######## block 1 ########
Fig. 1: block 1, congestion heat map
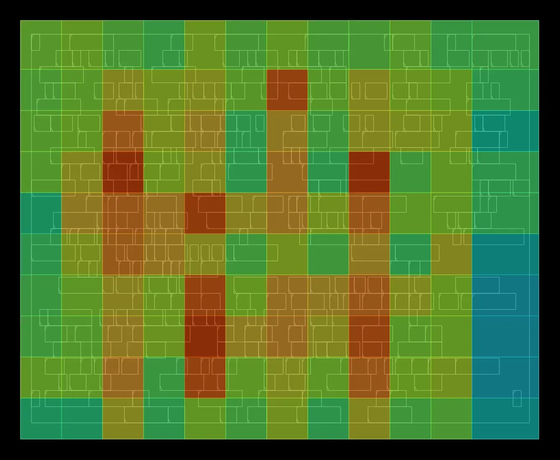

## src/rtl/codec_cfg_pkg.sv

```systemverilog
// Shared types and the default WM8731 init table for the codec configuration sequencer.
// Table words are {reg_addr[6:0], reg_data[8:0]}; the sequencer prepends the device address.
package codec_cfg_pkg;

  typedef enum logic [2:0] {
    PWRUP, LOAD, ISSUE, WAIT_BUSY, WAIT_DONE, FAIL, GAP, IDLE
  } seq_state_t;

  typedef logic [15:0] cfg_word_t;

  localparam logic [6:0] REG_LLINVOL = 7'h00;
  localparam logic [6:0] REG_RLINVOL = 7'h01;
  localparam logic [6:0] REG_LHPOUT  = 7'h02;
  localparam logic [6:0] REG_RHPOUT  = 7'h03;
  localparam logic [6:0] REG_AAPCTRL = 7'h04;
  localparam logic [6:0] REG_DAPCTRL = 7'h05;
  localparam logic [6:0] REG_PWRDN   = 7'h06;
  localparam logic [6:0] REG_IFACE   = 7'h07;
  localparam logic [6:0] REG_ACTIVE  = 7'h09;
  localparam logic [6:0] REG_RESET   = 7'h0F;

  localparam int INIT_LEN = 10;

  // Reset first, power up, set levels and routing, activate the interface last.
  localparam cfg_word_t INIT_TABLE [0:INIT_LEN-1] = '{
    {REG_RESET,   9'h000},
    {REG_PWRDN,   9'h000},
    {REG_LLINVOL, 9'h017},
    {REG_RLINVOL, 9'h017},
    {REG_LHPOUT,  9'h079},
    {REG_RHPOUT,  9'h079},
    {REG_AAPCTRL, 9'h012},
    {REG_DAPCTRL, 9'h000},
    {REG_IFACE,   9'h042},
    {REG_ACTIVE,  9'h001}
  };

endpackage

```

## src/rtl/codec_cfg_rom.sv

```systemverilog
// Combinational init-table lookup, idx -> cfg word; swap this module to retarget another codec.
// Indices beyond the table (or beyond NUM_REGS) read as zero.
module codec_cfg_rom
  import codec_cfg_pkg::*;
#(
  parameter int NUM_REGS = 10,
  parameter int IDX_W    = $clog2(NUM_REGS) + 1
) (
  input  logic [IDX_W-1:0] idx,
  output cfg_word_t        word
);

  always_comb begin
    word = '0;
    for (int i = 0; i < INIT_LEN; i++) begin
      if (i < NUM_REGS && int'(idx) == i) word = INIT_TABLE[i];
    end
  end

endmodule

```

## src/rtl/i2c_config_seq.sv

```systemverilog
// Drives the codec I2C write engine: power-up delay, init table with NACK/timeout retry, then host writes.
// One frame in flight at a time; host_req is held off (no host_gnt) until init is done and the engine is idle.
module i2c_config_seq
  import codec_cfg_pkg::*;
#(
  parameter int         NUM_REGS     = 10,
  parameter logic [7:0] DEV_ADDR     = 8'h34,
  parameter int         MAX_RETRY    = 3,
  parameter int         GAP_CYCLES   = 256,
  parameter int         PWRUP_CYCLES = 4096,
  parameter int         BUSY_TMO     = 8
) (
  input  logic        clk,
  input  logic        rst,
  output logic        i2c_start,
  output logic [23:0] i2c_data,
  input  logic        i2c_done,
  input  logic        i2c_ack,
  input  logic        host_req,
  input  logic [15:0] host_word,
  output logic        host_gnt,
  output logic        busy,
  output logic        init_done,
  output logic        cfg_err,
  output logic [3:0]  err_cnt
);

  localparam int IDX_W    = $clog2(NUM_REGS) + 1;
  localparam int RETRY_W  = $clog2(MAX_RETRY + 1) + 1;
  localparam int CNT_MAX0 = (PWRUP_CYCLES > GAP_CYCLES) ? PWRUP_CYCLES : GAP_CYCLES;
  localparam int CNT_MAX  = (CNT_MAX0 > BUSY_TMO) ? CNT_MAX0 : BUSY_TMO;
  localparam int CNT_W    = $clog2(CNT_MAX) + 1;

  seq_state_t         state, state_nxt;
  logic [CNT_W-1:0]   cnt, cnt_nxt;
  logic [IDX_W-1:0]   idx, idx_nxt;
  logic [RETRY_W-1:0] retry, retry_nxt;
  logic               again, again_nxt;
  logic [23:0]        data_nxt;
  logic               init_done_nxt, cfg_err_nxt;
  logic [3:0]         err_cnt_nxt;
  cfg_word_t          rom_word;

  codec_cfg_rom #(.NUM_REGS(NUM_REGS), .IDX_W(IDX_W)) u_rom (
    .idx  (idx),
    .word (rom_word)
  );

  always_ff @(posedge clk) begin
    if (rst) begin
      state     <= PWRUP;
      cnt       <= '0;
      idx       <= '0;
      retry     <= '0;
      again     <= 1'b0;
      i2c_data  <= '0;
      init_done <= 1'b0;
      cfg_err   <= 1'b0;
      err_cnt   <= '0;
    end else begin
      state     <= state_nxt;
      cnt       <= cnt_nxt;
      idx       <= idx_nxt;
      retry     <= retry_nxt;
      again     <= again_nxt;
      i2c_data  <= data_nxt;
      init_done <= init_done_nxt;
      cfg_err   <= cfg_err_nxt;
      err_cnt   <= err_cnt_nxt;
    end
  end

  always_comb begin
    state_nxt     = state;
    cnt_nxt       = cnt;
    idx_nxt       = idx;
    retry_nxt     = retry;
    again_nxt     = again;
    data_nxt      = i2c_data;
    init_done_nxt = init_done;
    cfg_err_nxt   = cfg_err;
    err_cnt_nxt   = err_cnt;
    i2c_start     = 1'b0;
    host_gnt      = 1'b0;

    unique case (state)
      PWRUP: begin
        if (cnt == CNT_W'(PWRUP_CYCLES - 1)) begin
          cnt_nxt   = '0;
          state_nxt = LOAD;
        end else begin
          cnt_nxt = cnt + 1'b1;
        end
      end
      LOAD: begin
        data_nxt  = {DEV_ADDR, rom_word};
        retry_nxt = '0;
        state_nxt = ISSUE;
      end
      ISSUE: begin
        if (i2c_done) begin
          i2c_start = 1'b1;
          cnt_nxt   = '0;
          state_nxt = WAIT_BUSY;
        end
      end
      WAIT_BUSY: begin
        // An engine that never leaves idle counts as a failed attempt.
        if (!i2c_done) begin
          state_nxt = WAIT_DONE;
        end else if (cnt == CNT_W'(BUSY_TMO - 1)) begin
          state_nxt = FAIL;
        end else begin
          cnt_nxt = cnt + 1'b1;
        end
      end
      WAIT_DONE: begin
        if (i2c_done) begin
          cnt_nxt   = '0;
          state_nxt = i2c_ack ? GAP : FAIL;
        end
      end
      FAIL: begin
        if (err_cnt != 4'hF) err_cnt_nxt = err_cnt + 4'd1;
        if (retry < RETRY_W'(MAX_RETRY)) begin
          retry_nxt = retry + 1'b1;
          again_nxt = 1'b1;
        end else begin
          cfg_err_nxt = 1'b1;
          again_nxt   = 1'b0;
        end
        cnt_nxt   = '0;
        state_nxt = GAP;
      end
      GAP: begin
        if (cnt == CNT_W'(GAP_CYCLES - 1)) begin
          cnt_nxt = '0;
          if (again) begin
            again_nxt = 1'b0;
            state_nxt = ISSUE;
          end else if (init_done) begin
            state_nxt = IDLE;
          end else begin
            idx_nxt = idx + 1'b1;
            if (idx_nxt < IDX_W'(NUM_REGS)) begin
              state_nxt = LOAD;
            end else begin
              init_done_nxt = 1'b1;
              state_nxt     = IDLE;
            end
          end
        end else begin
          cnt_nxt = cnt + 1'b1;
        end
      end
      IDLE: begin
        if (host_req) begin
          host_gnt  = 1'b1;
          data_nxt  = {DEV_ADDR, host_word};
          retry_nxt = '0;
          state_nxt = ISSUE;
        end
      end
      default: state_nxt = PWRUP;
    endcase
  end

  assign busy = (state != IDLE) || host_gnt;

endmodule

```

## config.mk

```make
export PLATFORM = sky130hd
export DESIGN_NAME = i2c_config_seq
export DESIGN_NICKNAME = d
export VERILOG_FILES = /design/src/rtl/codec_cfg_pkg.sv /design/src/rtl/codec_cfg_rom.sv /design/src/rtl/i2c_config_seq.sv
export SDC_FILE = /design/constraint.sdc
export NUM_CORES = 1
export LEC_CHECK = 0
export CAP_MARGIN = 20
export CORE_ASPECT_RATIO = 0.8
export CORE_MARGIN = 1.5
export CORE_UTILIZATION = 50
export DETAILED_ROUTE_END_ITERATION = 8
export DONT_BUFFER_PORTS = 1
export PLACE_DENSITY = 0.62
export SYNTH_ARGS = -nofsm -noshare
export SYNTH_HDL_FRONTEND = slang
export SYNTH_HIERARCHICAL = 1
export SYNTH_SLANG_ARGS = --single-unit
```

## constraint.sdc

```tcl
create_clock -name clk -period 2.9 [get_ports clk]
set_input_delay 0.29 -clock clk [delete_from_list [all_inputs] [get_ports clk]]
set_output_delay 0.29 -clock clk [all_outputs]
set_load 0.1 [all_outputs]
```

######## block 2 ########
### src/rtl/mips_pkg.sv
// Shared encodings for the multicycle MIPS sequencer: opcodes, states and datapath select codes.
package mips_pkg;

    localparam logic [5:0] OP_RTYPE = 6'b000000;
    localparam logic [5:0] OP_LW    = 6'b100011;
    localparam logic [5:0] OP_SW    = 6'b101011;
    localparam logic [5:0] OP_BEQ   = 6'b000100;
    localparam logic [5:0] OP_J     = 6'b000010;
    localparam logic [5:0] OP_JAL   = 6'b000011;

    typedef enum logic [3:0] {
        FETCH     = 4'd0,
        DECODE    = 4'd1,
        MEM_ADDR  = 4'd2,
        MEM_READ  = 4'd3,
        MEM_WB    = 4'd4,
        MEM_WRITE = 4'd5,
        R_EXEC    = 4'd6,
        R_WB      = 4'd7,
        BRANCH    = 4'd8,
        JUMP      = 4'd9,
        JAL       = 4'd10
    } state_t;

    localparam logic [1:0] ALUB_B      = 2'b00;
    localparam logic [1:0] ALUB_FOUR   = 2'b01;
    localparam logic [1:0] ALUB_IMM    = 2'b10;
    localparam logic [1:0] ALUB_IMM_SH = 2'b11;

    localparam logic [1:0] PCSRC_ALU    = 2'b00;
    localparam logic [1:0] PCSRC_ALUOUT = 2'b01;
    localparam logic [1:0] PCSRC_JUMP   = 2'b10;

    localparam logic [1:0] WB_ALUOUT = 2'b00;
    localparam logic [1:0] WB_MDR    = 2'b01;
    localparam logic [1:0] WB_PC     = 2'b10;

    localparam logic [1:0] DST_RT = 2'b00;
    localparam logic [1:0] DST_RD = 2'b01;
    localparam logic [1:0] DST_RA = 2'b10;

    localparam logic [1:0] ALUOP_ADD   = 2'b00;
    localparam logic [1:0] ALUOP_SUB   = 2'b01;
    localparam logic [1:0] ALUOP_FUNCT = 2'b10;

endpackage

### src/rtl/multicycle_control_if.sv
// Control bus between the multicycle sequencer (master) and the MIPS datapath (slave).
interface multicycle_control_if #(parameter int OPW = 6);
    logic [OPW-1:0] opcode;
    logic           zero;
    logic           mem_ready;
    logic           pc_write;
    logic           ir_write;
    logic           iord;
    logic           mem_read;
    logic           mem_write;
    logic [1:0]     mem_to_reg;
    logic [1:0]     reg_dst;
    logic           reg_write;
    logic           alu_src_a;
    logic [1:0]     alu_src_b;
    logic [1:0]     alu_op;
    logic [1:0]     pc_source;
    logic           instr_done;
    logic           illegal_op;
    logic [3:0]     state;

    modport master (
        input  opcode, zero, mem_ready,
        output pc_write, ir_write, iord, mem_read, mem_write, mem_to_reg, reg_dst,
               reg_write, alu_src_a, alu_src_b, alu_op, pc_source, instr_done,
               illegal_op, state
    );

    modport slave (
        output opcode, zero, mem_ready,
        input  pc_write, ir_write, iord, mem_read, mem_write, mem_to_reg, reg_dst,
               reg_write, alu_src_a, alu_src_b, alu_op, pc_source, instr_done,
               illegal_op, state
    );
endinterface

### src/rtl/multicycle_control.sv
// Multicycle MIPS sequencer: fetch/decode/execute/memory/writeback FSM with memory-ready stalls.
module multicycle_control
    import mips_pkg::*;
#(
    parameter int OPW = 6
) (
    input  logic                clk,
    input  logic                reset,
    multicycle_control_if.master bus
);

    state_t         state_q, state_d;
    logic [OPW-1:0] op;

    assign op        = bus.opcode;
    assign bus.state = state_q;

    always_ff @(posedge clk) begin
        if (reset) state_q <= FETCH;
        else       state_q <= state_d;
    end

    always_comb begin
        state_d = FETCH;
        case (state_q)
            FETCH:     state_d = bus.mem_ready ? DECODE : FETCH;
            DECODE: begin
                if      (op == OP_RTYPE)             state_d = R_EXEC;
                else if (op == OP_LW || op == OP_SW) state_d = MEM_ADDR;
                else if (op == OP_BEQ)               state_d = BRANCH;
                else if (op == OP_J)                 state_d = JUMP;
                else if (op == OP_JAL)               state_d = JAL;
                else                                 state_d = FETCH;
            end
            MEM_ADDR:  state_d = (op == OP_SW) ? MEM_WRITE : MEM_READ;
            MEM_READ:  state_d = bus.mem_ready ? MEM_WB : MEM_READ;
            MEM_WRITE: state_d = bus.mem_ready ? FETCH : MEM_WRITE;
            R_EXEC:    state_d = R_WB;
            default:   state_d = FETCH;
        endcase
    end

    always_comb begin
        bus.pc_write   = 1'b0;
        bus.ir_write   = 1'b0;
        bus.iord       = 1'b0;
        bus.mem_read   = 1'b0;
        bus.mem_write  = 1'b0;
        bus.mem_to_reg = WB_ALUOUT;
        bus.reg_dst    = DST_RT;
        bus.reg_write  = 1'b0;
        bus.alu_src_a  = 1'b0;
        bus.alu_src_b  = ALUB_B;
        bus.alu_op     = ALUOP_ADD;
        bus.pc_source  = PCSRC_ALU;
        bus.instr_done = 1'b0;
        bus.illegal_op = 1'b0;
        case (state_q)
            FETCH: begin
                bus.mem_read  = 1'b1;
                bus.alu_src_b = ALUB_FOUR;
                bus.ir_write  = bus.mem_ready;
                bus.pc_write  = bus.mem_ready;
            end
            DECODE: begin
                bus.alu_src_b  = ALUB_IMM_SH;
                bus.illegal_op = !(op == OP_RTYPE || op == OP_LW || op == OP_SW ||
                                   op == OP_BEQ || op == OP_J || op == OP_JAL);
            end
            MEM_ADDR: begin
                bus.alu_src_a = 1'b1;
                bus.alu_src_b = ALUB_IMM;
            end
            MEM_READ: begin
                bus.mem_read = 1'b1;
                bus.iord     = 1'b1;
            end
            MEM_WB: begin
                bus.reg_write  = 1'b1;
                bus.mem_to_reg = WB_MDR;
                bus.instr_done = 1'b1;
            end
            MEM_WRITE: begin
                bus.mem_write  = 1'b1;
                bus.iord       = 1'b1;
                bus.instr_done = bus.mem_ready;
            end
            R_EXEC: begin
                bus.alu_src_a = 1'b1;
                bus.alu_op    = ALUOP_FUNCT;
            end
            R_WB: begin
                bus.reg_write  = 1'b1;
                bus.reg_dst    = DST_RD;
                bus.instr_done = 1'b1;
            end
            BRANCH: begin
                bus.alu_src_a  = 1'b1;
                bus.alu_op     = ALUOP_SUB;
                bus.pc_source  = PCSRC_ALUOUT;
                bus.pc_write   = bus.zero;
                bus.instr_done = 1'b1;
            end
            JUMP: begin
                bus.pc_source  = PCSRC_JUMP;
                bus.pc_write   = 1'b1;
                bus.instr_done = 1'b1;
            end
            JAL: begin
                // PC already holds PC+4, so it is the link value written to $31
                bus.pc_source  = PCSRC_JUMP;
                bus.pc_write   = 1'b1;
                bus.reg_write  = 1'b1;
                bus.reg_dst    = DST_RA;
                bus.mem_to_reg = WB_PC;
                bus.instr_done = 1'b1;
            end
            default: ;
        endcase
        // Reset abandons the instruction: no strobe or write may escape this cycle
        if (reset) begin
            bus.pc_write   = 1'b0;
            bus.ir_write   = 1'b0;
            bus.mem_read   = 1'b0;
            bus.mem_write  = 1'b0;
            bus.reg_write  = 1'b0;
            bus.instr_done = 1'b0;
            bus.illegal_op = 1'b0;
        end
    end

endmodule

### src/flat_wrapper.sv
// flat-port wrapper written by rule: the top's interface ports become plain ports
module multicycle_control_flat import mips_pkg::*;
#(
    parameter int OPW = 6
)
  (clk, reset, bus_opcode, bus_zero, bus_mem_ready, bus_pc_write, bus_ir_write, bus_iord, bus_mem_read, bus_mem_write, bus_mem_to_reg, bus_reg_dst, bus_reg_write, bus_alu_src_a, bus_alu_src_b, bus_alu_op, bus_pc_source, bus_instr_done, bus_illegal_op, bus_state);
  multicycle_control_if #(.OPW(OPW)) bus_i ();
  input  logic clk;
  input  logic reset;
  input wire logic [$bits(bus_i.opcode)-1:0] bus_opcode;
  input wire logic [$bits(bus_i.zero)-1:0] bus_zero;
  input wire logic [$bits(bus_i.mem_ready)-1:0] bus_mem_ready;
  output wire logic [$bits(bus_i.pc_write)-1:0] bus_pc_write;
  output wire logic [$bits(bus_i.ir_write)-1:0] bus_ir_write;
  output wire logic [$bits(bus_i.iord)-1:0] bus_iord;
  output wire logic [$bits(bus_i.mem_read)-1:0] bus_mem_read;
  output wire logic [$bits(bus_i.mem_write)-1:0] bus_mem_write;
  output wire logic [$bits(bus_i.mem_to_reg)-1:0] bus_mem_to_reg;
  output wire logic [$bits(bus_i.reg_dst)-1:0] bus_reg_dst;
  output wire logic [$bits(bus_i.reg_write)-1:0] bus_reg_write;
  output wire logic [$bits(bus_i.alu_src_a)-1:0] bus_alu_src_a;
  output wire logic [$bits(bus_i.alu_src_b)-1:0] bus_alu_src_b;
  output wire logic [$bits(bus_i.alu_op)-1:0] bus_alu_op;
  output wire logic [$bits(bus_i.pc_source)-1:0] bus_pc_source;
  output wire logic [$bits(bus_i.instr_done)-1:0] bus_instr_done;
  output wire logic [$bits(bus_i.illegal_op)-1:0] bus_illegal_op;
  output wire logic [$bits(bus_i.state)-1:0] bus_state;
  assign bus_i.opcode = bus_opcode;
  assign bus_i.zero = bus_zero;
  assign bus_i.mem_ready = bus_mem_ready;
  assign bus_pc_write = bus_i.pc_write;
  assign bus_ir_write = bus_i.ir_write;
  assign bus_iord = bus_i.iord;
  assign bus_mem_read = bus_i.mem_read;
  assign bus_mem_write = bus_i.mem_write;
  assign bus_mem_to_reg = bus_i.mem_to_reg;
  assign bus_reg_dst = bus_i.reg_dst;
  assign bus_reg_write = bus_i.reg_write;
  assign bus_alu_src_a = bus_i.alu_src_a;
  assign bus_alu_src_b = bus_i.alu_src_b;
  assign bus_alu_op = bus_i.alu_op;
  assign bus_pc_source = bus_i.pc_source;
  assign bus_instr_done = bus_i.instr_done;
  assign bus_illegal_op = bus_i.illegal_op;
  assign bus_state = bus_i.state;
  multicycle_control #(.OPW(OPW)) u_core (.clk(clk), .reset(reset), .bus(bus_i));
endmodule
### config.mk
export PLATFORM = sky130hd
export DESIGN_NAME = multicycle_control_flat
export DESIGN_NICKNAME = d
export VERILOG_FILES = /design/src/rtl/mips_pkg.sv /design/src/rtl/multicycle_control_if.sv /design/src/rtl/multicycle_control.sv /design/src/flat_wrapper.sv
export SDC_FILE = /design/constraint.sdc
export NUM_CORES = 1
export LEC_CHECK = 0
export CORE_MARGIN = 1
export CORE_UTILIZATION = 41
export CTS_CLUSTER_DIAMETER = 100
export DETAILED_ROUTE_END_ITERATION = 16
export GPL_TIMING_DRIVEN = 0
export PLACE_DENSITY = 0.92
export SYNTH_ARGS = -nofsm -noshare
export SYNTH_HDL_FRONTEND = slang
export SYNTH_SLANG_ARGS = --single-unit
### constraint.sdc
create_clock -name clk -period 2.25 [get_ports clk]
set_input_delay 0.5625 -clock clk [delete_from_list [all_inputs] [get_ports clk]]
set_output_delay 0.5625 -clock clk [all_outputs]
set_load 0.02 [all_outputs]
Fig. 2: block 2, cells coloured by class
Bar = 10 um.
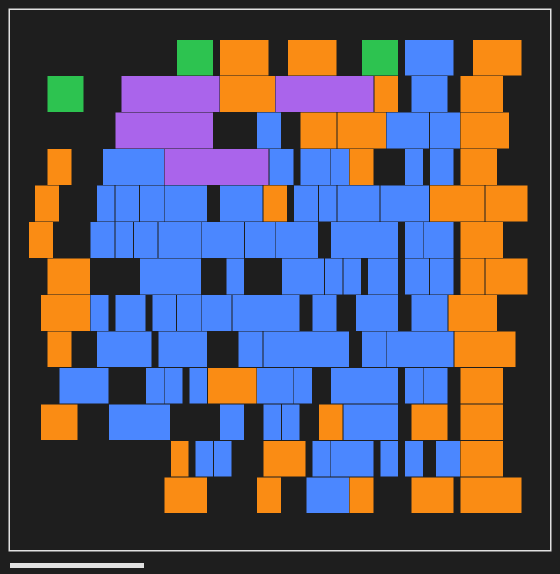
| class | colour | cells | share of their area |
|---|---|---|---|
| other buffers and delay cells | orange | 39 | 34% |
| cells driving clock nets | green | 3 | 2.4% |
| flops | purple | 4 | 8.8% |
| all other logic | blue | 75 | 55% |
sequential cell area share: 8.62%
Non-Filler Cell Area, Final: 943 um2

Fig. 3: block 2, power grid
Bar = 10 um. Pins as bars on the die edge.
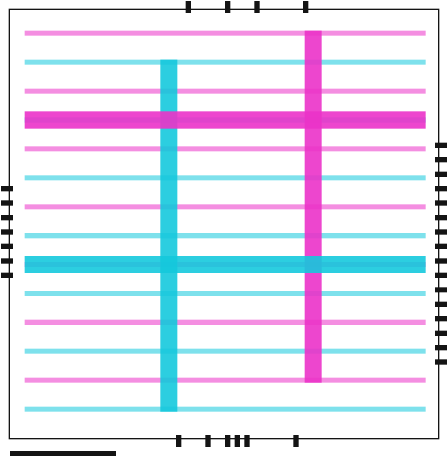
| net | colour |
|---|---|
| VSS | cyan |
| VDD | magenta |
met4 straps: 2
met1 rails: 14
Die Wd: 40.3 um
peak supply drop: 294 uV
chip height: 40.3 um

==> flow_summary_export.csv, block 2 <==
group,metric,value,unit
status,status,"complete, no violations",
worst_setup_path,crit_start,"bus_opcode[5]",
worst_setup_path,crit_path_end_kind,"primary output",
run,max_cap_viol_count,0,
synth,yosysTopAreaCellShare,13.3,%
layout,final-instance-count-excl-fill,136,
layout,final_util,70.7,%
worst_setup_path,r2r-start,"u_core.bus.state[2]",
synth,edf_count,0,
synth,top_cell,"nor2_1",
routing,drc,0,
synth,synthAoiAreaFrac,24.2,%
routing,routed_wl,1.74,mm
global_route,grt_pass1_wl,2.61,mm
place,dp_hpwl,1.26,mm
layout,areaGrowthSynthToFinish,57.1,%
global_route,grt_overflow,0,
run,warnings,28,
final_timing,rsz0062_at_grt,"yes",
clock_tree,cts-htree-levels,1,
clock_tree,path_clk_slew,0.04,ns
layout,comb_cells,72,
synth,ys_sh_xor,1.46,%
min_path,hold_start,"bus_opcode[1]",
[block 2: timing repair]
item                       4_1_cts  5_1_grt
setup endpoints to repair       18        7
pin swaps                        0        1
gates resized                   45       22
[block 2: per-layer routing]
metal  wire length [um]  up-vias  track usage [%]
met4                  0        0                0
met5                  0        -                0
li1                   -      379                -
met2                881       27             46.8
met1                779      347             25.5
met3                 78        0             6.67
[block 2: power by group through the flow]
| stage | Clock [mW] | Sequential, mW | Combinational [mW] |
|---|---|---|---|
| detailed placement | 0 | 0.0773 | 0.0948 |
| CTS | 0.0929 | 0.0765 | 0.0877 |
| global route | 0.102 | 0.0768 | 0.0967 |
| global placement | 0 | 0.0772 | 0.0929 |
| finish | 0.0874 | 0.0767 | 0.0900 |
| floorplan | 0 | 0.0786 | 0.0498 |
[block 2: path summary, 6_finish.rpt]
kind,slack (ns),endpoint,depth (start not counted)
setup reg to reg,0.87,u_core.bus.state[1],6
hold reg to reg,0.70,u_core.bus.state[0],4
setup / recovery,0.006,bus_illegal_op,4
hold / removal,0.63,u_core.bus.state[0],3
[block 2: critical path, delay by kind of cell]
kind | cells | cell delay [ns]
AND/OR/NAND/NOR | 2 | 0.67
buffers and inverters | 2 | 0.45
Fig. 4: block 1, cells coloured by class
Bar = 20 um.
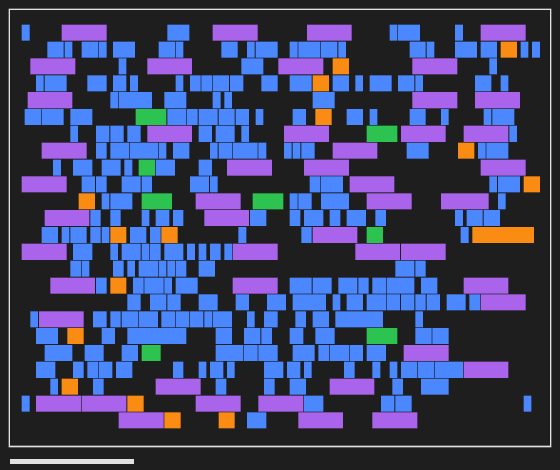
| class | colour | cells | share of their area |
|---|---|---|---|
| other buffers and delay cells | orange | 16 | 4.9% |
| clock drivers and dummy loads | green | 8 | 3.2% |
| flops | purple | 48 | 33% |
| all other logic | blue | 255 | 59% |
sequential cell area share: 32.2%
Final Util: 54.6%
Non-Filler Cell Area, Final: 2990 um2

Fig. 5: block 1, wiring by layer
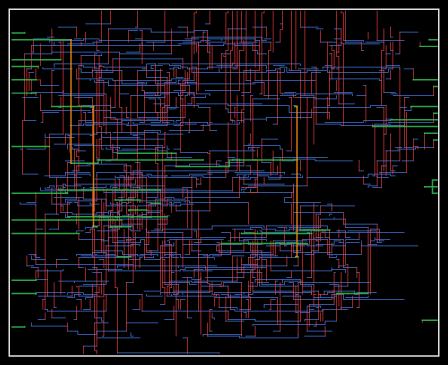
| layer | colour | wire length |
|---|---|---|
| met1 | blue | 3,110 um |
| met4 | orange | 80.2 um |
| met2 | red | 2,420 um |
| met3 | green | 336 um |
detailed-route via count: 2,311
routed wire length: 5.94 mm

Notes on Fig. 1 above:
wire length per cell: 14.7 um
grt met2 use: 28.3%
met1 Track Usage GR: 31.6%
met3 Track Usage GR: 5.32%

==> flow_summary_export.csv, block 1 <==
group,metric,value,unit
worst_setup_path,crit_path_start_kind,"flip-flop",
clock_tree,cts_setup_buffers,0,
power,sw_frac_of_total,27.8,%
synth,ys_sh_mux,7.11,%
layout,buf_share,4.69,%
worst_setup_path,cpPeakStageDelay,0.62,ns
layout,antennaDiodeCount,0,
layout,nClkBuffers,5,
die,fp_util,51.8,%
layout,nFillCells,566,
layout,mi_logic_area,1680,um2
synth,ys_ff,48,
status,status,"complete, no violations",
run,max_cap_viol_count,0,
place,dpl-instance-area,2890,um2
worst_setup_path,rr_endpoint,"cnt[9]",
layout,inverters,4,
synth,syn_inst,330,
power,p_comb,0.0770,mW
==> block 1: critical path, delay by kind of cell (launching register included) <==
| family | cells | cell delay (ns) |
|---|---|---|
| simple gates | 2 | 0.71 |
| compound gates | 3 | 0.91 |
| flops | 1 | 0.62 |
==> block 1: routing by layer <==
metal	share of wire [%]	wire length (um)	vias to the layer above
met4	1.3	80	0
met1	52	3110	1064
met2	41	2420	59
li1	-	-	1181
met5	0	0	-
met3	5.7	336	7
==> block 1: cells in the final DEF (no fill, tap or decap), types with 5 or more instances in the layout <==
master | netlist | final
a211oi_1 | 22 | 22
a21oi_1 | 9 | 9
and3_1 | 5 | 5
buf_4 | 15 | 15
clkbuf_8 | 0 | 5
conb_1 | 2 | 10
dfxtp_1 | 48 | 47
mux2i_1 | 19 | 19
nand2_1 | 15 | 15
nand3_1 | 7 | 7
nor2_1 | 44 | 43
nor2b_1 | 6 | 6
nor3_1 | 14 | 14
o21ai_0 | 8 | 8
xnor2_1 | 5 | 5
xor2_1 | 11 | 11
==> block 1: flip-flops by register name (all words and copies together), names as in the netlist <==
register   count
err_cnt        4
retry          3
cfg_err        1
state          3
cnt           13
init_done      1
i2c_data      17
again          1
idx            5

######## block 3 ########
## config.mk

```make
export PLATFORM = sky130hd
export DESIGN_NAME = div_iter_seq_flat
export DESIGN_NICKNAME = d
export VERILOG_FILES = /design/src/rtl/div_iter_seq_if.sv /design/src/rtl/div_iter_seq.sv /design/src/flat_wrapper.sv
export SDC_FILE = /design/constraint.sdc
export NUM_CORES = 1
export LEC_CHECK = 0
export ABC_AREA = 1
export CAP_MARGIN = 30
export CORE_ASPECT_RATIO = 1.2
export CORE_MARGIN = 5
export CORE_UTILIZATION = 40
export DETAILED_ROUTE_END_ITERATION = 6
export PLACE_DENSITY = 0.61
export SLEW_MARGIN = 20
export SYNTH_ARGS = -nofsm -noshare
export SYNTH_HDL_FRONTEND = slang
export SYNTH_SLANG_ARGS = --single-unit
```

## constraint.sdc

```tcl
create_clock -name clk -period 2.51 [get_ports clk]
set_clock_uncertainty 0.1 [all_clocks]
set_input_delay 0.502 -clock clk [delete_from_list [all_inputs] [get_ports clk]]
set_output_delay 0.502 -clock clk [all_outputs]
set_load 0.01 [all_outputs]
```

## src/rtl/div_iter_seq_if.sv

```systemverilog
// Request/response bundle for the iterative divider: operands and start in, status and results out.
// master drives requests, slave is the divider.
interface div_iter_seq_if #(
    parameter int WIDTH = 32
);
    logic             start;
    logic             signed_op;
    logic [WIDTH-1:0] dividend;
    logic [WIDTH-1:0] divisor;
    logic             busy;
    logic             done;
    logic [WIDTH-1:0] quotient;
    logic [WIDTH-1:0] remainder;
    logic             div_by_zero;

    modport master (
        output start, signed_op, dividend, divisor,
        input  busy, done, quotient, remainder, div_by_zero
    );

    modport slave (
        input  start, signed_op, dividend, divisor,
        output busy, done, quotient, remainder, div_by_zero
    );
endinterface

```

## src/rtl/div_iter_seq.sv

```systemverilog
// Sequential restoring divider, one quotient bit per clock; optional signed mode via DIV_SIGNED_EN.
// Latency: WIDTH+1 cycles from accepted start to done (1 cycle for divide by zero).
// Backpressure: none; start is only accepted in IDLE and ignored otherwise.
module div_iter_seq #(
    parameter int WIDTH = 32
) (
    input  logic          clk,
    input  logic          rst_n,
    div_iter_seq_if.slave io
);
    localparam int CW = $clog2(WIDTH);

    typedef enum logic [1:0] {IDLE, CALC, DONE} state_t;

    state_t           state_q, state_d;
    logic             accept;
    logic [CW-1:0]    cnt_q;
    logic [WIDTH:0]   rem_q;
    logic [WIDTH-1:0] q_sr_q;
    logic [WIDTH-1:0] dvs_q;
    logic             dbz_q;
    logic             divisor_zero;

    logic [2*WIDTH:0] shift_w;
    logic [WIDTH:0]   trial;

    logic [WIDTH-1:0] a_mag;
    logic [WIDTH-1:0] b_mag;
    logic [WIDTH-1:0] q_res;
    logic [WIDTH-1:0] r_res;

    logic             busy_q, done_q, dbz_out_q;
    logic [WIDTH-1:0] quot_q, rem_out_q;

    assign divisor_zero = (io.divisor == '0);

    always_ff @(posedge clk) begin
        if (!rst_n) state_q <= IDLE;
        else        state_q <= state_d;
    end

    always_comb begin
        state_d = state_q;
        accept  = 1'b0;
        case (state_q)
            IDLE: begin
                if (io.start) begin
                    accept  = 1'b1;
                    state_d = divisor_zero ? DONE : CALC;
                end
            end
            CALC:    if (cnt_q == '0) state_d = DONE;
            DONE:    state_d = IDLE;
            default: state_d = IDLE;
        endcase
    end

    // Shifted {remainder, quotient}; the trial subtract sign decides the next quotient bit.
    assign shift_w = {rem_q, q_sr_q} << 1;
    assign trial   = shift_w[2*WIDTH:WIDTH] - {1'b0, dvs_q};

`ifdef DIV_SIGNED_EN
    logic a_neg, b_neg;
    logic q_neg_q, r_neg_q;

    assign a_neg = io.signed_op & io.dividend[WIDTH-1];
    assign b_neg = io.signed_op & io.divisor[WIDTH-1];
    assign a_mag = a_neg ? (~io.dividend + 1'b1) : io.dividend;
    assign b_mag = b_neg ? (~io.divisor + 1'b1) : io.divisor;
    assign q_res = q_neg_q ? (~q_sr_q + 1'b1) : q_sr_q;
    assign r_res = r_neg_q ? (~rem_q[WIDTH-1:0] + 1'b1) : rem_q[WIDTH-1:0];

    always_ff @(posedge clk) begin
        if (!rst_n) begin
            q_neg_q <= 1'b0;
            r_neg_q <= 1'b0;
        end else if (accept) begin
            q_neg_q <= a_neg ^ b_neg;
            r_neg_q <= a_neg;
        end
    end
`else
    logic signed_op_unused;

    assign signed_op_unused = io.signed_op;
    assign a_mag = io.dividend;
    assign b_mag = io.divisor;
    assign q_res = q_sr_q;
    assign r_res = rem_q[WIDTH-1:0];
`endif

    always_ff @(posedge clk) begin
        if (!rst_n) begin
            cnt_q     <= '0;
            rem_q     <= '0;
            q_sr_q    <= '0;
            dvs_q     <= '0;
            dbz_q     <= 1'b0;
            busy_q    <= 1'b0;
            done_q    <= 1'b0;
            dbz_out_q <= 1'b0;
            quot_q    <= '0;
            rem_out_q <= '0;
        end else begin
            busy_q <= (state_q != IDLE);
            done_q <= (state_q == DONE);
            if (accept) begin
                // Divide by zero keeps the raw dividend so it can be returned unmodified.
                q_sr_q <= divisor_zero ? io.dividend : a_mag;
                dvs_q  <= b_mag;
                rem_q  <= '0;
                cnt_q  <= CW'(WIDTH - 1);
                dbz_q  <= divisor_zero;
            end else if (state_q == CALC) begin
                rem_q  <= trial[WIDTH] ? shift_w[2*WIDTH:WIDTH] : trial;
                q_sr_q <= shift_w[WIDTH-1:0] | {{(WIDTH-1){1'b0}}, ~trial[WIDTH]};
                cnt_q  <= cnt_q - 1'b1;
            end
            if (state_q == DONE) begin
                dbz_out_q <= dbz_q;
                quot_q    <= dbz_q ? '1 : q_res;
                rem_out_q <= dbz_q ? q_sr_q : r_res;
            end
        end
    end

    assign io.busy        = busy_q;
    assign io.done        = done_q;
    assign io.quotient    = quot_q;
    assign io.remainder   = rem_out_q;
    assign io.div_by_zero = dbz_out_q;
endmodule

```

## src/flat_wrapper.sv

```systemverilog
// flat-port wrapper written by rule: the top's interface ports become plain ports
module div_iter_seq_flat 
#(
    parameter int WIDTH = 32
)
  (clk, rst_n, io_start, io_signed_op, io_dividend, io_divisor, io_busy, io_done, io_quotient, io_remainder, io_div_by_zero);
  div_iter_seq_if #(.WIDTH(WIDTH)) io_i ();
  input  logic clk;
  input  logic rst_n;
  input wire logic [$bits(io_i.start)-1:0] io_start;
  input wire logic [$bits(io_i.signed_op)-1:0] io_signed_op;
  input wire logic [$bits(io_i.dividend)-1:0] io_dividend;
  input wire logic [$bits(io_i.divisor)-1:0] io_divisor;
  output wire logic [$bits(io_i.busy)-1:0] io_busy;
  output wire logic [$bits(io_i.done)-1:0] io_done;
  output wire logic [$bits(io_i.quotient)-1:0] io_quotient;
  output wire logic [$bits(io_i.remainder)-1:0] io_remainder;
  output wire logic [$bits(io_i.div_by_zero)-1:0] io_div_by_zero;
  assign io_i.start = io_start;
  assign io_i.signed_op = io_signed_op;
  assign io_i.dividend = io_dividend;
  assign io_i.divisor = io_divisor;
  assign io_busy = io_i.busy;
  assign io_done = io_i.done;
  assign io_quotient = io_i.quotient;
  assign io_remainder = io_i.remainder;
  assign io_div_by_zero = io_i.div_by_zero;
  div_iter_seq #(.WIDTH(WIDTH)) u_core (.clk(clk), .rst_n(rst_n), .io(io_i));
endmodule
```

######## block 4 ########
===== src/rtl/adder_arb_pkg.sv =====
// Shared types for the adder arbiter: ALU operation codes, controller states
// and the requester-index width helper.
package adder_arb_pkg;

  typedef enum logic [1:0] {
    ALU_ADD,
    ALU_SUB,
    ALU_LT,
    ALU_LTU
  } ALUOp_t;

  typedef enum logic {
    ARB_IDLE,
    ARB_RUN
  } adder_arb_state_t;

  function automatic int idx_width(input int n);
    return (n > 1) ? $clog2(n) : 1;
  endfunction

endpackage


===== src/rtl/adder_arb_if.sv =====
// Requester-side bus of the adder arbiter: per-requester operation handshake
// plus the shared tagged response.
interface adder_arb_if
  import adder_arb_pkg::*;
#(
  parameter int NREQ  = 2,
  parameter int WIDTH = 32
);

  // An operation from requester i transfers in any cycle where
  // req_valid[i] & req_ready[i]; req_ready is combinational from req_valid,
  // so req_valid must never be derived from req_ready.
  logic [NREQ-1:0]  req_valid;
  logic [NREQ-1:0]  req_ready;
  ALUOp_t           req_op [NREQ];
  logic [WIDTH-1:0] req_a  [NREQ];
  logic [WIDTH-1:0] req_b  [NREQ];
  logic [NREQ-1:0]  rsp_valid;
  logic [WIDTH-1:0] rsp_data;

  modport master (
    output req_valid, req_op, req_a, req_b,
    input  req_ready, rsp_valid, rsp_data
  );

  modport slave (
    input  req_valid, req_op, req_a, req_b,
    output req_ready, rsp_valid, rsp_data
  );

endinterface


===== src/rtl/adder_arb_rr.sv =====
// Combinational round-robin pick: rotate so last_grant+1 is bit 0, take the
// lowest set bit, rotate back. Produces a one-hot (or zero) grant.
module rr_arbiter #(
  parameter int NREQ = 2,
  parameter int IW   = 1
) (
  input  logic [NREQ-1:0] req,
  input  logic [IW-1:0]   last_grant,
  output logic [NREQ-1:0] grant
);

  logic [IW:0]     shift;
  logic [NREQ-1:0] rot;
  logic [NREQ-1:0] pick;

  // last_grant = NREQ-1 gives shift = NREQ, which is the identity rotation.
  assign shift = {1'b0, last_grant} + (IW+1)'(1);
  assign rot   = NREQ'({req, req} >> shift);
  assign pick  = rot & (~rot + NREQ'(1));
  assign grant = NREQ'(({pick, pick} << shift) >> NREQ);

endmodule


===== src/rtl/adder_arb.sv =====
// Round-robin controller sharing one multi-cycle adder among NREQ requesters;
// latches one operation, runs the adder start/done protocol, returns a tagged pulse.
module adder_arb
  import adder_arb_pkg::*;
#(
  parameter int NREQ  = 2,
  parameter int WIDTH = 32,
  parameter int WADD  = 16
) (
  input  logic             clk,
  input  logic             rst_n,
  input  logic             flush,
  adder_arb_if.slave       bus,
  output logic             add_start,
  output ALUOp_t           add_op,
  output logic [WIDTH-1:0] add_a,
  output logic [WIDTH-1:0] add_b,
  input  logic [WIDTH-1:0] add_out,
  input  logic             add_done,
  output adder_arb_state_t dbg_state
);

  localparam int IW = idx_width(NREQ);

  if (NREQ < 2 || WADD < 1 || WIDTH < 1) begin : g_bad_param
    $error("adder_arb: illegal parameters");
  end

  adder_arb_state_t state;
  logic [IW-1:0]    last_grant;
  logic [IW-1:0]    idx;
  logic [IW-1:0]    grant_idx;
  logic [NREQ-1:0]  grant;
  logic [NREQ-1:0]  rsp_valid;
  logic [WIDTH-1:0] rsp_data;
  ALUOp_t           op_q;
  logic [WIDTH-1:0] a_q;
  logic [WIDTH-1:0] b_q;
  logic             discard;
  logic             window;
  logic             finish;
  logic             accept;

  rr_arbiter #(.NREQ(NREQ), .IW(IW)) u_rr (
    .req        (bus.req_valid),
    .last_grant (last_grant),
    .grant      (grant)
  );

  always_comb begin
    grant_idx = '0;
    for (int i = 0; i < NREQ; i++) begin
      if (grant[i]) grant_idx = IW'(i);
    end
  end

  // The next accept may land in the adder's done cycle, giving back-to-back use.
  assign finish = (state == ARB_RUN) && add_done;
  assign window = rst_n && !flush && ((state == ARB_IDLE) || finish);
  assign accept = window && (|grant);

  assign bus.req_ready = window ? grant : '0;
  assign bus.rsp_valid = rsp_valid;
  assign bus.rsp_data  = rsp_data;
  assign add_start     = (state == ARB_RUN);
  assign add_op        = op_q;
  assign add_a         = a_q;
  assign add_b         = b_q;
  assign dbg_state     = state;

  always_ff @(posedge clk or negedge rst_n) begin
    if (!rst_n) begin
      state      <= ARB_IDLE;
      last_grant <= IW'(NREQ - 1);
      idx        <= '0;
      discard    <= 1'b0;
      op_q       <= ALU_ADD;
      a_q        <= '0;
      b_q        <= '0;
      rsp_valid  <= '0;
      rsp_data   <= '0;
    end else begin
      rsp_valid <= '0;
      if (finish) begin
        rsp_data <= add_out;
        // A flush landing in the done cycle discards that same result.
        if (!discard && !flush) rsp_valid <= NREQ'(1) << idx;
      end
      if ((state == ARB_RUN) && flush) discard <= 1'b1;
      if (accept) begin
        state      <= ARB_RUN;
        op_q       <= bus.req_op[grant_idx];
        a_q        <= bus.req_a[grant_idx];
        b_q        <= bus.req_b[grant_idx];
        idx        <= grant_idx;
        last_grant <= grant_idx;
        discard    <= 1'b0;
      end else if (finish) begin
        state <= ARB_IDLE;
      end
    end
  end

endmodule


===== src/flat_wrapper.sv =====
// flat-port wrapper written by rule: the top's interface ports become plain ports
module adder_arb_flat import adder_arb_pkg::*;
#(
  parameter int NREQ  = 2,
  parameter int WIDTH = 32,
  parameter int WADD  = 16
)
  (clk, rst_n, flush, add_start, add_op, add_a, add_b, add_out, add_done, dbg_state, bus_req_valid, bus_req_op, bus_req_a, bus_req_b, bus_req_ready, bus_rsp_valid, bus_rsp_data);
  adder_arb_if #(.NREQ(NREQ), .WIDTH(WIDTH)) bus_i ();
  input  logic clk;
  input  logic rst_n;
  input  logic flush;
  output logic add_start;
  output ALUOp_t add_op;
  output logic [WIDTH-1:0] add_a;
  output logic [WIDTH-1:0] add_b;
  input  logic [WIDTH-1:0] add_out;
  input  logic add_done;
  output adder_arb_state_t dbg_state;
  input wire logic [$bits(bus_i.req_valid)-1:0] bus_req_valid;
  input wire logic [$bits(bus_i.req_op)-1:0] bus_req_op;
  input wire logic [$bits(bus_i.req_a)-1:0] bus_req_a;
  input wire logic [$bits(bus_i.req_b)-1:0] bus_req_b;
  output wire logic [$bits(bus_i.req_ready)-1:0] bus_req_ready;
  output wire logic [$bits(bus_i.rsp_valid)-1:0] bus_rsp_valid;
  output wire logic [$bits(bus_i.rsp_data)-1:0] bus_rsp_data;
  assign bus_i.req_valid = bus_req_valid;
  assign bus_i.req_op = {>>{bus_req_op}};
  assign bus_i.req_a = {>>{bus_req_a}};
  assign bus_i.req_b = {>>{bus_req_b}};
  assign bus_req_ready = bus_i.req_ready;
  assign bus_rsp_valid = bus_i.rsp_valid;
  assign bus_rsp_data = bus_i.rsp_data;
  adder_arb #(.NREQ(NREQ), .WIDTH(WIDTH), .WADD(WADD)) u_core (.clk(clk), .rst_n(rst_n), .flush(flush), .bus(bus_i), .add_start(add_start), .add_op(add_op), .add_a(add_a), .add_b(add_b), .add_out(add_out), .add_done(add_done), .dbg_state(dbg_state));
endmodule

===== config.mk =====
export PLATFORM = sky130hd
export DESIGN_NAME = adder_arb_flat
export DESIGN_NICKNAME = d
export VERILOG_FILES = /design/src/rtl/adder_arb_pkg.sv /design/src/rtl/adder_arb_if.sv /design/src/rtl/adder_arb_rr.sv /design/src/rtl/adder_arb.sv /design/src/flat_wrapper.sv
export SDC_FILE = /design/constraint.sdc
export NUM_CORES = 1
export LEC_CHECK = 0
export ABC_AREA = 1
export CORE_UTILIZATION = 39
export CTS_CLUSTER_SIZE = 25
export DETAILED_ROUTE_END_ITERATION = 7
export PLACE_DENSITY = 0.81
export SYNTH_ARGS = -nofsm -noshare
export SYNTH_HDL_FRONTEND = slang
export SYNTH_SLANG_ARGS = --single-unit

===== constraint.sdc =====
create_clock -name clk -period 2 [get_ports clk]
set_clock_uncertainty 0.1 [all_clocks]
set_input_delay 0.5 -clock clk [delete_from_list [all_inputs] [get_ports clk]]
set_output_delay 0.5 -clock clk [all_outputs]
set_load 0.02 [all_outputs]

Fig. 6: block 4, routed clock nets over the placement
Bar = 20 um.
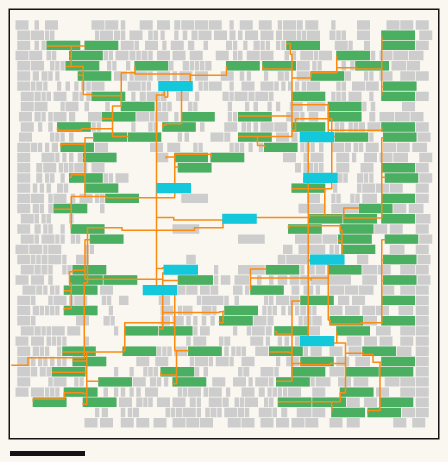
[clock wires] orange | length: 1,210 um
[cells driving clock nets] cyan | count: 9
[flip-flops] green | count: 104
flops lie: all over the die
worst skew pair latency: 0.33 ns
P_clk: 1.78 mW
Clock power frac: 23.9%

Fig. 7: block 4, cells coloured by class
Bar = 20 um.
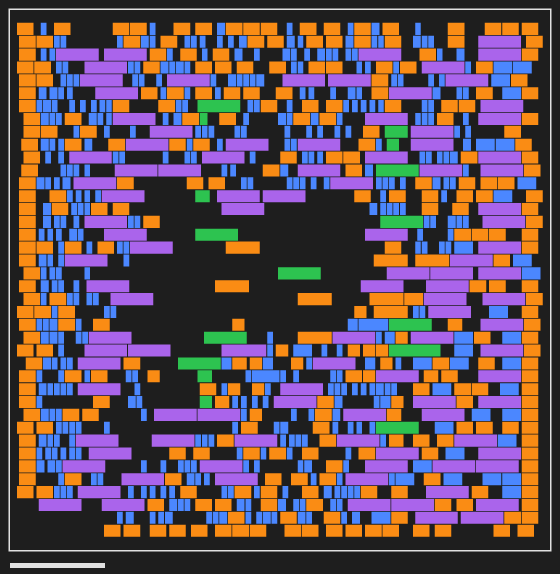
| class | colour | cells | share of their area |
|---|---|---|---|
| clock drivers and dummy loads | green | 16 | 3.8% |
| all other logic | blue | 460 | 26% |
| other buffers and delay cells | orange | 295 | 37% |
| flops | purple | 104 | 33% |
core area: 12,100 um2
Non-Filler Cell Area, Final: 8210 um2
sequential cell area share: 31.7%

==> flow_summary_export.csv, block 4 <==
group,metric,value,unit
run,max_cap_viol_count,0,
status,status,"complete, no violations",
die,ios,274,
worst_setup_path,r2r-start,"u_core.last_grant",
power,top_power_group,"combinational logic",
synth,area_leaders,"dfrtp_1, nand2_1, mux2_2, nand3_1, buf_2",
clock_tree,post_cts_resized,21,
global_route,grt_overflow,0,
place,place.gp.congestion,0.761,
worst_setup_path,reg2reg_slack,0.18,ns
clock_tree,cts_hold_buf,0,
global_route,grt_max_degree,72,
worst_setup_path,rr_worst_depth,7,
layout,flop_area,2600,um2
worst_setup_path,cpPeakStageDelay,0.63,ns
worst_setup_path,endpoint,"add_a[18]",
die,die_width,114,um
layout,buf_share,36.4,%
worst_setup_path,critPathArrivalTime,1.36,ns
-- block 4: synth_stat cells, drive strengths merged --
master	count
nor4	1
inv	9
nor2	4
clkbuf	4
nand3	68
dfrtp	103
mux2	32
nand2	343
nand4	2
a21oi	1
buf	35
dfstp	1
-- block 4: routing by layer --
metal  track usage, %  vias to the layer above
li1                 -                     2419
met1             28.0                     2219
met2             40.5                      189
met3             5.56                       26
met4             8.14                        0
met5                0                        -
-- block 4: logic make-up (layout without fill, tap and decap cells) --
logic type             count (synthesis)  after routing  synth area share (%)
multiplexers                          32             32                  7.35
flip-flops                           104            104                  53.1
AND-OR/OR-AND                          1              1                 0.179
AND/OR/NAND/NOR                      418            418                  33.9
buffers and inverters                 48            320                  5.48
other                                  0              1                     0
-- block 4: through the flow --
step	hold WS [ns]	TNS (ns)	utilization, %	total power, mW
2_1_floorplan	0.104	0	-	4.16
3_5_place_dp	0.335	-19.15	65.1	5.71
6_report	0.148	0	67.8	7.45
3_3_place_gp	0.318	-17.51	65.1	5.66
4_1_cts	0.151	0	67.8	7.53
5_1_grt	0.187	0	67.8	7.86
Fig. 8: block 3, cells coloured by class
Bar = 50 um.
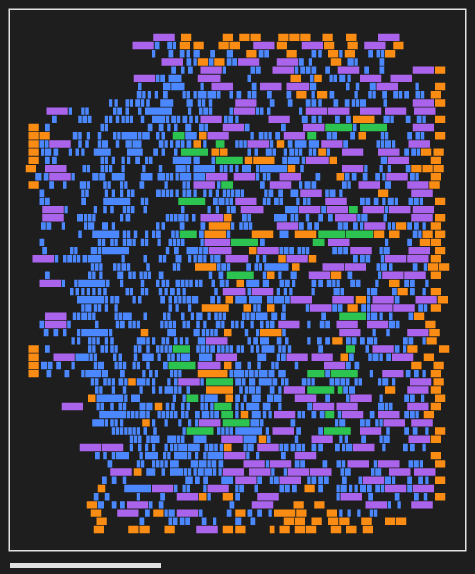
| class | colour | cells | share of their area |
|---|---|---|---|
| other buffers and delay cells | orange | 182 | 16% |
| flops | purple | 171 | 29% |
| all other logic | blue | 1,238 | 51% |
| clock drivers and dummy loads | green | 32 | 5.0% |
sequential cell area share: 27.8%
Final Util: 53.0%
core area: 23,400 um2

==> flow_summary_export.csv, block 3 <==
group,metric,value,unit
status,status,"complete, no violations",
layout,nFillCells,2373,
synth,synthAoiAreaFrac,19.1,%
layout,seq_cell_count,171,
routing,wl_met3,1.15,mm
synth,ys_async_sr_fraction,0,%
final_timing,setup_viol,0,
power,switchingPower,3.23,mW
layout,buf_share,15.0,%
final_timing,fmax,409,MHz
synth,syn_avg_cell_area,6.44,um2
power,intPower,5.40,mW
layout,mi_logic_area,5300,um2
synth,synth.cellmix.simpleShare,27.0,%
die,nWellTaps,315,
die,chipArea,27000,um2
routing,via_per_inst,4.92,
power,leakagePower,5.51,nW
clock_tree,root_buffer,"clkbuf_16",
min_path,min_path_type,"reg2reg",
routing,routed_wl,28.9,mm
synth,yosysTopAreaCellShare,35.9,%
power,seq_power_share,35.6,%
final_timing,fin_tns_setup,0,ns
-- block 3: what timing repair did --
item                       in CTS  in global routing
setup endpoints to repair      33                 33
setup buffers                   3                  3
resized                        12                 57
pin swaps                       7                 14
hold buffers                    0                  0
cloned                          3                  2
-- block 3: cell usage after synthesis (all sizes together), types with 2 or more instances --
cell / number
nand3: 37
xnor2: 3
a31oi: 32
and3: 2
and2: 2
ha: 34
o211ai: 13
a21o: 2
buf: 23
nor3: 4
o21ai: 106
xor2: 13
clkbuf: 49
dfxtp: 171
a21oi: 181
nor2: 72
nand2: 504
or2: 3
inv: 210
nand4: 7
nor4: 5
-- block 3: state kept, by name, summed over array words and instances (netlist names), 2 cells and up --
signal	flops
u_core.q_res	32
u_core.cnt_q	5
u_core.state_q	2
u_core.io.remainder	32
u_core.io.quotient	32
u_core.rem_q	32
u_core.dvs_q	32
-- block 3: kinds of logic after synthesis --
family          after synthesis
compound gates              338
flops                       171
fa+ha+maj                    35
simple gates                636
buf+inv                     283
xor+xnor                     16
-- block 3: through the flow --
stage	instance area, um2	instances	power [mW]
detailed placement	11300	1895	5.75
global placement	11300	1895	5.73
global route	12400	1938	9.18
CTS	12000	1933	8.52
floorplan	9530	1479	4.85
finish	12400	1938	8.63

######## block 5 ########
Fig. 9: block 5, routed clock nets over the placement
Bar = 20 um.
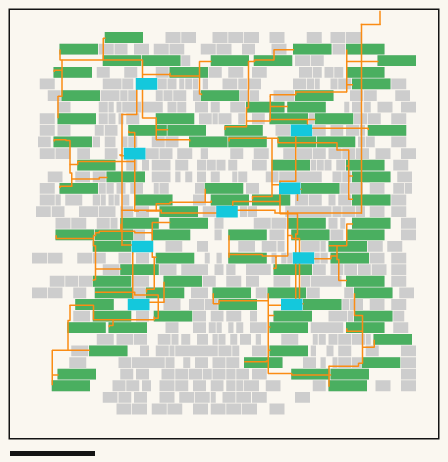

## config.mk

```make
export PLATFORM = sky130hd
export DESIGN_NAME = hazard_ctrl
export DESIGN_NICKNAME = d
export VERILOG_FILES = /design/src/rtl/hazard_ctrl.sv
export SDC_FILE = /design/constraint.sdc
export NUM_CORES = 1
export LEC_CHECK = 0
export CAP_MARGIN = 20
export CORE_MARGIN = 5
export CORE_UTILIZATION = 55
export DETAILED_ROUTE_END_ITERATION = 7
export PLACE_DENSITY = 0.86
export SYNTH_ARGS = -nofsm -noshare
export SYNTH_HDL_FRONTEND = slang
export SYNTH_SLANG_ARGS = --single-unit
```

## constraint.sdc

```tcl
create_clock -name clk -period 7.6 [get_ports clk]
set_input_delay 1.14 -clock clk [delete_from_list [all_inputs] [get_ports clk]]
set_output_delay 1.14 -clock clk [all_outputs]
set_load 0.005 [all_outputs]
```

## src/rtl/hazard_ctrl.sv

```systemverilog
// hazard_ctrl: decode-side hazard unit for the five-stage RV32 pipe.
// A three-entry scoreboard (EX, MEM, WB) of in-flight destinations drives
// load-use stalls, redirect flushes, freeze, EX forwarding selects,
// decode write-back bypass and stall/flush performance counters.
module hazard_ctrl #(
  parameter int CNT_W = 32
) (
  input  logic             clk,
  input  logic             rst,
  input  logic             id_valid,
  input  logic [4:0]       id_rs1,
  input  logic [4:0]       id_rs2,
  input  logic             id_use_rs1,
  input  logic             id_use_rs2,
  input  logic [4:0]       id_rd,
  input  logic             id_rd_we,
  input  logic             id_is_load,
  input  logic             ex_redirect,
  input  logic             mem_stall,
  output logic             freeze,
  output logic             stall_if,
  output logic             bubble_ex,
  output logic             flush_if,
  output logic             id_byp_rs1,
  output logic             id_byp_rs2,
  output logic [1:0]       fwd_a_sel,
  output logic [1:0]       fwd_b_sel,
  output logic [CNT_W-1:0] stall_cnt,
  output logic [CNT_W-1:0] flush_cnt
);

  typedef struct packed {
    logic       v;
    logic [4:0] rd;
    logic       we;
    logic       ld;
  } sb_entry_t;

  localparam logic [1:0] SEL_REG = 2'b00;
  localparam logic [1:0] SEL_MEM = 2'b01;
  localparam logic [1:0] SEL_WB  = 2'b10;

  sb_entry_t        ex_q, mem_q, wb_q;
  sb_entry_t        ex_d, mem_d, wb_d;
  logic [1:0]       fwd_a_q, fwd_a_d, fwd_b_q, fwd_b_d;
  logic [CNT_W-1:0] stall_cnt_q, stall_cnt_d, flush_cnt_q, flush_cnt_d;

  logic ex_m1, ex_m2, mem_m1, mem_m2;
  logic load_use, issue;

  // x0 is never a real producer, and unused sources never create a dependency.
  function automatic logic sb_match(input sb_entry_t e, input logic [4:0] s,
                                    input logic use_s);
    return use_s & e.v & e.we & (e.rd != 5'd0) & (e.rd == s);
  endfunction

  // Younger EX producer wins over the MEM producer; a matching EX load never
  // reaches here because it holds the consumer back as a load-use stall.
  function automatic logic [1:0] pick_fwd(input logic ex_m, input logic ex_ld,
                                          input logic mem_m);
    if (ex_m && !ex_ld) return SEL_MEM;
    if (mem_m)          return SEL_WB;
    return SEL_REG;
  endfunction

  // Hazard detection and pipeline-control outputs (freeze overrides all).
  always_comb begin
    ex_m1      = sb_match(ex_q,  id_rs1, id_use_rs1);
    ex_m2      = sb_match(ex_q,  id_rs2, id_use_rs2);
    mem_m1     = sb_match(mem_q, id_rs1, id_use_rs1);
    mem_m2     = sb_match(mem_q, id_rs2, id_use_rs2);
    load_use   = id_valid & ex_q.ld & (ex_m1 | ex_m2);
    issue      = id_valid & ~load_use & ~ex_redirect;
    freeze     = mem_stall;
    flush_if   = ~mem_stall & ex_redirect;
    bubble_ex  = ~mem_stall & (ex_redirect | load_use);
    stall_if   = ~mem_stall & ~ex_redirect & load_use;
    id_byp_rs1 = sb_match(wb_q, id_rs1, id_use_rs1);
    id_byp_rs2 = sb_match(wb_q, id_rs2, id_use_rs2);
  end

  // Next-state: scoreboard shift, select load and counters, all held on freeze.
  always_comb begin
    ex_d        = ex_q;
    mem_d       = mem_q;
    wb_d        = wb_q;
    fwd_a_d     = fwd_a_q;
    fwd_b_d     = fwd_b_q;
    stall_cnt_d = stall_cnt_q;
    flush_cnt_d = flush_cnt_q;
    if (!mem_stall) begin
      wb_d    = mem_q;
      mem_d   = ex_q;
      ex_d    = issue ? '{v: 1'b1, rd: id_rd, we: id_rd_we, ld: id_is_load} : '0;
      fwd_a_d = issue ? pick_fwd(ex_m1, ex_q.ld, mem_m1) : SEL_REG;
      fwd_b_d = issue ? pick_fwd(ex_m2, ex_q.ld, mem_m2) : SEL_REG;
      if (load_use && !ex_redirect) stall_cnt_d = stall_cnt_q + {{(CNT_W-1){1'b0}}, 1'b1};
      if (ex_redirect)              flush_cnt_d = flush_cnt_q + {{(CNT_W-1){1'b0}}, 1'b1};
    end
  end

  // State registers with asynchronous reset.
  always_ff @(posedge clk or posedge rst) begin
    if (rst) begin
      ex_q        <= '0;
      mem_q       <= '0;
      wb_q        <= '0;
      fwd_a_q     <= SEL_REG;
      fwd_b_q     <= SEL_REG;
      stall_cnt_q <= '0;
      flush_cnt_q <= '0;
    end else begin
      ex_q        <= ex_d;
      mem_q       <= mem_d;
      wb_q        <= wb_d;
      fwd_a_q     <= fwd_a_d;
      fwd_b_q     <= fwd_b_d;
      stall_cnt_q <= stall_cnt_d;
      flush_cnt_q <= flush_cnt_d;
    end
  end

  assign fwd_a_sel = fwd_a_q;
  assign fwd_b_sel = fwd_b_q;
  assign stall_cnt = stall_cnt_q;
  assign flush_cnt = flush_cnt_q;

endmodule

```

######## block 6 ########
$ cat src/rtl/cu_fsm_if.sv
// cu_fsm_if: decoder/CSR/memory-facing signal bundle for the OTTER multi-cycle sequencer.
// slave  = sequencer side (cu_fsm), master = surrounding core / testbench side.
`timescale 1ns/1ps
interface cu_fsm_if #(
  parameter int CNT_WIDTH = 32
);
  logic [6:0]           opcode;
  logic [2:0]           func;
  logic                 intrpt;
  logic                 mie;
  logic                 mem_ready;
  logic                 pc_reset;
  logic                 pc_write;
  logic                 rfile_write;
  logic                 mem_rden1;
  logic                 mem_rden2;
  logic                 mem_we2;
  logic                 csr_write;
  logic                 intrpt_taken;
  logic [CNT_WIDTH-1:0] instr_retired;

  modport slave (
    input  opcode, func, intrpt, mie, mem_ready,
    output pc_reset, pc_write, rfile_write, mem_rden1, mem_rden2, mem_we2,
           csr_write, intrpt_taken, instr_retired
  );

  modport master (
    output opcode, func, intrpt, mie, mem_ready,
    input  pc_reset, pc_write, rfile_write, mem_rden1, mem_rden2, mem_we2,
           csr_write, intrpt_taken, instr_retired
  );
endinterface

$ cat src/rtl/cu_fsm.sv
// cu_fsm: OTTER RV32I multi-cycle sequencer (INIT/FETCH/EXEC/WB/INTRPT).
// Synchronises and latches the external interrupt, enters INTRPT only between
// instructions, and counts retired instructions.
// Optional feature macro: CU_FSM_MEM_STALL_EN -- FETCH and WB wait for mem_ready.
`timescale 1ns/1ps
module cu_fsm #(
  parameter int INTRPT_SYNC_STAGES = 2,
  parameter int CNT_WIDTH          = 32
) (
  input  logic     clk,
  input  logic     rst_n,
  cu_fsm_if.slave  bus
);

  localparam logic [6:0] OPC_LOAD   = 7'b0000011;
  localparam logic [6:0] OPC_STORE  = 7'b0100011;
  localparam logic [6:0] OPC_BRANCH = 7'b1100011;
  localparam logic [6:0] OPC_SYSTEM = 7'b1110011;
  localparam logic [6:0] OPC_OP     = 7'b0110011;
  localparam logic [6:0] OPC_OPIMM  = 7'b0010011;
  localparam logic [6:0] OPC_LUI    = 7'b0110111;
  localparam logic [6:0] OPC_AUIPC  = 7'b0010111;
  localparam logic [6:0] OPC_JAL    = 7'b1101111;
  localparam logic [6:0] OPC_JALR   = 7'b1100111;

  typedef enum logic [2:0] {
    ST_INIT, ST_FETCH, ST_EXEC, ST_WB, ST_INTRPT
  } state_t;

  state_t                        state_q, state_d;
  logic [INTRPT_SYNC_STAGES-1:0] sync_q;
  logic                          pending_q, pending_d;
  logic [CNT_WIDTH-1:0]          cnt_q;

  logic intr_s, take_int, mem_ok;
  logic pc_reset, pc_write, rfile_write, rden1, rden2, we2, csr_write, int_taken;

  assign intr_s   = sync_q[INTRPT_SYNC_STAGES-1];
  // Only sampled when leaving EXEC/WB, so an interrupt never splits an instruction.
  assign take_int = pending_q & bus.mie;

`ifdef CU_FSM_MEM_STALL_EN
  assign mem_ok = bus.mem_ready;
`else
  logic unused_mem_ready;
  assign unused_mem_ready = bus.mem_ready;
  assign mem_ok = 1'b1;
`endif

  // Interrupt synchroniser chain (async level input).
  always_ff @(posedge clk or negedge rst_n) begin
    if (!rst_n) sync_q <= '0;
    else        sync_q <= {sync_q[INTRPT_SYNC_STAGES-2:0], bus.intrpt};
  end

  // Pending latch: the INTRPT state clears it, overriding a simultaneous set.
  always_comb begin
    pending_d = pending_q | (intr_s & bus.mie);
    if (state_q == ST_INTRPT) pending_d = 1'b0;
  end

  // State and pending registers.
  always_ff @(posedge clk or negedge rst_n) begin
    if (!rst_n) begin
      state_q   <= ST_INIT;
      pending_q <= 1'b0;
    end else begin
      state_q   <= state_d;
      pending_q <= pending_d;
    end
  end

  // Next-state and strobe decode.
  always_comb begin
    state_d     = state_q;
    pc_reset    = 1'b0;
    pc_write    = 1'b0;
    rfile_write = 1'b0;
    rden1       = 1'b0;
    rden2       = 1'b0;
    we2         = 1'b0;
    csr_write   = 1'b0;
    int_taken   = 1'b0;
    case (state_q)
      ST_INIT: begin
        pc_reset = 1'b1;
        state_d  = ST_FETCH;
      end
      ST_FETCH: begin
        rden1 = 1'b1;
        if (mem_ok) state_d = ST_EXEC;
      end
      ST_EXEC: begin
        if (bus.opcode == OPC_LOAD) begin
          rden2   = 1'b1;
          state_d = ST_WB;
        end else begin
          pc_write = 1'b1;
          state_d  = take_int ? ST_INTRPT : ST_FETCH;
          case (bus.opcode)
            OPC_STORE:  we2 = 1'b1;
            OPC_SYSTEM: begin
              if (bus.func == 3'b001) begin
                csr_write   = 1'b1;
                rfile_write = 1'b1;
              end
            end
            OPC_OP, OPC_OPIMM, OPC_LUI, OPC_AUIPC, OPC_JAL, OPC_JALR:
              rfile_write = 1'b1;
            default: ;
          endcase
        end
      end
      ST_WB: begin
        // Writes are held off until the data port reports completion.
        if (mem_ok) begin
          rfile_write = 1'b1;
          pc_write    = 1'b1;
          state_d     = take_int ? ST_INTRPT : ST_FETCH;
        end
      end
      ST_INTRPT: begin
        int_taken = 1'b1;
        pc_write  = 1'b1;
        state_d   = ST_FETCH;
      end
      default: state_d = ST_INIT;
    endcase
  end

  // Retired-instruction counter: PC loads in EXEC/WB only; wraps naturally.
  always_ff @(posedge clk or negedge rst_n) begin
    if (!rst_n)                   cnt_q <= '0;
    else if (pc_write && !int_taken) cnt_q <= cnt_q + 1'b1;
  end

  assign bus.pc_reset      = pc_reset;
  assign bus.pc_write      = pc_write;
  assign bus.rfile_write   = rfile_write;
  assign bus.mem_rden1     = rden1;
  assign bus.mem_rden2     = rden2;
  assign bus.mem_we2       = we2;
  assign bus.csr_write     = csr_write;
  assign bus.intrpt_taken  = int_taken;
  assign bus.instr_retired = cnt_q;

endmodule

$ cat src/flat_wrapper.sv
// flat-port wrapper written by rule: the top's interface ports become plain ports
module cu_fsm_flat 
#(
  parameter int INTRPT_SYNC_STAGES = 2,
  parameter int CNT_WIDTH          = 32
)
  (clk, rst_n, bus_opcode, bus_func, bus_intrpt, bus_mie, bus_mem_ready, bus_pc_reset, bus_pc_write, bus_rfile_write, bus_mem_rden1, bus_mem_rden2, bus_mem_we2, bus_csr_write, bus_intrpt_taken, bus_instr_retired);
  cu_fsm_if #(.CNT_WIDTH(CNT_WIDTH)) bus_i ();
  input  logic clk;
  input  logic rst_n;
  input wire logic [$bits(bus_i.opcode)-1:0] bus_opcode;
  input wire logic [$bits(bus_i.func)-1:0] bus_func;
  input wire logic [$bits(bus_i.intrpt)-1:0] bus_intrpt;
  input wire logic [$bits(bus_i.mie)-1:0] bus_mie;
  input wire logic [$bits(bus_i.mem_ready)-1:0] bus_mem_ready;
  output wire logic [$bits(bus_i.pc_reset)-1:0] bus_pc_reset;
  output wire logic [$bits(bus_i.pc_write)-1:0] bus_pc_write;
  output wire logic [$bits(bus_i.rfile_write)-1:0] bus_rfile_write;
  output wire logic [$bits(bus_i.mem_rden1)-1:0] bus_mem_rden1;
  output wire logic [$bits(bus_i.mem_rden2)-1:0] bus_mem_rden2;
  output wire logic [$bits(bus_i.mem_we2)-1:0] bus_mem_we2;
  output wire logic [$bits(bus_i.csr_write)-1:0] bus_csr_write;
  output wire logic [$bits(bus_i.intrpt_taken)-1:0] bus_intrpt_taken;
  output wire logic [$bits(bus_i.instr_retired)-1:0] bus_instr_retired;
  assign bus_i.opcode = bus_opcode;
  assign bus_i.func = bus_func;
  assign bus_i.intrpt = bus_intrpt;
  assign bus_i.mie = bus_mie;
  assign bus_i.mem_ready = bus_mem_ready;
  assign bus_pc_reset = bus_i.pc_reset;
  assign bus_pc_write = bus_i.pc_write;
  assign bus_rfile_write = bus_i.rfile_write;
  assign bus_mem_rden1 = bus_i.mem_rden1;
  assign bus_mem_rden2 = bus_i.mem_rden2;
  assign bus_mem_we2 = bus_i.mem_we2;
  assign bus_csr_write = bus_i.csr_write;
  assign bus_intrpt_taken = bus_i.intrpt_taken;
  assign bus_instr_retired = bus_i.instr_retired;
  cu_fsm #(.INTRPT_SYNC_STAGES(INTRPT_SYNC_STAGES), .CNT_WIDTH(CNT_WIDTH)) u_core (.clk(clk), .rst_n(rst_n), .bus(bus_i));
endmodule
$ cat config.mk
export PLATFORM = sky130hd
export DESIGN_NAME = cu_fsm_flat
export DESIGN_NICKNAME = d
export VERILOG_FILES = /design/src/rtl/cu_fsm_if.sv /design/src/rtl/cu_fsm.sv /design/src/flat_wrapper.sv
export SDC_FILE = /design/constraint.sdc
export NUM_CORES = 1
export LEC_CHECK = 0
export ABC_AREA = 1
export CAP_MARGIN = 20
export CORE_UTILIZATION = 51
export CTS_CLUSTER_SIZE = 10
export DETAILED_ROUTE_END_ITERATION = 12
export HOLD_SLACK_MARGIN = 0.03
export PLACE_DENSITY = 0.8
export SLEW_MARGIN = 10
export SYNTH_ARGS = -nofsm -noshare
export SYNTH_HDL_FRONTEND = slang
export SYNTH_SLANG_ARGS = --single-unit
$ cat constraint.sdc
create_clock -name clk -period 1.62 [get_ports clk]
set_input_delay 0.324 -clock clk [delete_from_list [all_inputs] [get_ports clk]]
set_output_delay 0.324 -clock clk [all_outputs]
set_load 0.005 [all_outputs]
######## block 7 ########
==> src/rtl/rob_retire_ctrl_if.sv <==
// Retire controller bundle: ROB head view in, retire/commit/RF/redirect out.
// master = ROB / upstream side, slave = retire controller.
// Optional retired_count exists only with ROB_RETIRE_STATS_EN defined.
interface rob_retire_ctrl_if #(
  parameter int DEPTHLOG2 = 4,
  parameter int EXT_COUNT = 2
);
  logic                               rob_empty;
  logic [DEPTHLOG2:0]                 rob_used_count;
  logic [EXT_COUNT-1:0]               slot_valid;
  logic [EXT_COUNT-1:0][4:0]          slot_dest_reg;
  logic [EXT_COUNT-1:0]               slot_dest_valid;
  logic [EXT_COUNT-1:0][31:0]         slot_result;
  logic [EXT_COUNT-1:0]               slot_is_store;
  logic [EXT_COUNT-1:0]               slot_exc;
  logic [EXT_COUNT-1:0][31:0]         slot_pc;
  logic                               store_stall;

  logic                               consume;
  logic                               consume_count;
  logic                               store_commit;
  logic [EXT_COUNT-1:0]               rf_we;
  logic [EXT_COUNT-1:0][4:0]          rf_waddr;
  logic [EXT_COUNT-1:0][31:0]         rf_wdata;
  logic                               retire_busy;
  logic                               redirect;
  logic [31:0]                        redirect_pc;
`ifdef ROB_RETIRE_STATS_EN
  logic [31:0]                        retired_count;
`endif

  modport master (
    output rob_empty, rob_used_count, slot_valid, slot_dest_reg, slot_dest_valid,
           slot_result, slot_is_store, slot_exc, slot_pc, store_stall,
    input  consume, consume_count, store_commit, rf_we, rf_waddr, rf_wdata,
           retire_busy, redirect, redirect_pc
`ifdef ROB_RETIRE_STATS_EN
    , input retired_count
`endif
  );

  modport slave (
    input  rob_empty, rob_used_count, slot_valid, slot_dest_reg, slot_dest_valid,
           slot_result, slot_is_store, slot_exc, slot_pc, store_stall,
    output consume, consume_count, store_commit, rf_we, rf_waddr, rf_wdata,
           retire_busy, redirect, redirect_pc
`ifdef ROB_RETIRE_STATS_EN
    , output retired_count
`endif
  );
endinterface

==> src/rtl/rob_retire_ctrl.sv <==
// ROB retire controller: retires up to two head entries per cycle in order,
// writes results to the RF one cycle later, commits stores, and on an
// exception at the head drains the ROB and issues a one-cycle redirect.
// Optional feature: define ROB_RETIRE_STATS_EN to add retired_count.
// Only EXT_COUNT == 2 is supported.

// Per-lane RF write stage: registers the write for a retiring slot.
module rob_retire_lane (
  input  logic        clk_i,
  input  logic        rst_i,
  input  logic        retire_i,
  input  logic        exc_i,
  input  logic        dest_valid_i,
  input  logic [4:0]  dest_reg_i,
  input  logic [31:0] result_i,
  output logic        we_o,
  output logic [4:0]  waddr_o,
  output logic [31:0] wdata_o
);
  logic        we_d;
  logic        we_q;
  logic [4:0]  waddr_q;
  logic [31:0] wdata_q;

  // x0 is hardwired, excepting slots never update architectural state
  assign we_d = retire_i && !exc_i && dest_valid_i && (dest_reg_i != 5'd0);

  // RF write port register; address/data hold when no write is issued
  always_ff @(posedge clk_i or posedge rst_i) begin
    if (rst_i) begin
      we_q    <= 1'b0;
      waddr_q <= '0;
      wdata_q <= '0;
    end else begin
      we_q <= we_d;
      if (we_d) begin
        waddr_q <= dest_reg_i;
        wdata_q <= result_i;
      end
    end
  end

  assign we_o    = we_q;
  assign waddr_o = waddr_q;
  assign wdata_o = wdata_q;
endmodule

module rob_retire_ctrl #(
  parameter int DEPTHLOG2 = 4,
  parameter int EXT_COUNT = 2
) (
  input  logic clk_i,
  input  logic rst_i,
  rob_retire_ctrl_if.slave bus
);
  localparam int UW = DEPTHLOG2 + 1;
  localparam logic [UW-1:0] CNT_ONE = UW'(1);
  localparam logic [UW-1:0] CNT_TWO = UW'(2);

  typedef enum logic [1:0] {RUN, DRAIN, REDIRECT} state_t;

  state_t      state_q;
  logic        busy_q;
  logic        redirect_q;
  logic [31:0] redirect_pc_q;
  logic [31:0] epc_q;

  logic                 r0, r1;
  logic                 consume, consume_cnt, store_commit;
  logic                 drain_done;
  logic [UW-1:0]        n_consumed;
  logic [EXT_COUNT-1:0] retire;
  logic [EXT_COUNT-1:0]        rf_we;
  logic [EXT_COUNT-1:0][4:0]   rf_waddr;
  logic [EXT_COUNT-1:0][31:0]  rf_wdata;

  logic        used_ge2;
  assign used_ge2 = (bus.rob_used_count >= CNT_TWO);

  // Retire decision for the current head pair, per FSM state
  always_comb begin
    r0           = 1'b0;
    r1           = 1'b0;
    consume      = 1'b0;
    consume_cnt  = 1'b0;
    store_commit = 1'b0;
    retire       = '0;
    n_consumed   = '0;
    drain_done   = 1'b0;
    case (state_q)
      RUN: begin
        r0 = !bus.rob_empty && bus.slot_valid[0]
             && !(bus.slot_is_store[0] && bus.store_stall);
        // Pairing only for clean slots; store buffer takes one store a cycle
        r1 = r0 && !bus.slot_exc[0] && !bus.slot_exc[1] && bus.slot_valid[1]
             && used_ge2 && !(bus.slot_is_store[0] && bus.slot_is_store[1])
             && !(bus.slot_is_store[1] && bus.store_stall);
        consume      = r0;
        consume_cnt  = r1;
        store_commit = (r0 && !bus.slot_exc[0] && bus.slot_is_store[0])
                       || (r1 && bus.slot_is_store[1]);
        retire       = {r1, r0};
      end
      DRAIN: begin
        // Squash written entries; nothing reaches RF or store buffer
        consume     = !bus.rob_empty && bus.slot_valid[0];
        consume_cnt = bus.slot_valid[1] && used_ge2;
        if (consume) n_consumed = consume_cnt ? CNT_TWO : CNT_ONE;
        drain_done  = bus.rob_empty || (n_consumed == bus.rob_used_count);
      end
      default: ;
    endcase
  end

  // Retire FSM with registered busy/redirect outputs
  always_ff @(posedge clk_i or posedge rst_i) begin
    if (rst_i) begin
      state_q       <= RUN;
      busy_q        <= 1'b0;
      redirect_q    <= 1'b0;
      redirect_pc_q <= '0;
      epc_q         <= '0;
    end else begin
      redirect_q <= 1'b0;
      case (state_q)
        RUN: begin
          if (r0 && bus.slot_exc[0]) begin
            epc_q   <= bus.slot_pc[0];
            state_q <= DRAIN;
            busy_q  <= 1'b1;
          end
        end
        DRAIN: begin
          if (drain_done) begin
            state_q       <= REDIRECT;
            redirect_q    <= 1'b1;
            redirect_pc_q <= epc_q;
          end
        end
        REDIRECT: begin
          state_q <= RUN;
          busy_q  <= 1'b0;
        end
        default: begin
          state_q <= RUN;
          busy_q  <= 1'b0;
        end
      endcase
    end
  end

  // One RF write lane per examined head slot
  for (genvar g = 0; g < EXT_COUNT; g++) begin : g_lane
    rob_retire_lane u_lane (
      .clk_i        (clk_i),
      .rst_i        (rst_i),
      .retire_i     (retire[g]),
      .exc_i        (bus.slot_exc[g]),
      .dest_valid_i (bus.slot_dest_valid[g]),
      .dest_reg_i   (bus.slot_dest_reg[g]),
      .result_i     (bus.slot_result[g]),
      .we_o         (rf_we[g]),
      .waddr_o      (rf_waddr[g]),
      .wdata_o      (rf_wdata[g])
    );
  end

`ifdef ROB_RETIRE_STATS_EN
  logic [31:0] retired_q;
  logic [31:0] retired_d;

  // Count every retirement outside DRAIN, excepting slots included
  always_comb begin
    retired_d = retired_q;
    if (state_q != DRAIN && consume)
      retired_d = retired_q + (consume_cnt ? 32'd2 : 32'd1);
  end

  // Free-running retirement counter, wraps naturally
  always_ff @(posedge clk_i or posedge rst_i) begin
    if (rst_i) retired_q <= '0;
    else       retired_q <= retired_d;
  end

  assign bus.retired_count = retired_q;
`endif

  // Only slot0 can raise the redirect, so slot1's PC is not needed here
  logic unused_pc1;
  assign unused_pc1 = ^bus.slot_pc[1];

  assign bus.consume       = consume;
  assign bus.consume_count = consume_cnt;
  assign bus.store_commit  = store_commit;
  assign bus.rf_we         = rf_we;
  assign bus.rf_waddr      = rf_waddr;
  assign bus.rf_wdata      = rf_wdata;
  assign bus.retire_busy   = busy_q;
  assign bus.redirect      = redirect_q;
  assign bus.redirect_pc   = redirect_pc_q;
endmodule

==> src/flat_wrapper.sv <==
// flat-port wrapper written by rule: the top's interface ports become plain ports
module rob_retire_ctrl_flat 
#(
  parameter int DEPTHLOG2 = 4,
  parameter int EXT_COUNT = 2
)
  (clk_i, rst_i, bus_rob_empty, bus_rob_used_count, bus_slot_valid, bus_slot_dest_reg, bus_slot_dest_valid, bus_slot_result, bus_slot_is_store, bus_slot_exc, bus_slot_pc, bus_store_stall, bus_consume, bus_consume_count, bus_store_commit, bus_rf_we, bus_rf_waddr, bus_rf_wdata, bus_retire_busy, bus_redirect, bus_redirect_pc);
  rob_retire_ctrl_if #(.DEPTHLOG2(DEPTHLOG2), .EXT_COUNT(EXT_COUNT)) bus_i ();
  input  logic clk_i;
  input  logic rst_i;
  input wire logic [$bits(bus_i.rob_empty)-1:0] bus_rob_empty;
  input wire logic [$bits(bus_i.rob_used_count)-1:0] bus_rob_used_count;
  input wire logic [$bits(bus_i.slot_valid)-1:0] bus_slot_valid;
  input wire logic [$bits(bus_i.slot_dest_reg)-1:0] bus_slot_dest_reg;
  input wire logic [$bits(bus_i.slot_dest_valid)-1:0] bus_slot_dest_valid;
  input wire logic [$bits(bus_i.slot_result)-1:0] bus_slot_result;
  input wire logic [$bits(bus_i.slot_is_store)-1:0] bus_slot_is_store;
  input wire logic [$bits(bus_i.slot_exc)-1:0] bus_slot_exc;
  input wire logic [$bits(bus_i.slot_pc)-1:0] bus_slot_pc;
  input wire logic [$bits(bus_i.store_stall)-1:0] bus_store_stall;
  output wire logic [$bits(bus_i.consume)-1:0] bus_consume;
  output wire logic [$bits(bus_i.consume_count)-1:0] bus_consume_count;
  output wire logic [$bits(bus_i.store_commit)-1:0] bus_store_commit;
  output wire logic [$bits(bus_i.rf_we)-1:0] bus_rf_we;
  output wire logic [$bits(bus_i.rf_waddr)-1:0] bus_rf_waddr;
  output wire logic [$bits(bus_i.rf_wdata)-1:0] bus_rf_wdata;
  output wire logic [$bits(bus_i.retire_busy)-1:0] bus_retire_busy;
  output wire logic [$bits(bus_i.redirect)-1:0] bus_redirect;
  output wire logic [$bits(bus_i.redirect_pc)-1:0] bus_redirect_pc;
  assign bus_i.rob_empty = bus_rob_empty;
  assign bus_i.rob_used_count = bus_rob_used_count;
  assign bus_i.slot_valid = bus_slot_valid;
  assign bus_i.slot_dest_reg = bus_slot_dest_reg;
  assign bus_i.slot_dest_valid = bus_slot_dest_valid;
  assign bus_i.slot_result = bus_slot_result;
  assign bus_i.slot_is_store = bus_slot_is_store;
  assign bus_i.slot_exc = bus_slot_exc;
  assign bus_i.slot_pc = bus_slot_pc;
  assign bus_i.store_stall = bus_store_stall;
  assign bus_consume = bus_i.consume;
  assign bus_consume_count = bus_i.consume_count;
  assign bus_store_commit = bus_i.store_commit;
  assign bus_rf_we = bus_i.rf_we;
  assign bus_rf_waddr = bus_i.rf_waddr;
  assign bus_rf_wdata = bus_i.rf_wdata;
  assign bus_retire_busy = bus_i.retire_busy;
  assign bus_redirect = bus_i.redirect;
  assign bus_redirect_pc = bus_i.redirect_pc;
  rob_retire_ctrl #(.DEPTHLOG2(DEPTHLOG2), .EXT_COUNT(EXT_COUNT)) u_core (.clk_i(clk_i), .rst_i(rst_i), .bus(bus_i));
endmodule
==> config.mk <==
export PLATFORM = sky130hd
export DESIGN_NAME = rob_retire_ctrl_flat
export DESIGN_NICKNAME = d
export VERILOG_FILES = /design/src/rtl/rob_retire_ctrl_if.sv /design/src/rtl/rob_retire_ctrl.sv /design/src/flat_wrapper.sv
export SDC_FILE = /design/constraint.sdc
export NUM_CORES = 1
export LEC_CHECK = 0
export ABC_AREA = 1
export CAP_MARGIN = 20
export CORE_MARGIN = 2
export CORE_UTILIZATION = 40
export CTS_CLUSTER_DIAMETER = 80
export DETAILED_ROUTE_END_ITERATION = 8
export HOLD_SLACK_MARGIN = 0.1
export PLACE_DENSITY = 0.78
export SYNTH_ARGS = -nofsm -noshare
export SYNTH_HDL_FRONTEND = slang
export SYNTH_SLANG_ARGS = --single-unit
export TNS_END_PERCENT = 100
==> constraint.sdc <==
create_clock -name clk_i -period 10.2 [get_ports clk_i]
set_input_delay 2.04 -clock clk_i [delete_from_list [all_inputs] [get_ports clk_i]]
set_output_delay 2.04 -clock clk_i [all_outputs]
set_load 0.01 [all_outputs]
######## block 8 ########
--- config.mk ---
export PLATFORM = sky130hd
export DESIGN_NAME = mod_divider_seq
export DESIGN_NICKNAME = d
export VERILOG_FILES = /design/src/rtl/mod_divider_seq.sv
export SDC_FILE = /design/constraint.sdc
export NUM_CORES = 1
export LEC_CHECK = 0
export CORE_UTILIZATION = 30
export CTS_BUF_LIST = sky130_fd_sc_hd__clkbuf_4 sky130_fd_sc_hd__clkbuf_8 sky130_fd_sc_hd__clkbuf_16
export DETAILED_ROUTE_END_ITERATION = 6
export PLACE_DENSITY = 0.57
export SYNTH_ARGS = -nofsm -noshare
export SYNTH_HDL_FRONTEND = slang
export SYNTH_SLANG_ARGS = --single-unit
--- constraint.sdc ---
create_clock -name clk -period 5 [get_ports clk]
set_clock_uncertainty 0.1 [all_clocks]
set_input_delay 0.75 -clock clk [delete_from_list [all_inputs] [get_ports clk]]
set_output_delay 0.75 -clock clk [all_outputs]
set_load 0.01 [all_outputs]
--- src/rtl/mod_divider_seq.sv ---
`default_nettype none
// ============================================================================
//  Module      : mod_divider_seq
//  Description : Sequential unsigned restoring divider. A rising edge on
//                start (while idle) latches the operands; the quotient is
//                then produced one bit per cycle, MSB first, over WIDTH
//                cycles. A zero divider completes after a single cycle with
//                quotient = all ones, remainder = dividend, div_by_zero = 1.
//
//  Ports       : clk         - clock, all state changes on rising edge
//                rst         - synchronous active-high reset
//                start       - request strobe (rising edge requests a divide)
//                dividend    - unsigned numerator, sampled on acceptance
//                divider     - unsigned denominator, sampled on acceptance
//                quotient    - unsigned result, held between completions
//                remainder   - unsigned result, held between completions
//                ready       - high when idle and results are valid
//                done        - one-cycle pulse on completion
//                div_by_zero - last accepted operation had divider == 0
//
//  Revision    : 1.0 - initial release
// ============================================================================
module mod_divider_seq #(
    parameter int WIDTH = 16            // operand/result width, must be >= 2
) (
    input  logic             clk,
    input  logic             rst,
    input  logic             start,
    input  logic [WIDTH-1:0] dividend,
    input  logic [WIDTH-1:0] divider,
    output logic [WIDTH-1:0] quotient,
    output logic [WIDTH-1:0] remainder,
    output logic             ready,
    output logic             done,
    output logic             div_by_zero
);

    localparam int                 c_cnt_w = $clog2(WIDTH) + 1;
    localparam logic [c_cnt_w-1:0] c_last  = c_cnt_w'(WIDTH - 1);

    typedef enum logic [0:0] {
        S_IDLE = 1'b0,
        S_RUN  = 1'b1
    } state_t;

    state_t             r_state;
    logic               r_start_q;
    logic [WIDTH-1:0]   r_divisor;
    // Holds the remaining dividend bits; vacated LSBs collect quotient bits.
    logic [WIDTH-1:0]   r_quot_sh;
    logic [WIDTH:0]     r_part;
    logic [c_cnt_w-1:0] r_count;

    logic               w_accept;
    logic [WIDTH+1:0]   w_trial;
    logic [WIDTH+1:0]   w_diff;
    logic               w_borrow;
    logic [WIDTH:0]     w_part_next;
    logic [WIDTH-1:0]   w_quot_next;

    // ready is only high in IDLE, so it doubles as the idle qualifier.
    assign w_accept = start & ~r_start_q & ready;

    // Shift the next dividend bit into the partial remainder and try to
    // subtract. The trial is one bit wider than the stored remainder so a
    // failed subtraction shows up as a set MSB (borrow).
    assign w_trial     = {r_part, r_quot_sh[WIDTH-1]};
    assign w_diff      = w_trial - {2'b00, r_divisor};
    assign w_borrow    = w_diff[WIDTH+1];
    assign w_part_next = w_borrow ? w_trial[WIDTH:0] : w_diff[WIDTH:0];
    assign w_quot_next = {r_quot_sh[WIDTH-2:0], ~w_borrow};

    always_ff @(posedge clk) begin
        if (rst) begin
            r_state     <= S_IDLE;
            r_start_q   <= 1'b0;
            r_divisor   <= '0;
            r_quot_sh   <= '0;
            r_part      <= '0;
            r_count     <= '0;
            quotient    <= '0;
            remainder   <= '0;
            ready       <= 1'b1;
            done        <= 1'b0;
            div_by_zero <= 1'b0;
        end else begin
            r_start_q <= start;
            done      <= 1'b0;

            case (r_state)
                S_IDLE: begin
                    if (w_accept) begin
                        r_quot_sh   <= dividend;
                        r_divisor   <= divider;
                        r_part      <= '0;
                        r_count     <= '0;
                        div_by_zero <= 1'b0;
                        ready       <= 1'b0;
                        r_state     <= S_RUN;
                    end
                end

                S_RUN: begin
                    if (r_divisor == '0) begin
                        // Dividend is still untouched in the shift register
                        // on the first RUN cycle.
                        quotient    <= '1;
                        remainder   <= r_quot_sh;
                        div_by_zero <= 1'b1;
                        ready       <= 1'b1;
                        done        <= 1'b1;
                        r_state     <= S_IDLE;
                    end else begin
                        r_part    <= w_part_next;
                        r_quot_sh <= w_quot_next;
                        r_count   <= r_count + c_cnt_w'(1);
                        if (r_count == c_last) begin
                            quotient  <= w_quot_next;
                            remainder <= w_part_next[WIDTH-1:0];
                            ready     <= 1'b1;
                            done      <= 1'b1;
                            r_count   <= '0;
                            r_state   <= S_IDLE;
                        end
                    end
                end

                default: begin
                    r_state <= S_IDLE;
                    ready   <= 1'b1;
                end
            endcase
        end
    end

endmodule
`default_nettype wire
Fig. 10: block 5, cells coloured by class
Bar = 20 um.
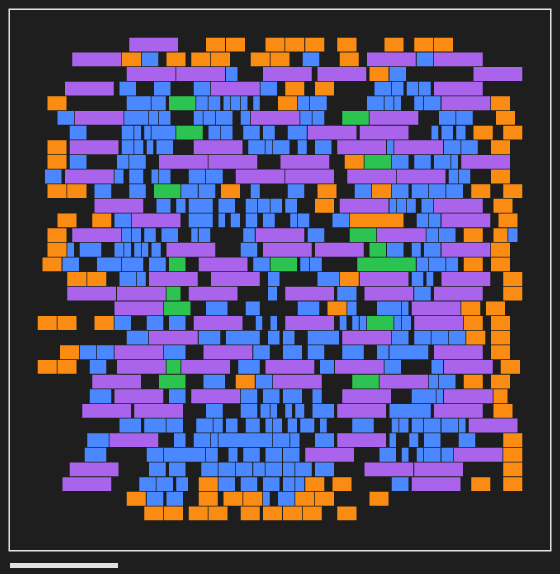
| class | colour | cells | share of their area |
|---|---|---|---|
| clock drivers and dummy loads | green | 16 | 3.8% |
| flops | purple | 90 | 40% |
| other buffers and delay cells | orange | 100 | 18% |
| all other logic | blue | 283 | 38% |
core area: 8090 um2
sequential cell area share: 39.1%
Non-Filler Cell Area, Final: 5760 um2
row count: 33

Fig. 11: block 5, congestion heat map
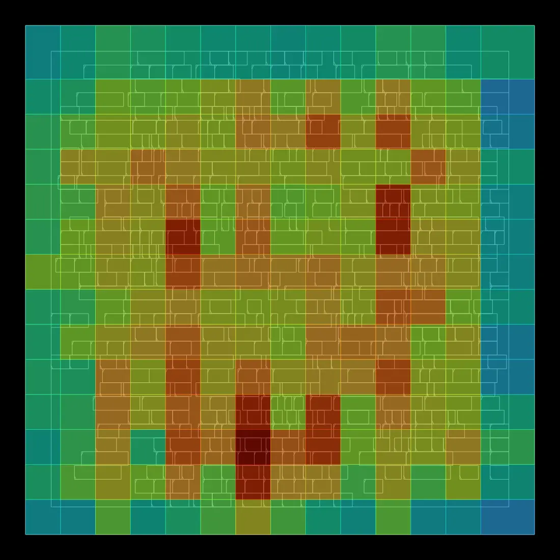
wire length per cell: 16.5 um
Final Util: 71.2%
met1 Track Usage GR: 28.1%
met3 Track Usage GR: 3.61%

About Fig. 9:
[flip-flops] green | count: 90
[clock wires] orange | length: 963 um
[cells driving clock nets] cyan | count: 9
flops lie: all over the die
Worst Clk Skew: 0.00946 ns
worst skew pair latency: 0.35 ns
P_clk: 0.336 mW
Clock power frac: 33.3%

==> flow_summary_export.csv, block 5 <==
group,metric,value,unit
synth,ys_ff,90,
worst_setup_path,worstSetupPathType,"in2out",
final_timing,setup_viol,0,
final_timing,whs,0.468,ns
place,dp_hpwl,7.13,mm
status,status,"complete, no violations",
routing,wl_met1,4.38,mm
worst_setup_path,critPathArrivalTime,3.53,ns
synth,synthAdderAreaFrac,0.558,%
worst_setup_path,worstPathRequired,6.46,ns
global_route,grt_pass1_wl,16.3,mm
synth,edf_count,0,
routing,wl_met3,576,um
power,switchingPower,0.257,mW
final_timing,worst_slew_pin_slew,0.799,ns
layout,mostFrequentLayoutCell,"clkdlybuf4s50_1",
global_route,grt_overflow,0,
synth,netlist_top_cells_count,"dfrtp_1, xnor2_1, nand3_1",
layout,final-instance-count-excl-fill,594,
synth,ys_sh_xor,18.0,%
power,seq_power_share,53.2,%
final_timing,fin_crit_sh,61.4,%
place,place.gp.congestion,0.879,
place,numPortBuffers,97,
die,die_width,100,um
worst_setup_path,cp_num_buf_inv,2,
power,sw_frac_of_total,25.4,%
clock_tree,cts_inserted_buffers,9,
final_timing,finalCriticalPeriod,4.67,ns
power,vdd_ir_drop_max,94.5,uV
routing,vias,3321,
[block 5: per-layer routing]
metal  global-route usage, %  up-vias
met5                       0        -
met4                    6.84        0
met3                    3.61       10
met2                    31.8      105
met1                    28.1     1651
li1                        -     1555
[block 5: path summary, 6_finish.rpt]
| path | endpoint | slack (ns) | cells past startpoint |
|---|---|---|---|
| hold reg to reg | stall_cnt[31] | 0.47 | 1 |
| max in group asynchronous | mem_q[2] | 5.89 | 4 |
| setup reg to reg | stall_cnt[29] | 5.45 | 5 |
| hold / removal | stall_cnt[31] | 0.47 | 1 |
| min in group asynchronous | flush_cnt[14] | 1.11 | 3 |
| setup / recovery | bubble_ex | 2.93 | 6 |
[block 5: registers in the layout (all words and copies together) (netlist names)]
signal	cells
wb_q	7
stall_cnt	32
flush_cnt	32
fwd_a_sel	2
mem_q	7
ex_q	8
fwd_b_sel	2
[block 5: layout make-up]
type | count | area, um2
clock buffers | 11 | 151
multi-input cells | 277 | 2120
fillers | 605 | 2330
repair buffers | 100 | 1010
flip-flops and latches | 90 | 2250
inverters | 6 | 23.8
well taps | 105 | 131
clock inverters | 5 | 62.6
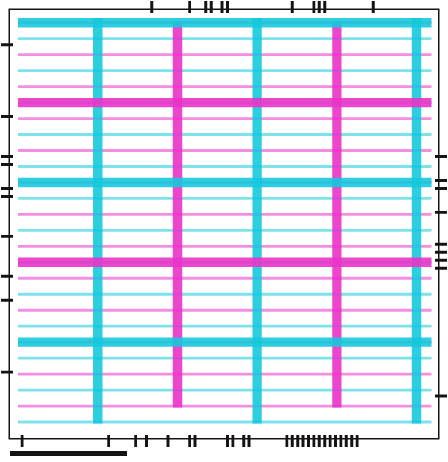
Fig. 12. Power grid (block 6).
Bar = 20 um. Pins as bars on the die edge.
| net | colour |
|---|---|
| VSS | cyan |
| VDD | magenta |
met1 rails: 26
signal pins: 55
core area: 4790 um2
peak supply drop: 1040 uV
chip height: 72.9 um

==> flow_summary_export.csv, block 6 <==
group,metric,value,unit
final_timing,setup_viol,7,
layout,stdcell_area,3640,um2
synth,ys_sh_mux,0,%
synth,logic_family,"simple AND/OR/NAND/NOR gates",
final_timing,slew_headroom,65.8,%
status,status,"complete, but fails checks",
layout,final-instance-count-excl-fill,503,
final_timing,rsz0062_at_grt,"yes",
synth,syn_inst,344,
global_route,grt_overflow,0,
synth,ys_chip_area,2560,um2
worst_setup_path,crit_fanout,4,
final_timing,setup_ws,-0.0612,ns
die,fp_util,53.5,%
clock_tree,cts_tree,"yes",
worst_setup_path,reg2reg_slack,0.02,ns
final_timing,fmax,595,MHz
routing,drt_iter0_markers,203,
status,violations,"negative setup slack",
## block 6: cell usage after synthesis, types with 4 or more instances
cell type,instances
inv_2,6
nor2_1,39
nand3_1,25
dfrtp_1,38
nand3b_1,4
nand2_1,111
nand4_1,7
nor2_2,8
xor2_2,8
nand2_4,12
inv_1,46
xor2_1,9
## block 6: state kept, by name, summed over array words and instances (netlist names)
register                  flops
u_core.bus.instr_retired     32
u_core.pending_q              1
u_core.sync_q                 2
u_core.state_q                3
## block 6: routing by layer
metal	wire, um	up-vias	GRT usage, %
met1	2850	1166	32.6
li1	-	1230	-
met4	92	0	10.2
met3	339	10	4.14
met5	0	-	0
met2	3420	84	44.4
## block 6: power by group
group	internal [mW]	switching, mW
clock	0.453	0.351
sequential	1.10	0.167
combinational	1.21	1.22
total	2.76	1.74
## block 6: layout make-up
class	instances	area [um2]
clock inverters	3	40.0
well taps	67	83.8
multi-input cells	250	1470
inverters	52	195
repair buffers	88	823
clock buffers	5	68.8
fillers	340	1150
flip-flops and latches	38	960
## block 6: what timing repair did
action                                  4_1_cts  5_1_grt
gates cloned                                  0        2
endpoints found under the setup margin       33       24
setup buffers                                 9        4
pin swaps                                     9       13
gates resized                                49       33
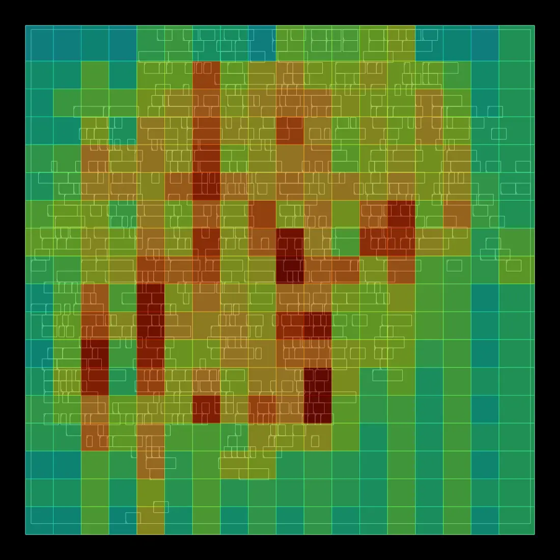
Fig. 13. Congestion heat map (block 8).
total track usage: 17.3%
met1 Track Usage GR: 23.2%
Final Util: 37.8%
grt met2 use: 27.1%

Fig. 14: block 8, cells coloured by class
Bar = 50 um.
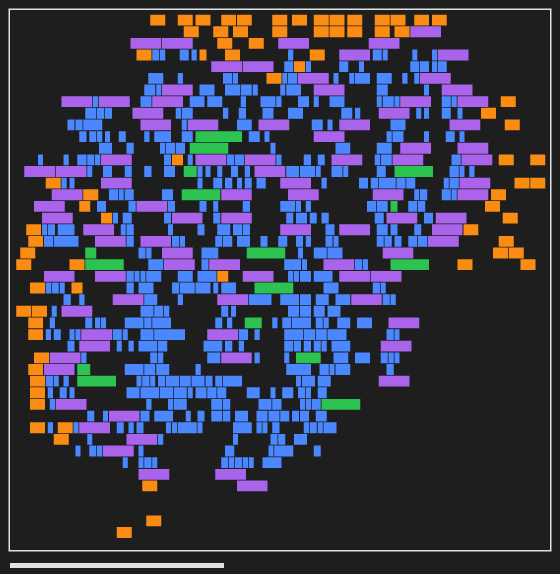
| class | colour | cells | share of their area |
|---|---|---|---|
| all other logic | blue | 436 | 48% |
| other buffers and delay cells | orange | 75 | 13% |
| clock drivers and dummy loads | green | 16 | 5.7% |
| flops | purple | 91 | 33% |
row count: 45
core area: 15,100 um2
sequential cell area share: 31.8%
Non-Filler Cell Area, Final: 5730 um2

==> flow_summary_export.csv, block 8 <==
group,metric,value,unit
die,fp_util,30.5,%
routing,vias,4241,
synth,yosysTopAreaCellShare,39.4,%
layout,nClkBuffers,9,
clock_tree,cts_inserted_buffers,9,
layout,largest_class,"multi-input combinational cells",
synth,yosys_warnings,0,
layout,drive_gt1_share,6.80,%
clock_tree,post_cts_resized,0,
status,status,"complete, no violations",
synth,netlist_top_cells_count,"nand2_1, dfxtp_1, a21oi_1",
final_timing,fin_crit_sh,64.8,%
synth,ff_type,"dfxtp_1",
global_route,grt_overflow,0,
layout,buffers,75,
worst_setup_path,rr_endpoint,"remainder[1]",
worst_setup_path,crit_fanout,19,
layout,antennaDiodeCount,0,
layout,lay_top_cells,"nand2_1, dfxtp_1, clkdlybuf4s50_1",
global_route,grt_max_degree,70,
layout,flop_area,1820,um2
layout,comb_cells,409,
final_timing,setup_viol,0,
worst_setup_path,rr_worst_depth,10,
layout,num-nets-final,666,
min_path,min_path_type,"reg2reg",
worst_setup_path,crit_path_start_kind,"flip-flop",
==> block 8: metrics by stage <==
| step | total power, mW | worst slack, ns | cell area (um2) |
|---|---|---|---|
| 5_1_grt | 2.68 | 1.54 | 5730 |
| 6_report | 2.53 | 1.76 | 5730 |
| 4_1_cts | 2.54 | 1.79 | 5730 |
| 2_1_floorplan | 1.61 | 2.52 | 4620 |
| 3_3_place_gp | 1.81 | 1.90 | 5420 |
| 3_5_place_dp | 1.82 | 1.81 | 5420 |
==> block 8: kinds of logic after synthesis <==
kind of cell	Yosys count	synth area share (%)
and+or+nand+nor	198	19.9
AOI/OAI and AO/OA	149	20.3
DFF	91	39.4
buffers and inverters	59	6.04
muxes	31	6.85
adders and majority gates	18	5.04
xor gates and xnor gates	13	2.46
==> block 8: power breakdown <==
part	switching [mW]	internal [mW]
clock network	0.322	0.397
logic	0.550	0.401
registers	0.0679	0.794
==> block 8: layer usage <==
metal	vias to the layer above	global-route usage (%)	wire length, um
met5	-	0	0
li1	2091	-	-
met2	116	27.1	6030
met3	26	3.27	621
met4	0	7.44	331
met1	2008	23.2	6280
Fig. 15: block 7, power grid
Bar = 20 um. Pins as bars on the die edge.
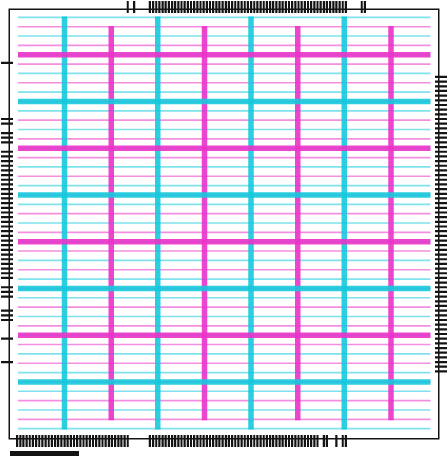
| net | colour |
|---|---|
| VSS | cyan |
| VDD | magenta |
met1 rails: 45
signal pins: 268
met5 straps: 8
rows: 44
met4 straps: 8
Die Wd: 125 um
peak supply drop: 128 uV
chip height: 125 um
core area: 14,400 um2

==> flow_summary_export.csv, block 7 <==
group,metric,value,unit
status,status,"complete, no violations",
layout,mi_logic_area,1920,um2
synth,fp_nets,740,
worst_setup_path,r2r-start,"u_core.state_q[0]",
worst_setup_path,cp_top_family,"buffers and inverters",
power,sw_frac_of_total,26.4,%
synth,ys_ff,144,
global_route,grt_pass1_wl,24.6,mm
synth,yosysTopAreaCellShare,62.0,%
layout,lay_top_cells,"nand2_1, clkdlybuf4s50_1, dfrtp_1",
final_timing,finalCriticalPeriod,5.88,ns
worst_setup_path,rr_endpoint,"u_core.g_lane[0].u_lane.wdata_o[30]",
routing,via_per_inst,4.81,
routing,routed-wl-met2,7.30,mm
synth,ys_chip_area,5810,um2
routing,first_pass_iters,4,
place,dpl-instance-area,8200,um2
power,pg_clk,0.631,mW
synth,logic_family,"simple AND/OR/NAND/NOR gates",
worst_setup_path,crit_start,"bus_rob_empty",
layout,final_util,61.3,%
clock_tree,cts-htree-levels,4,
final_timing,slew_headroom,35.6,%
clock_tree,cts_inserted_buffers,17,
final_timing,slew_violations,0,
global_route,antenna_found_initial,0,
run,max_cap_viol_count,0,
worst_setup_path,path_depth,9,
layout,num-nets-final,962,
clock_tree,post_cts_resized,0,
final_timing,setup_ws,4.32,ns
worst_setup_path,endpoint,"bus_store_commit",
final_timing,whs,0.467,ns
routing,vias,4828,
min_path,hold_end,"u_core.bus.redirect_pc[30]",
worst_setup_path,crit_fanout,4,
die,fp_util,40.4,%
worst_setup_path,cpMaxStageDelayCell,"clkdlybuf4s50_1",
layout,nFillCells,1161,
layout,areaGrowthSynthToFinish,51.5,%
clock_tree,clock_latency,0.41,ns
worst_setup_path,cpPeakStageDelay,0.56,ns
synth,ys_sh_mux,6.20,%
layout,antennaDiodeCount,0,
clock_tree,numClockSinks,144,
power,finalPower,1.90,mW
final_timing,skew,0.00861,ns
-- block 7: layer usage --
| layer | vias up | global-route usage, % |
|---|---|---|
| met4 | 0 | 7.87 |
| met3 | 25 | 6.83 |
| met2 | 166 | 31.2 |
| met5 | - | 0 |
| li1 | 2335 | - |
| met1 | 2302 | 25.2 |
-- block 7: Yosys cell counts (all sizes together) --
master  instances
a21oi           2
buf            25
clkbuf         11
clkinv          1
dfrtp         144
inv            15
mux2           32
nand2         263
nand3          38
nand4          37
nor2            6
nor3            3
o2111a          1
o21ai           6
or2             1
-- block 7: registers in the layout, indices dropped and copies added (netlist names) --
signal,cells
u_core.g_lane.u_lane.wdata_o,64
u_core.bus.redirect_pc,32
u_core.epc_q,32
u_core.g_lane.u_lane.waddr_o,10
u_core.g_lane.u_lane.we_o,2
u_core.state_q,2
u_core.bus.redirect,1
u_core.bus.retire_busy,1
-- block 7: cell type report --
class	instances	area share (%)
Tap cell	184	2.61
Timing Repair Buffer	239	27.0
Inverter	16	0.739
Sequential cell	144	40.9
Multi-Input combinational cell	389	21.8
Clock inverter	9	1.49
Clock buffer	23	5.43


==> screenshots <==
Routed clock nets over the placement.
shot_01.png
Bar = 50 um.
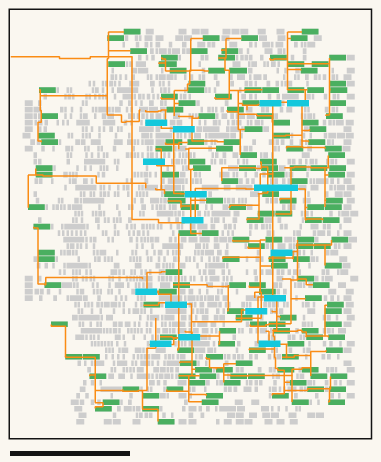
shot_02.png
Bar = 20 um.
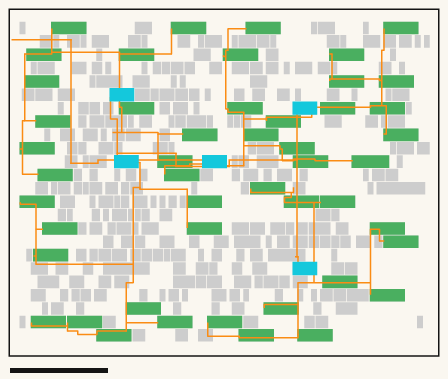
shot_03.png
Bar = 10 um.
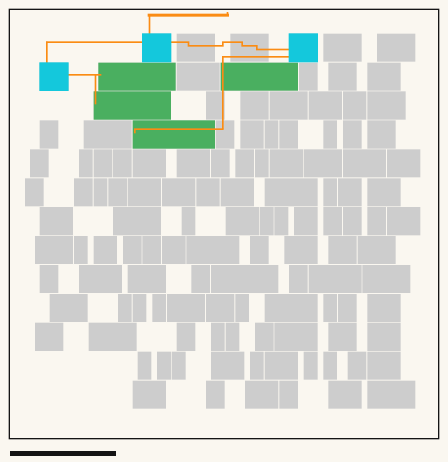
shot_04.png
Bar = 20 um.
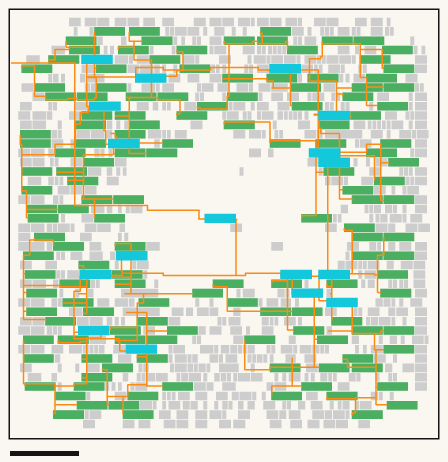
shot_05.png
Bar = 50 um.
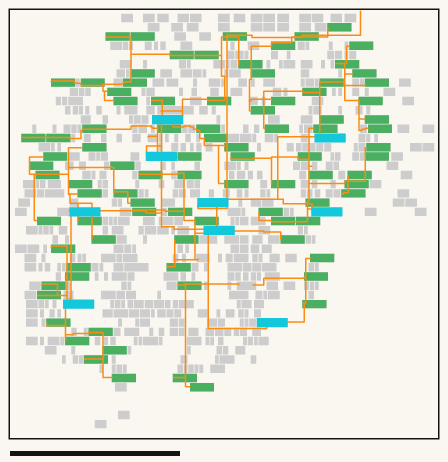
shot_06.png
Bar = 20 um.
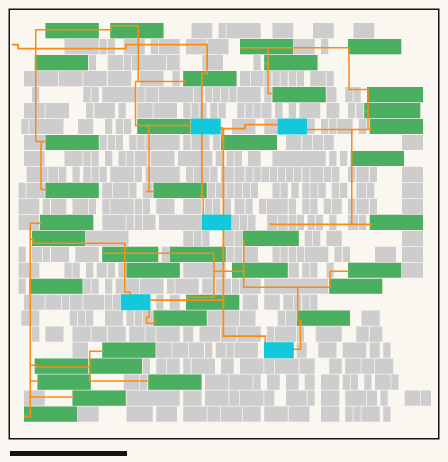
shot_01.png is block 3.
shot_05.png is block 8.
shot_02.png is block 1.
shot_04.png is block 7.
shot_06.png is block 6.
shot_03.png is block 2.

Key to shot_04.png:
[cells driving clock nets] cyan | count: 17
[clock wires] orange | length: 1,710 um
[flip-flops] green | count: 144
flops lie: all over the die


==> screenshots <==
Wiring by layer.
picture 1
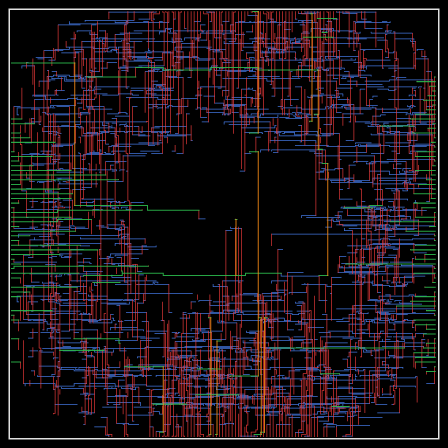
picture 2
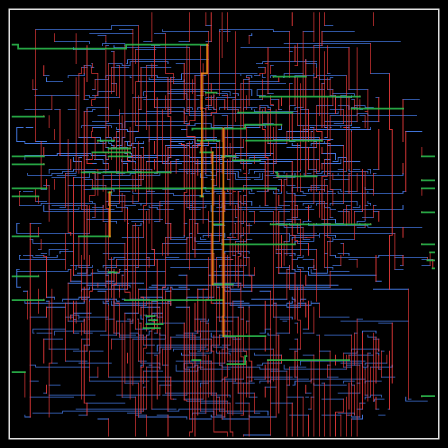
picture 3
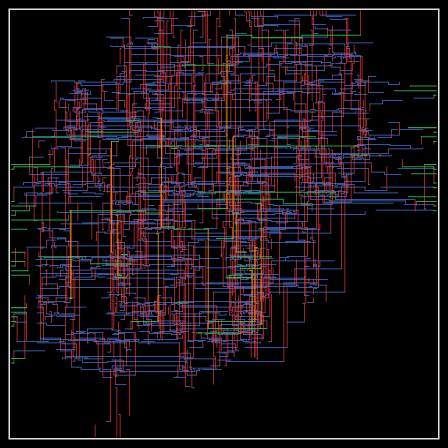
picture 4
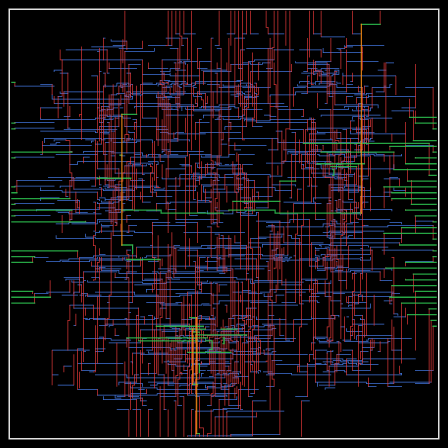
picture 5
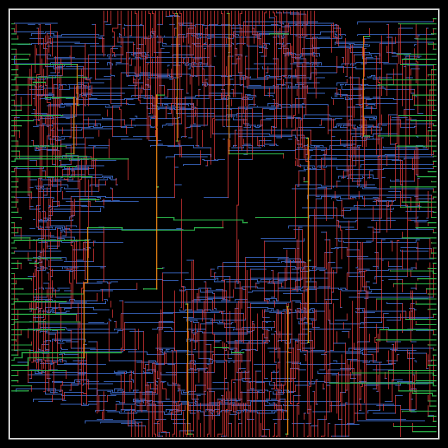
picture 6
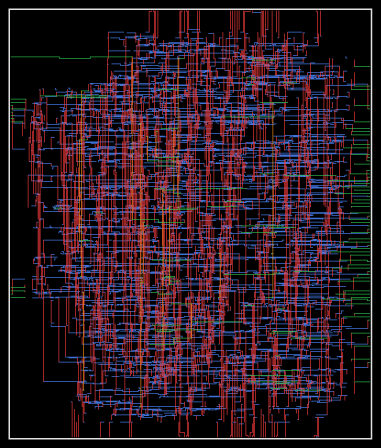
- picture 6 = block 3
- picture 5 = block 4
- picture 4 = block 5
- picture 3 = block 8
- picture 2 = block 6
- picture 1 = block 7

Key to picture 6:
| layer | colour | wire length |
|---|---|---|
| met3 | green | 1,150 um |
| met4 | orange | 696 um |
| met1 | blue | 12,700 um |
| met2 | red | 14,300 um |

Power figures rest on the tool's default switching activity, not on a simulated workload.
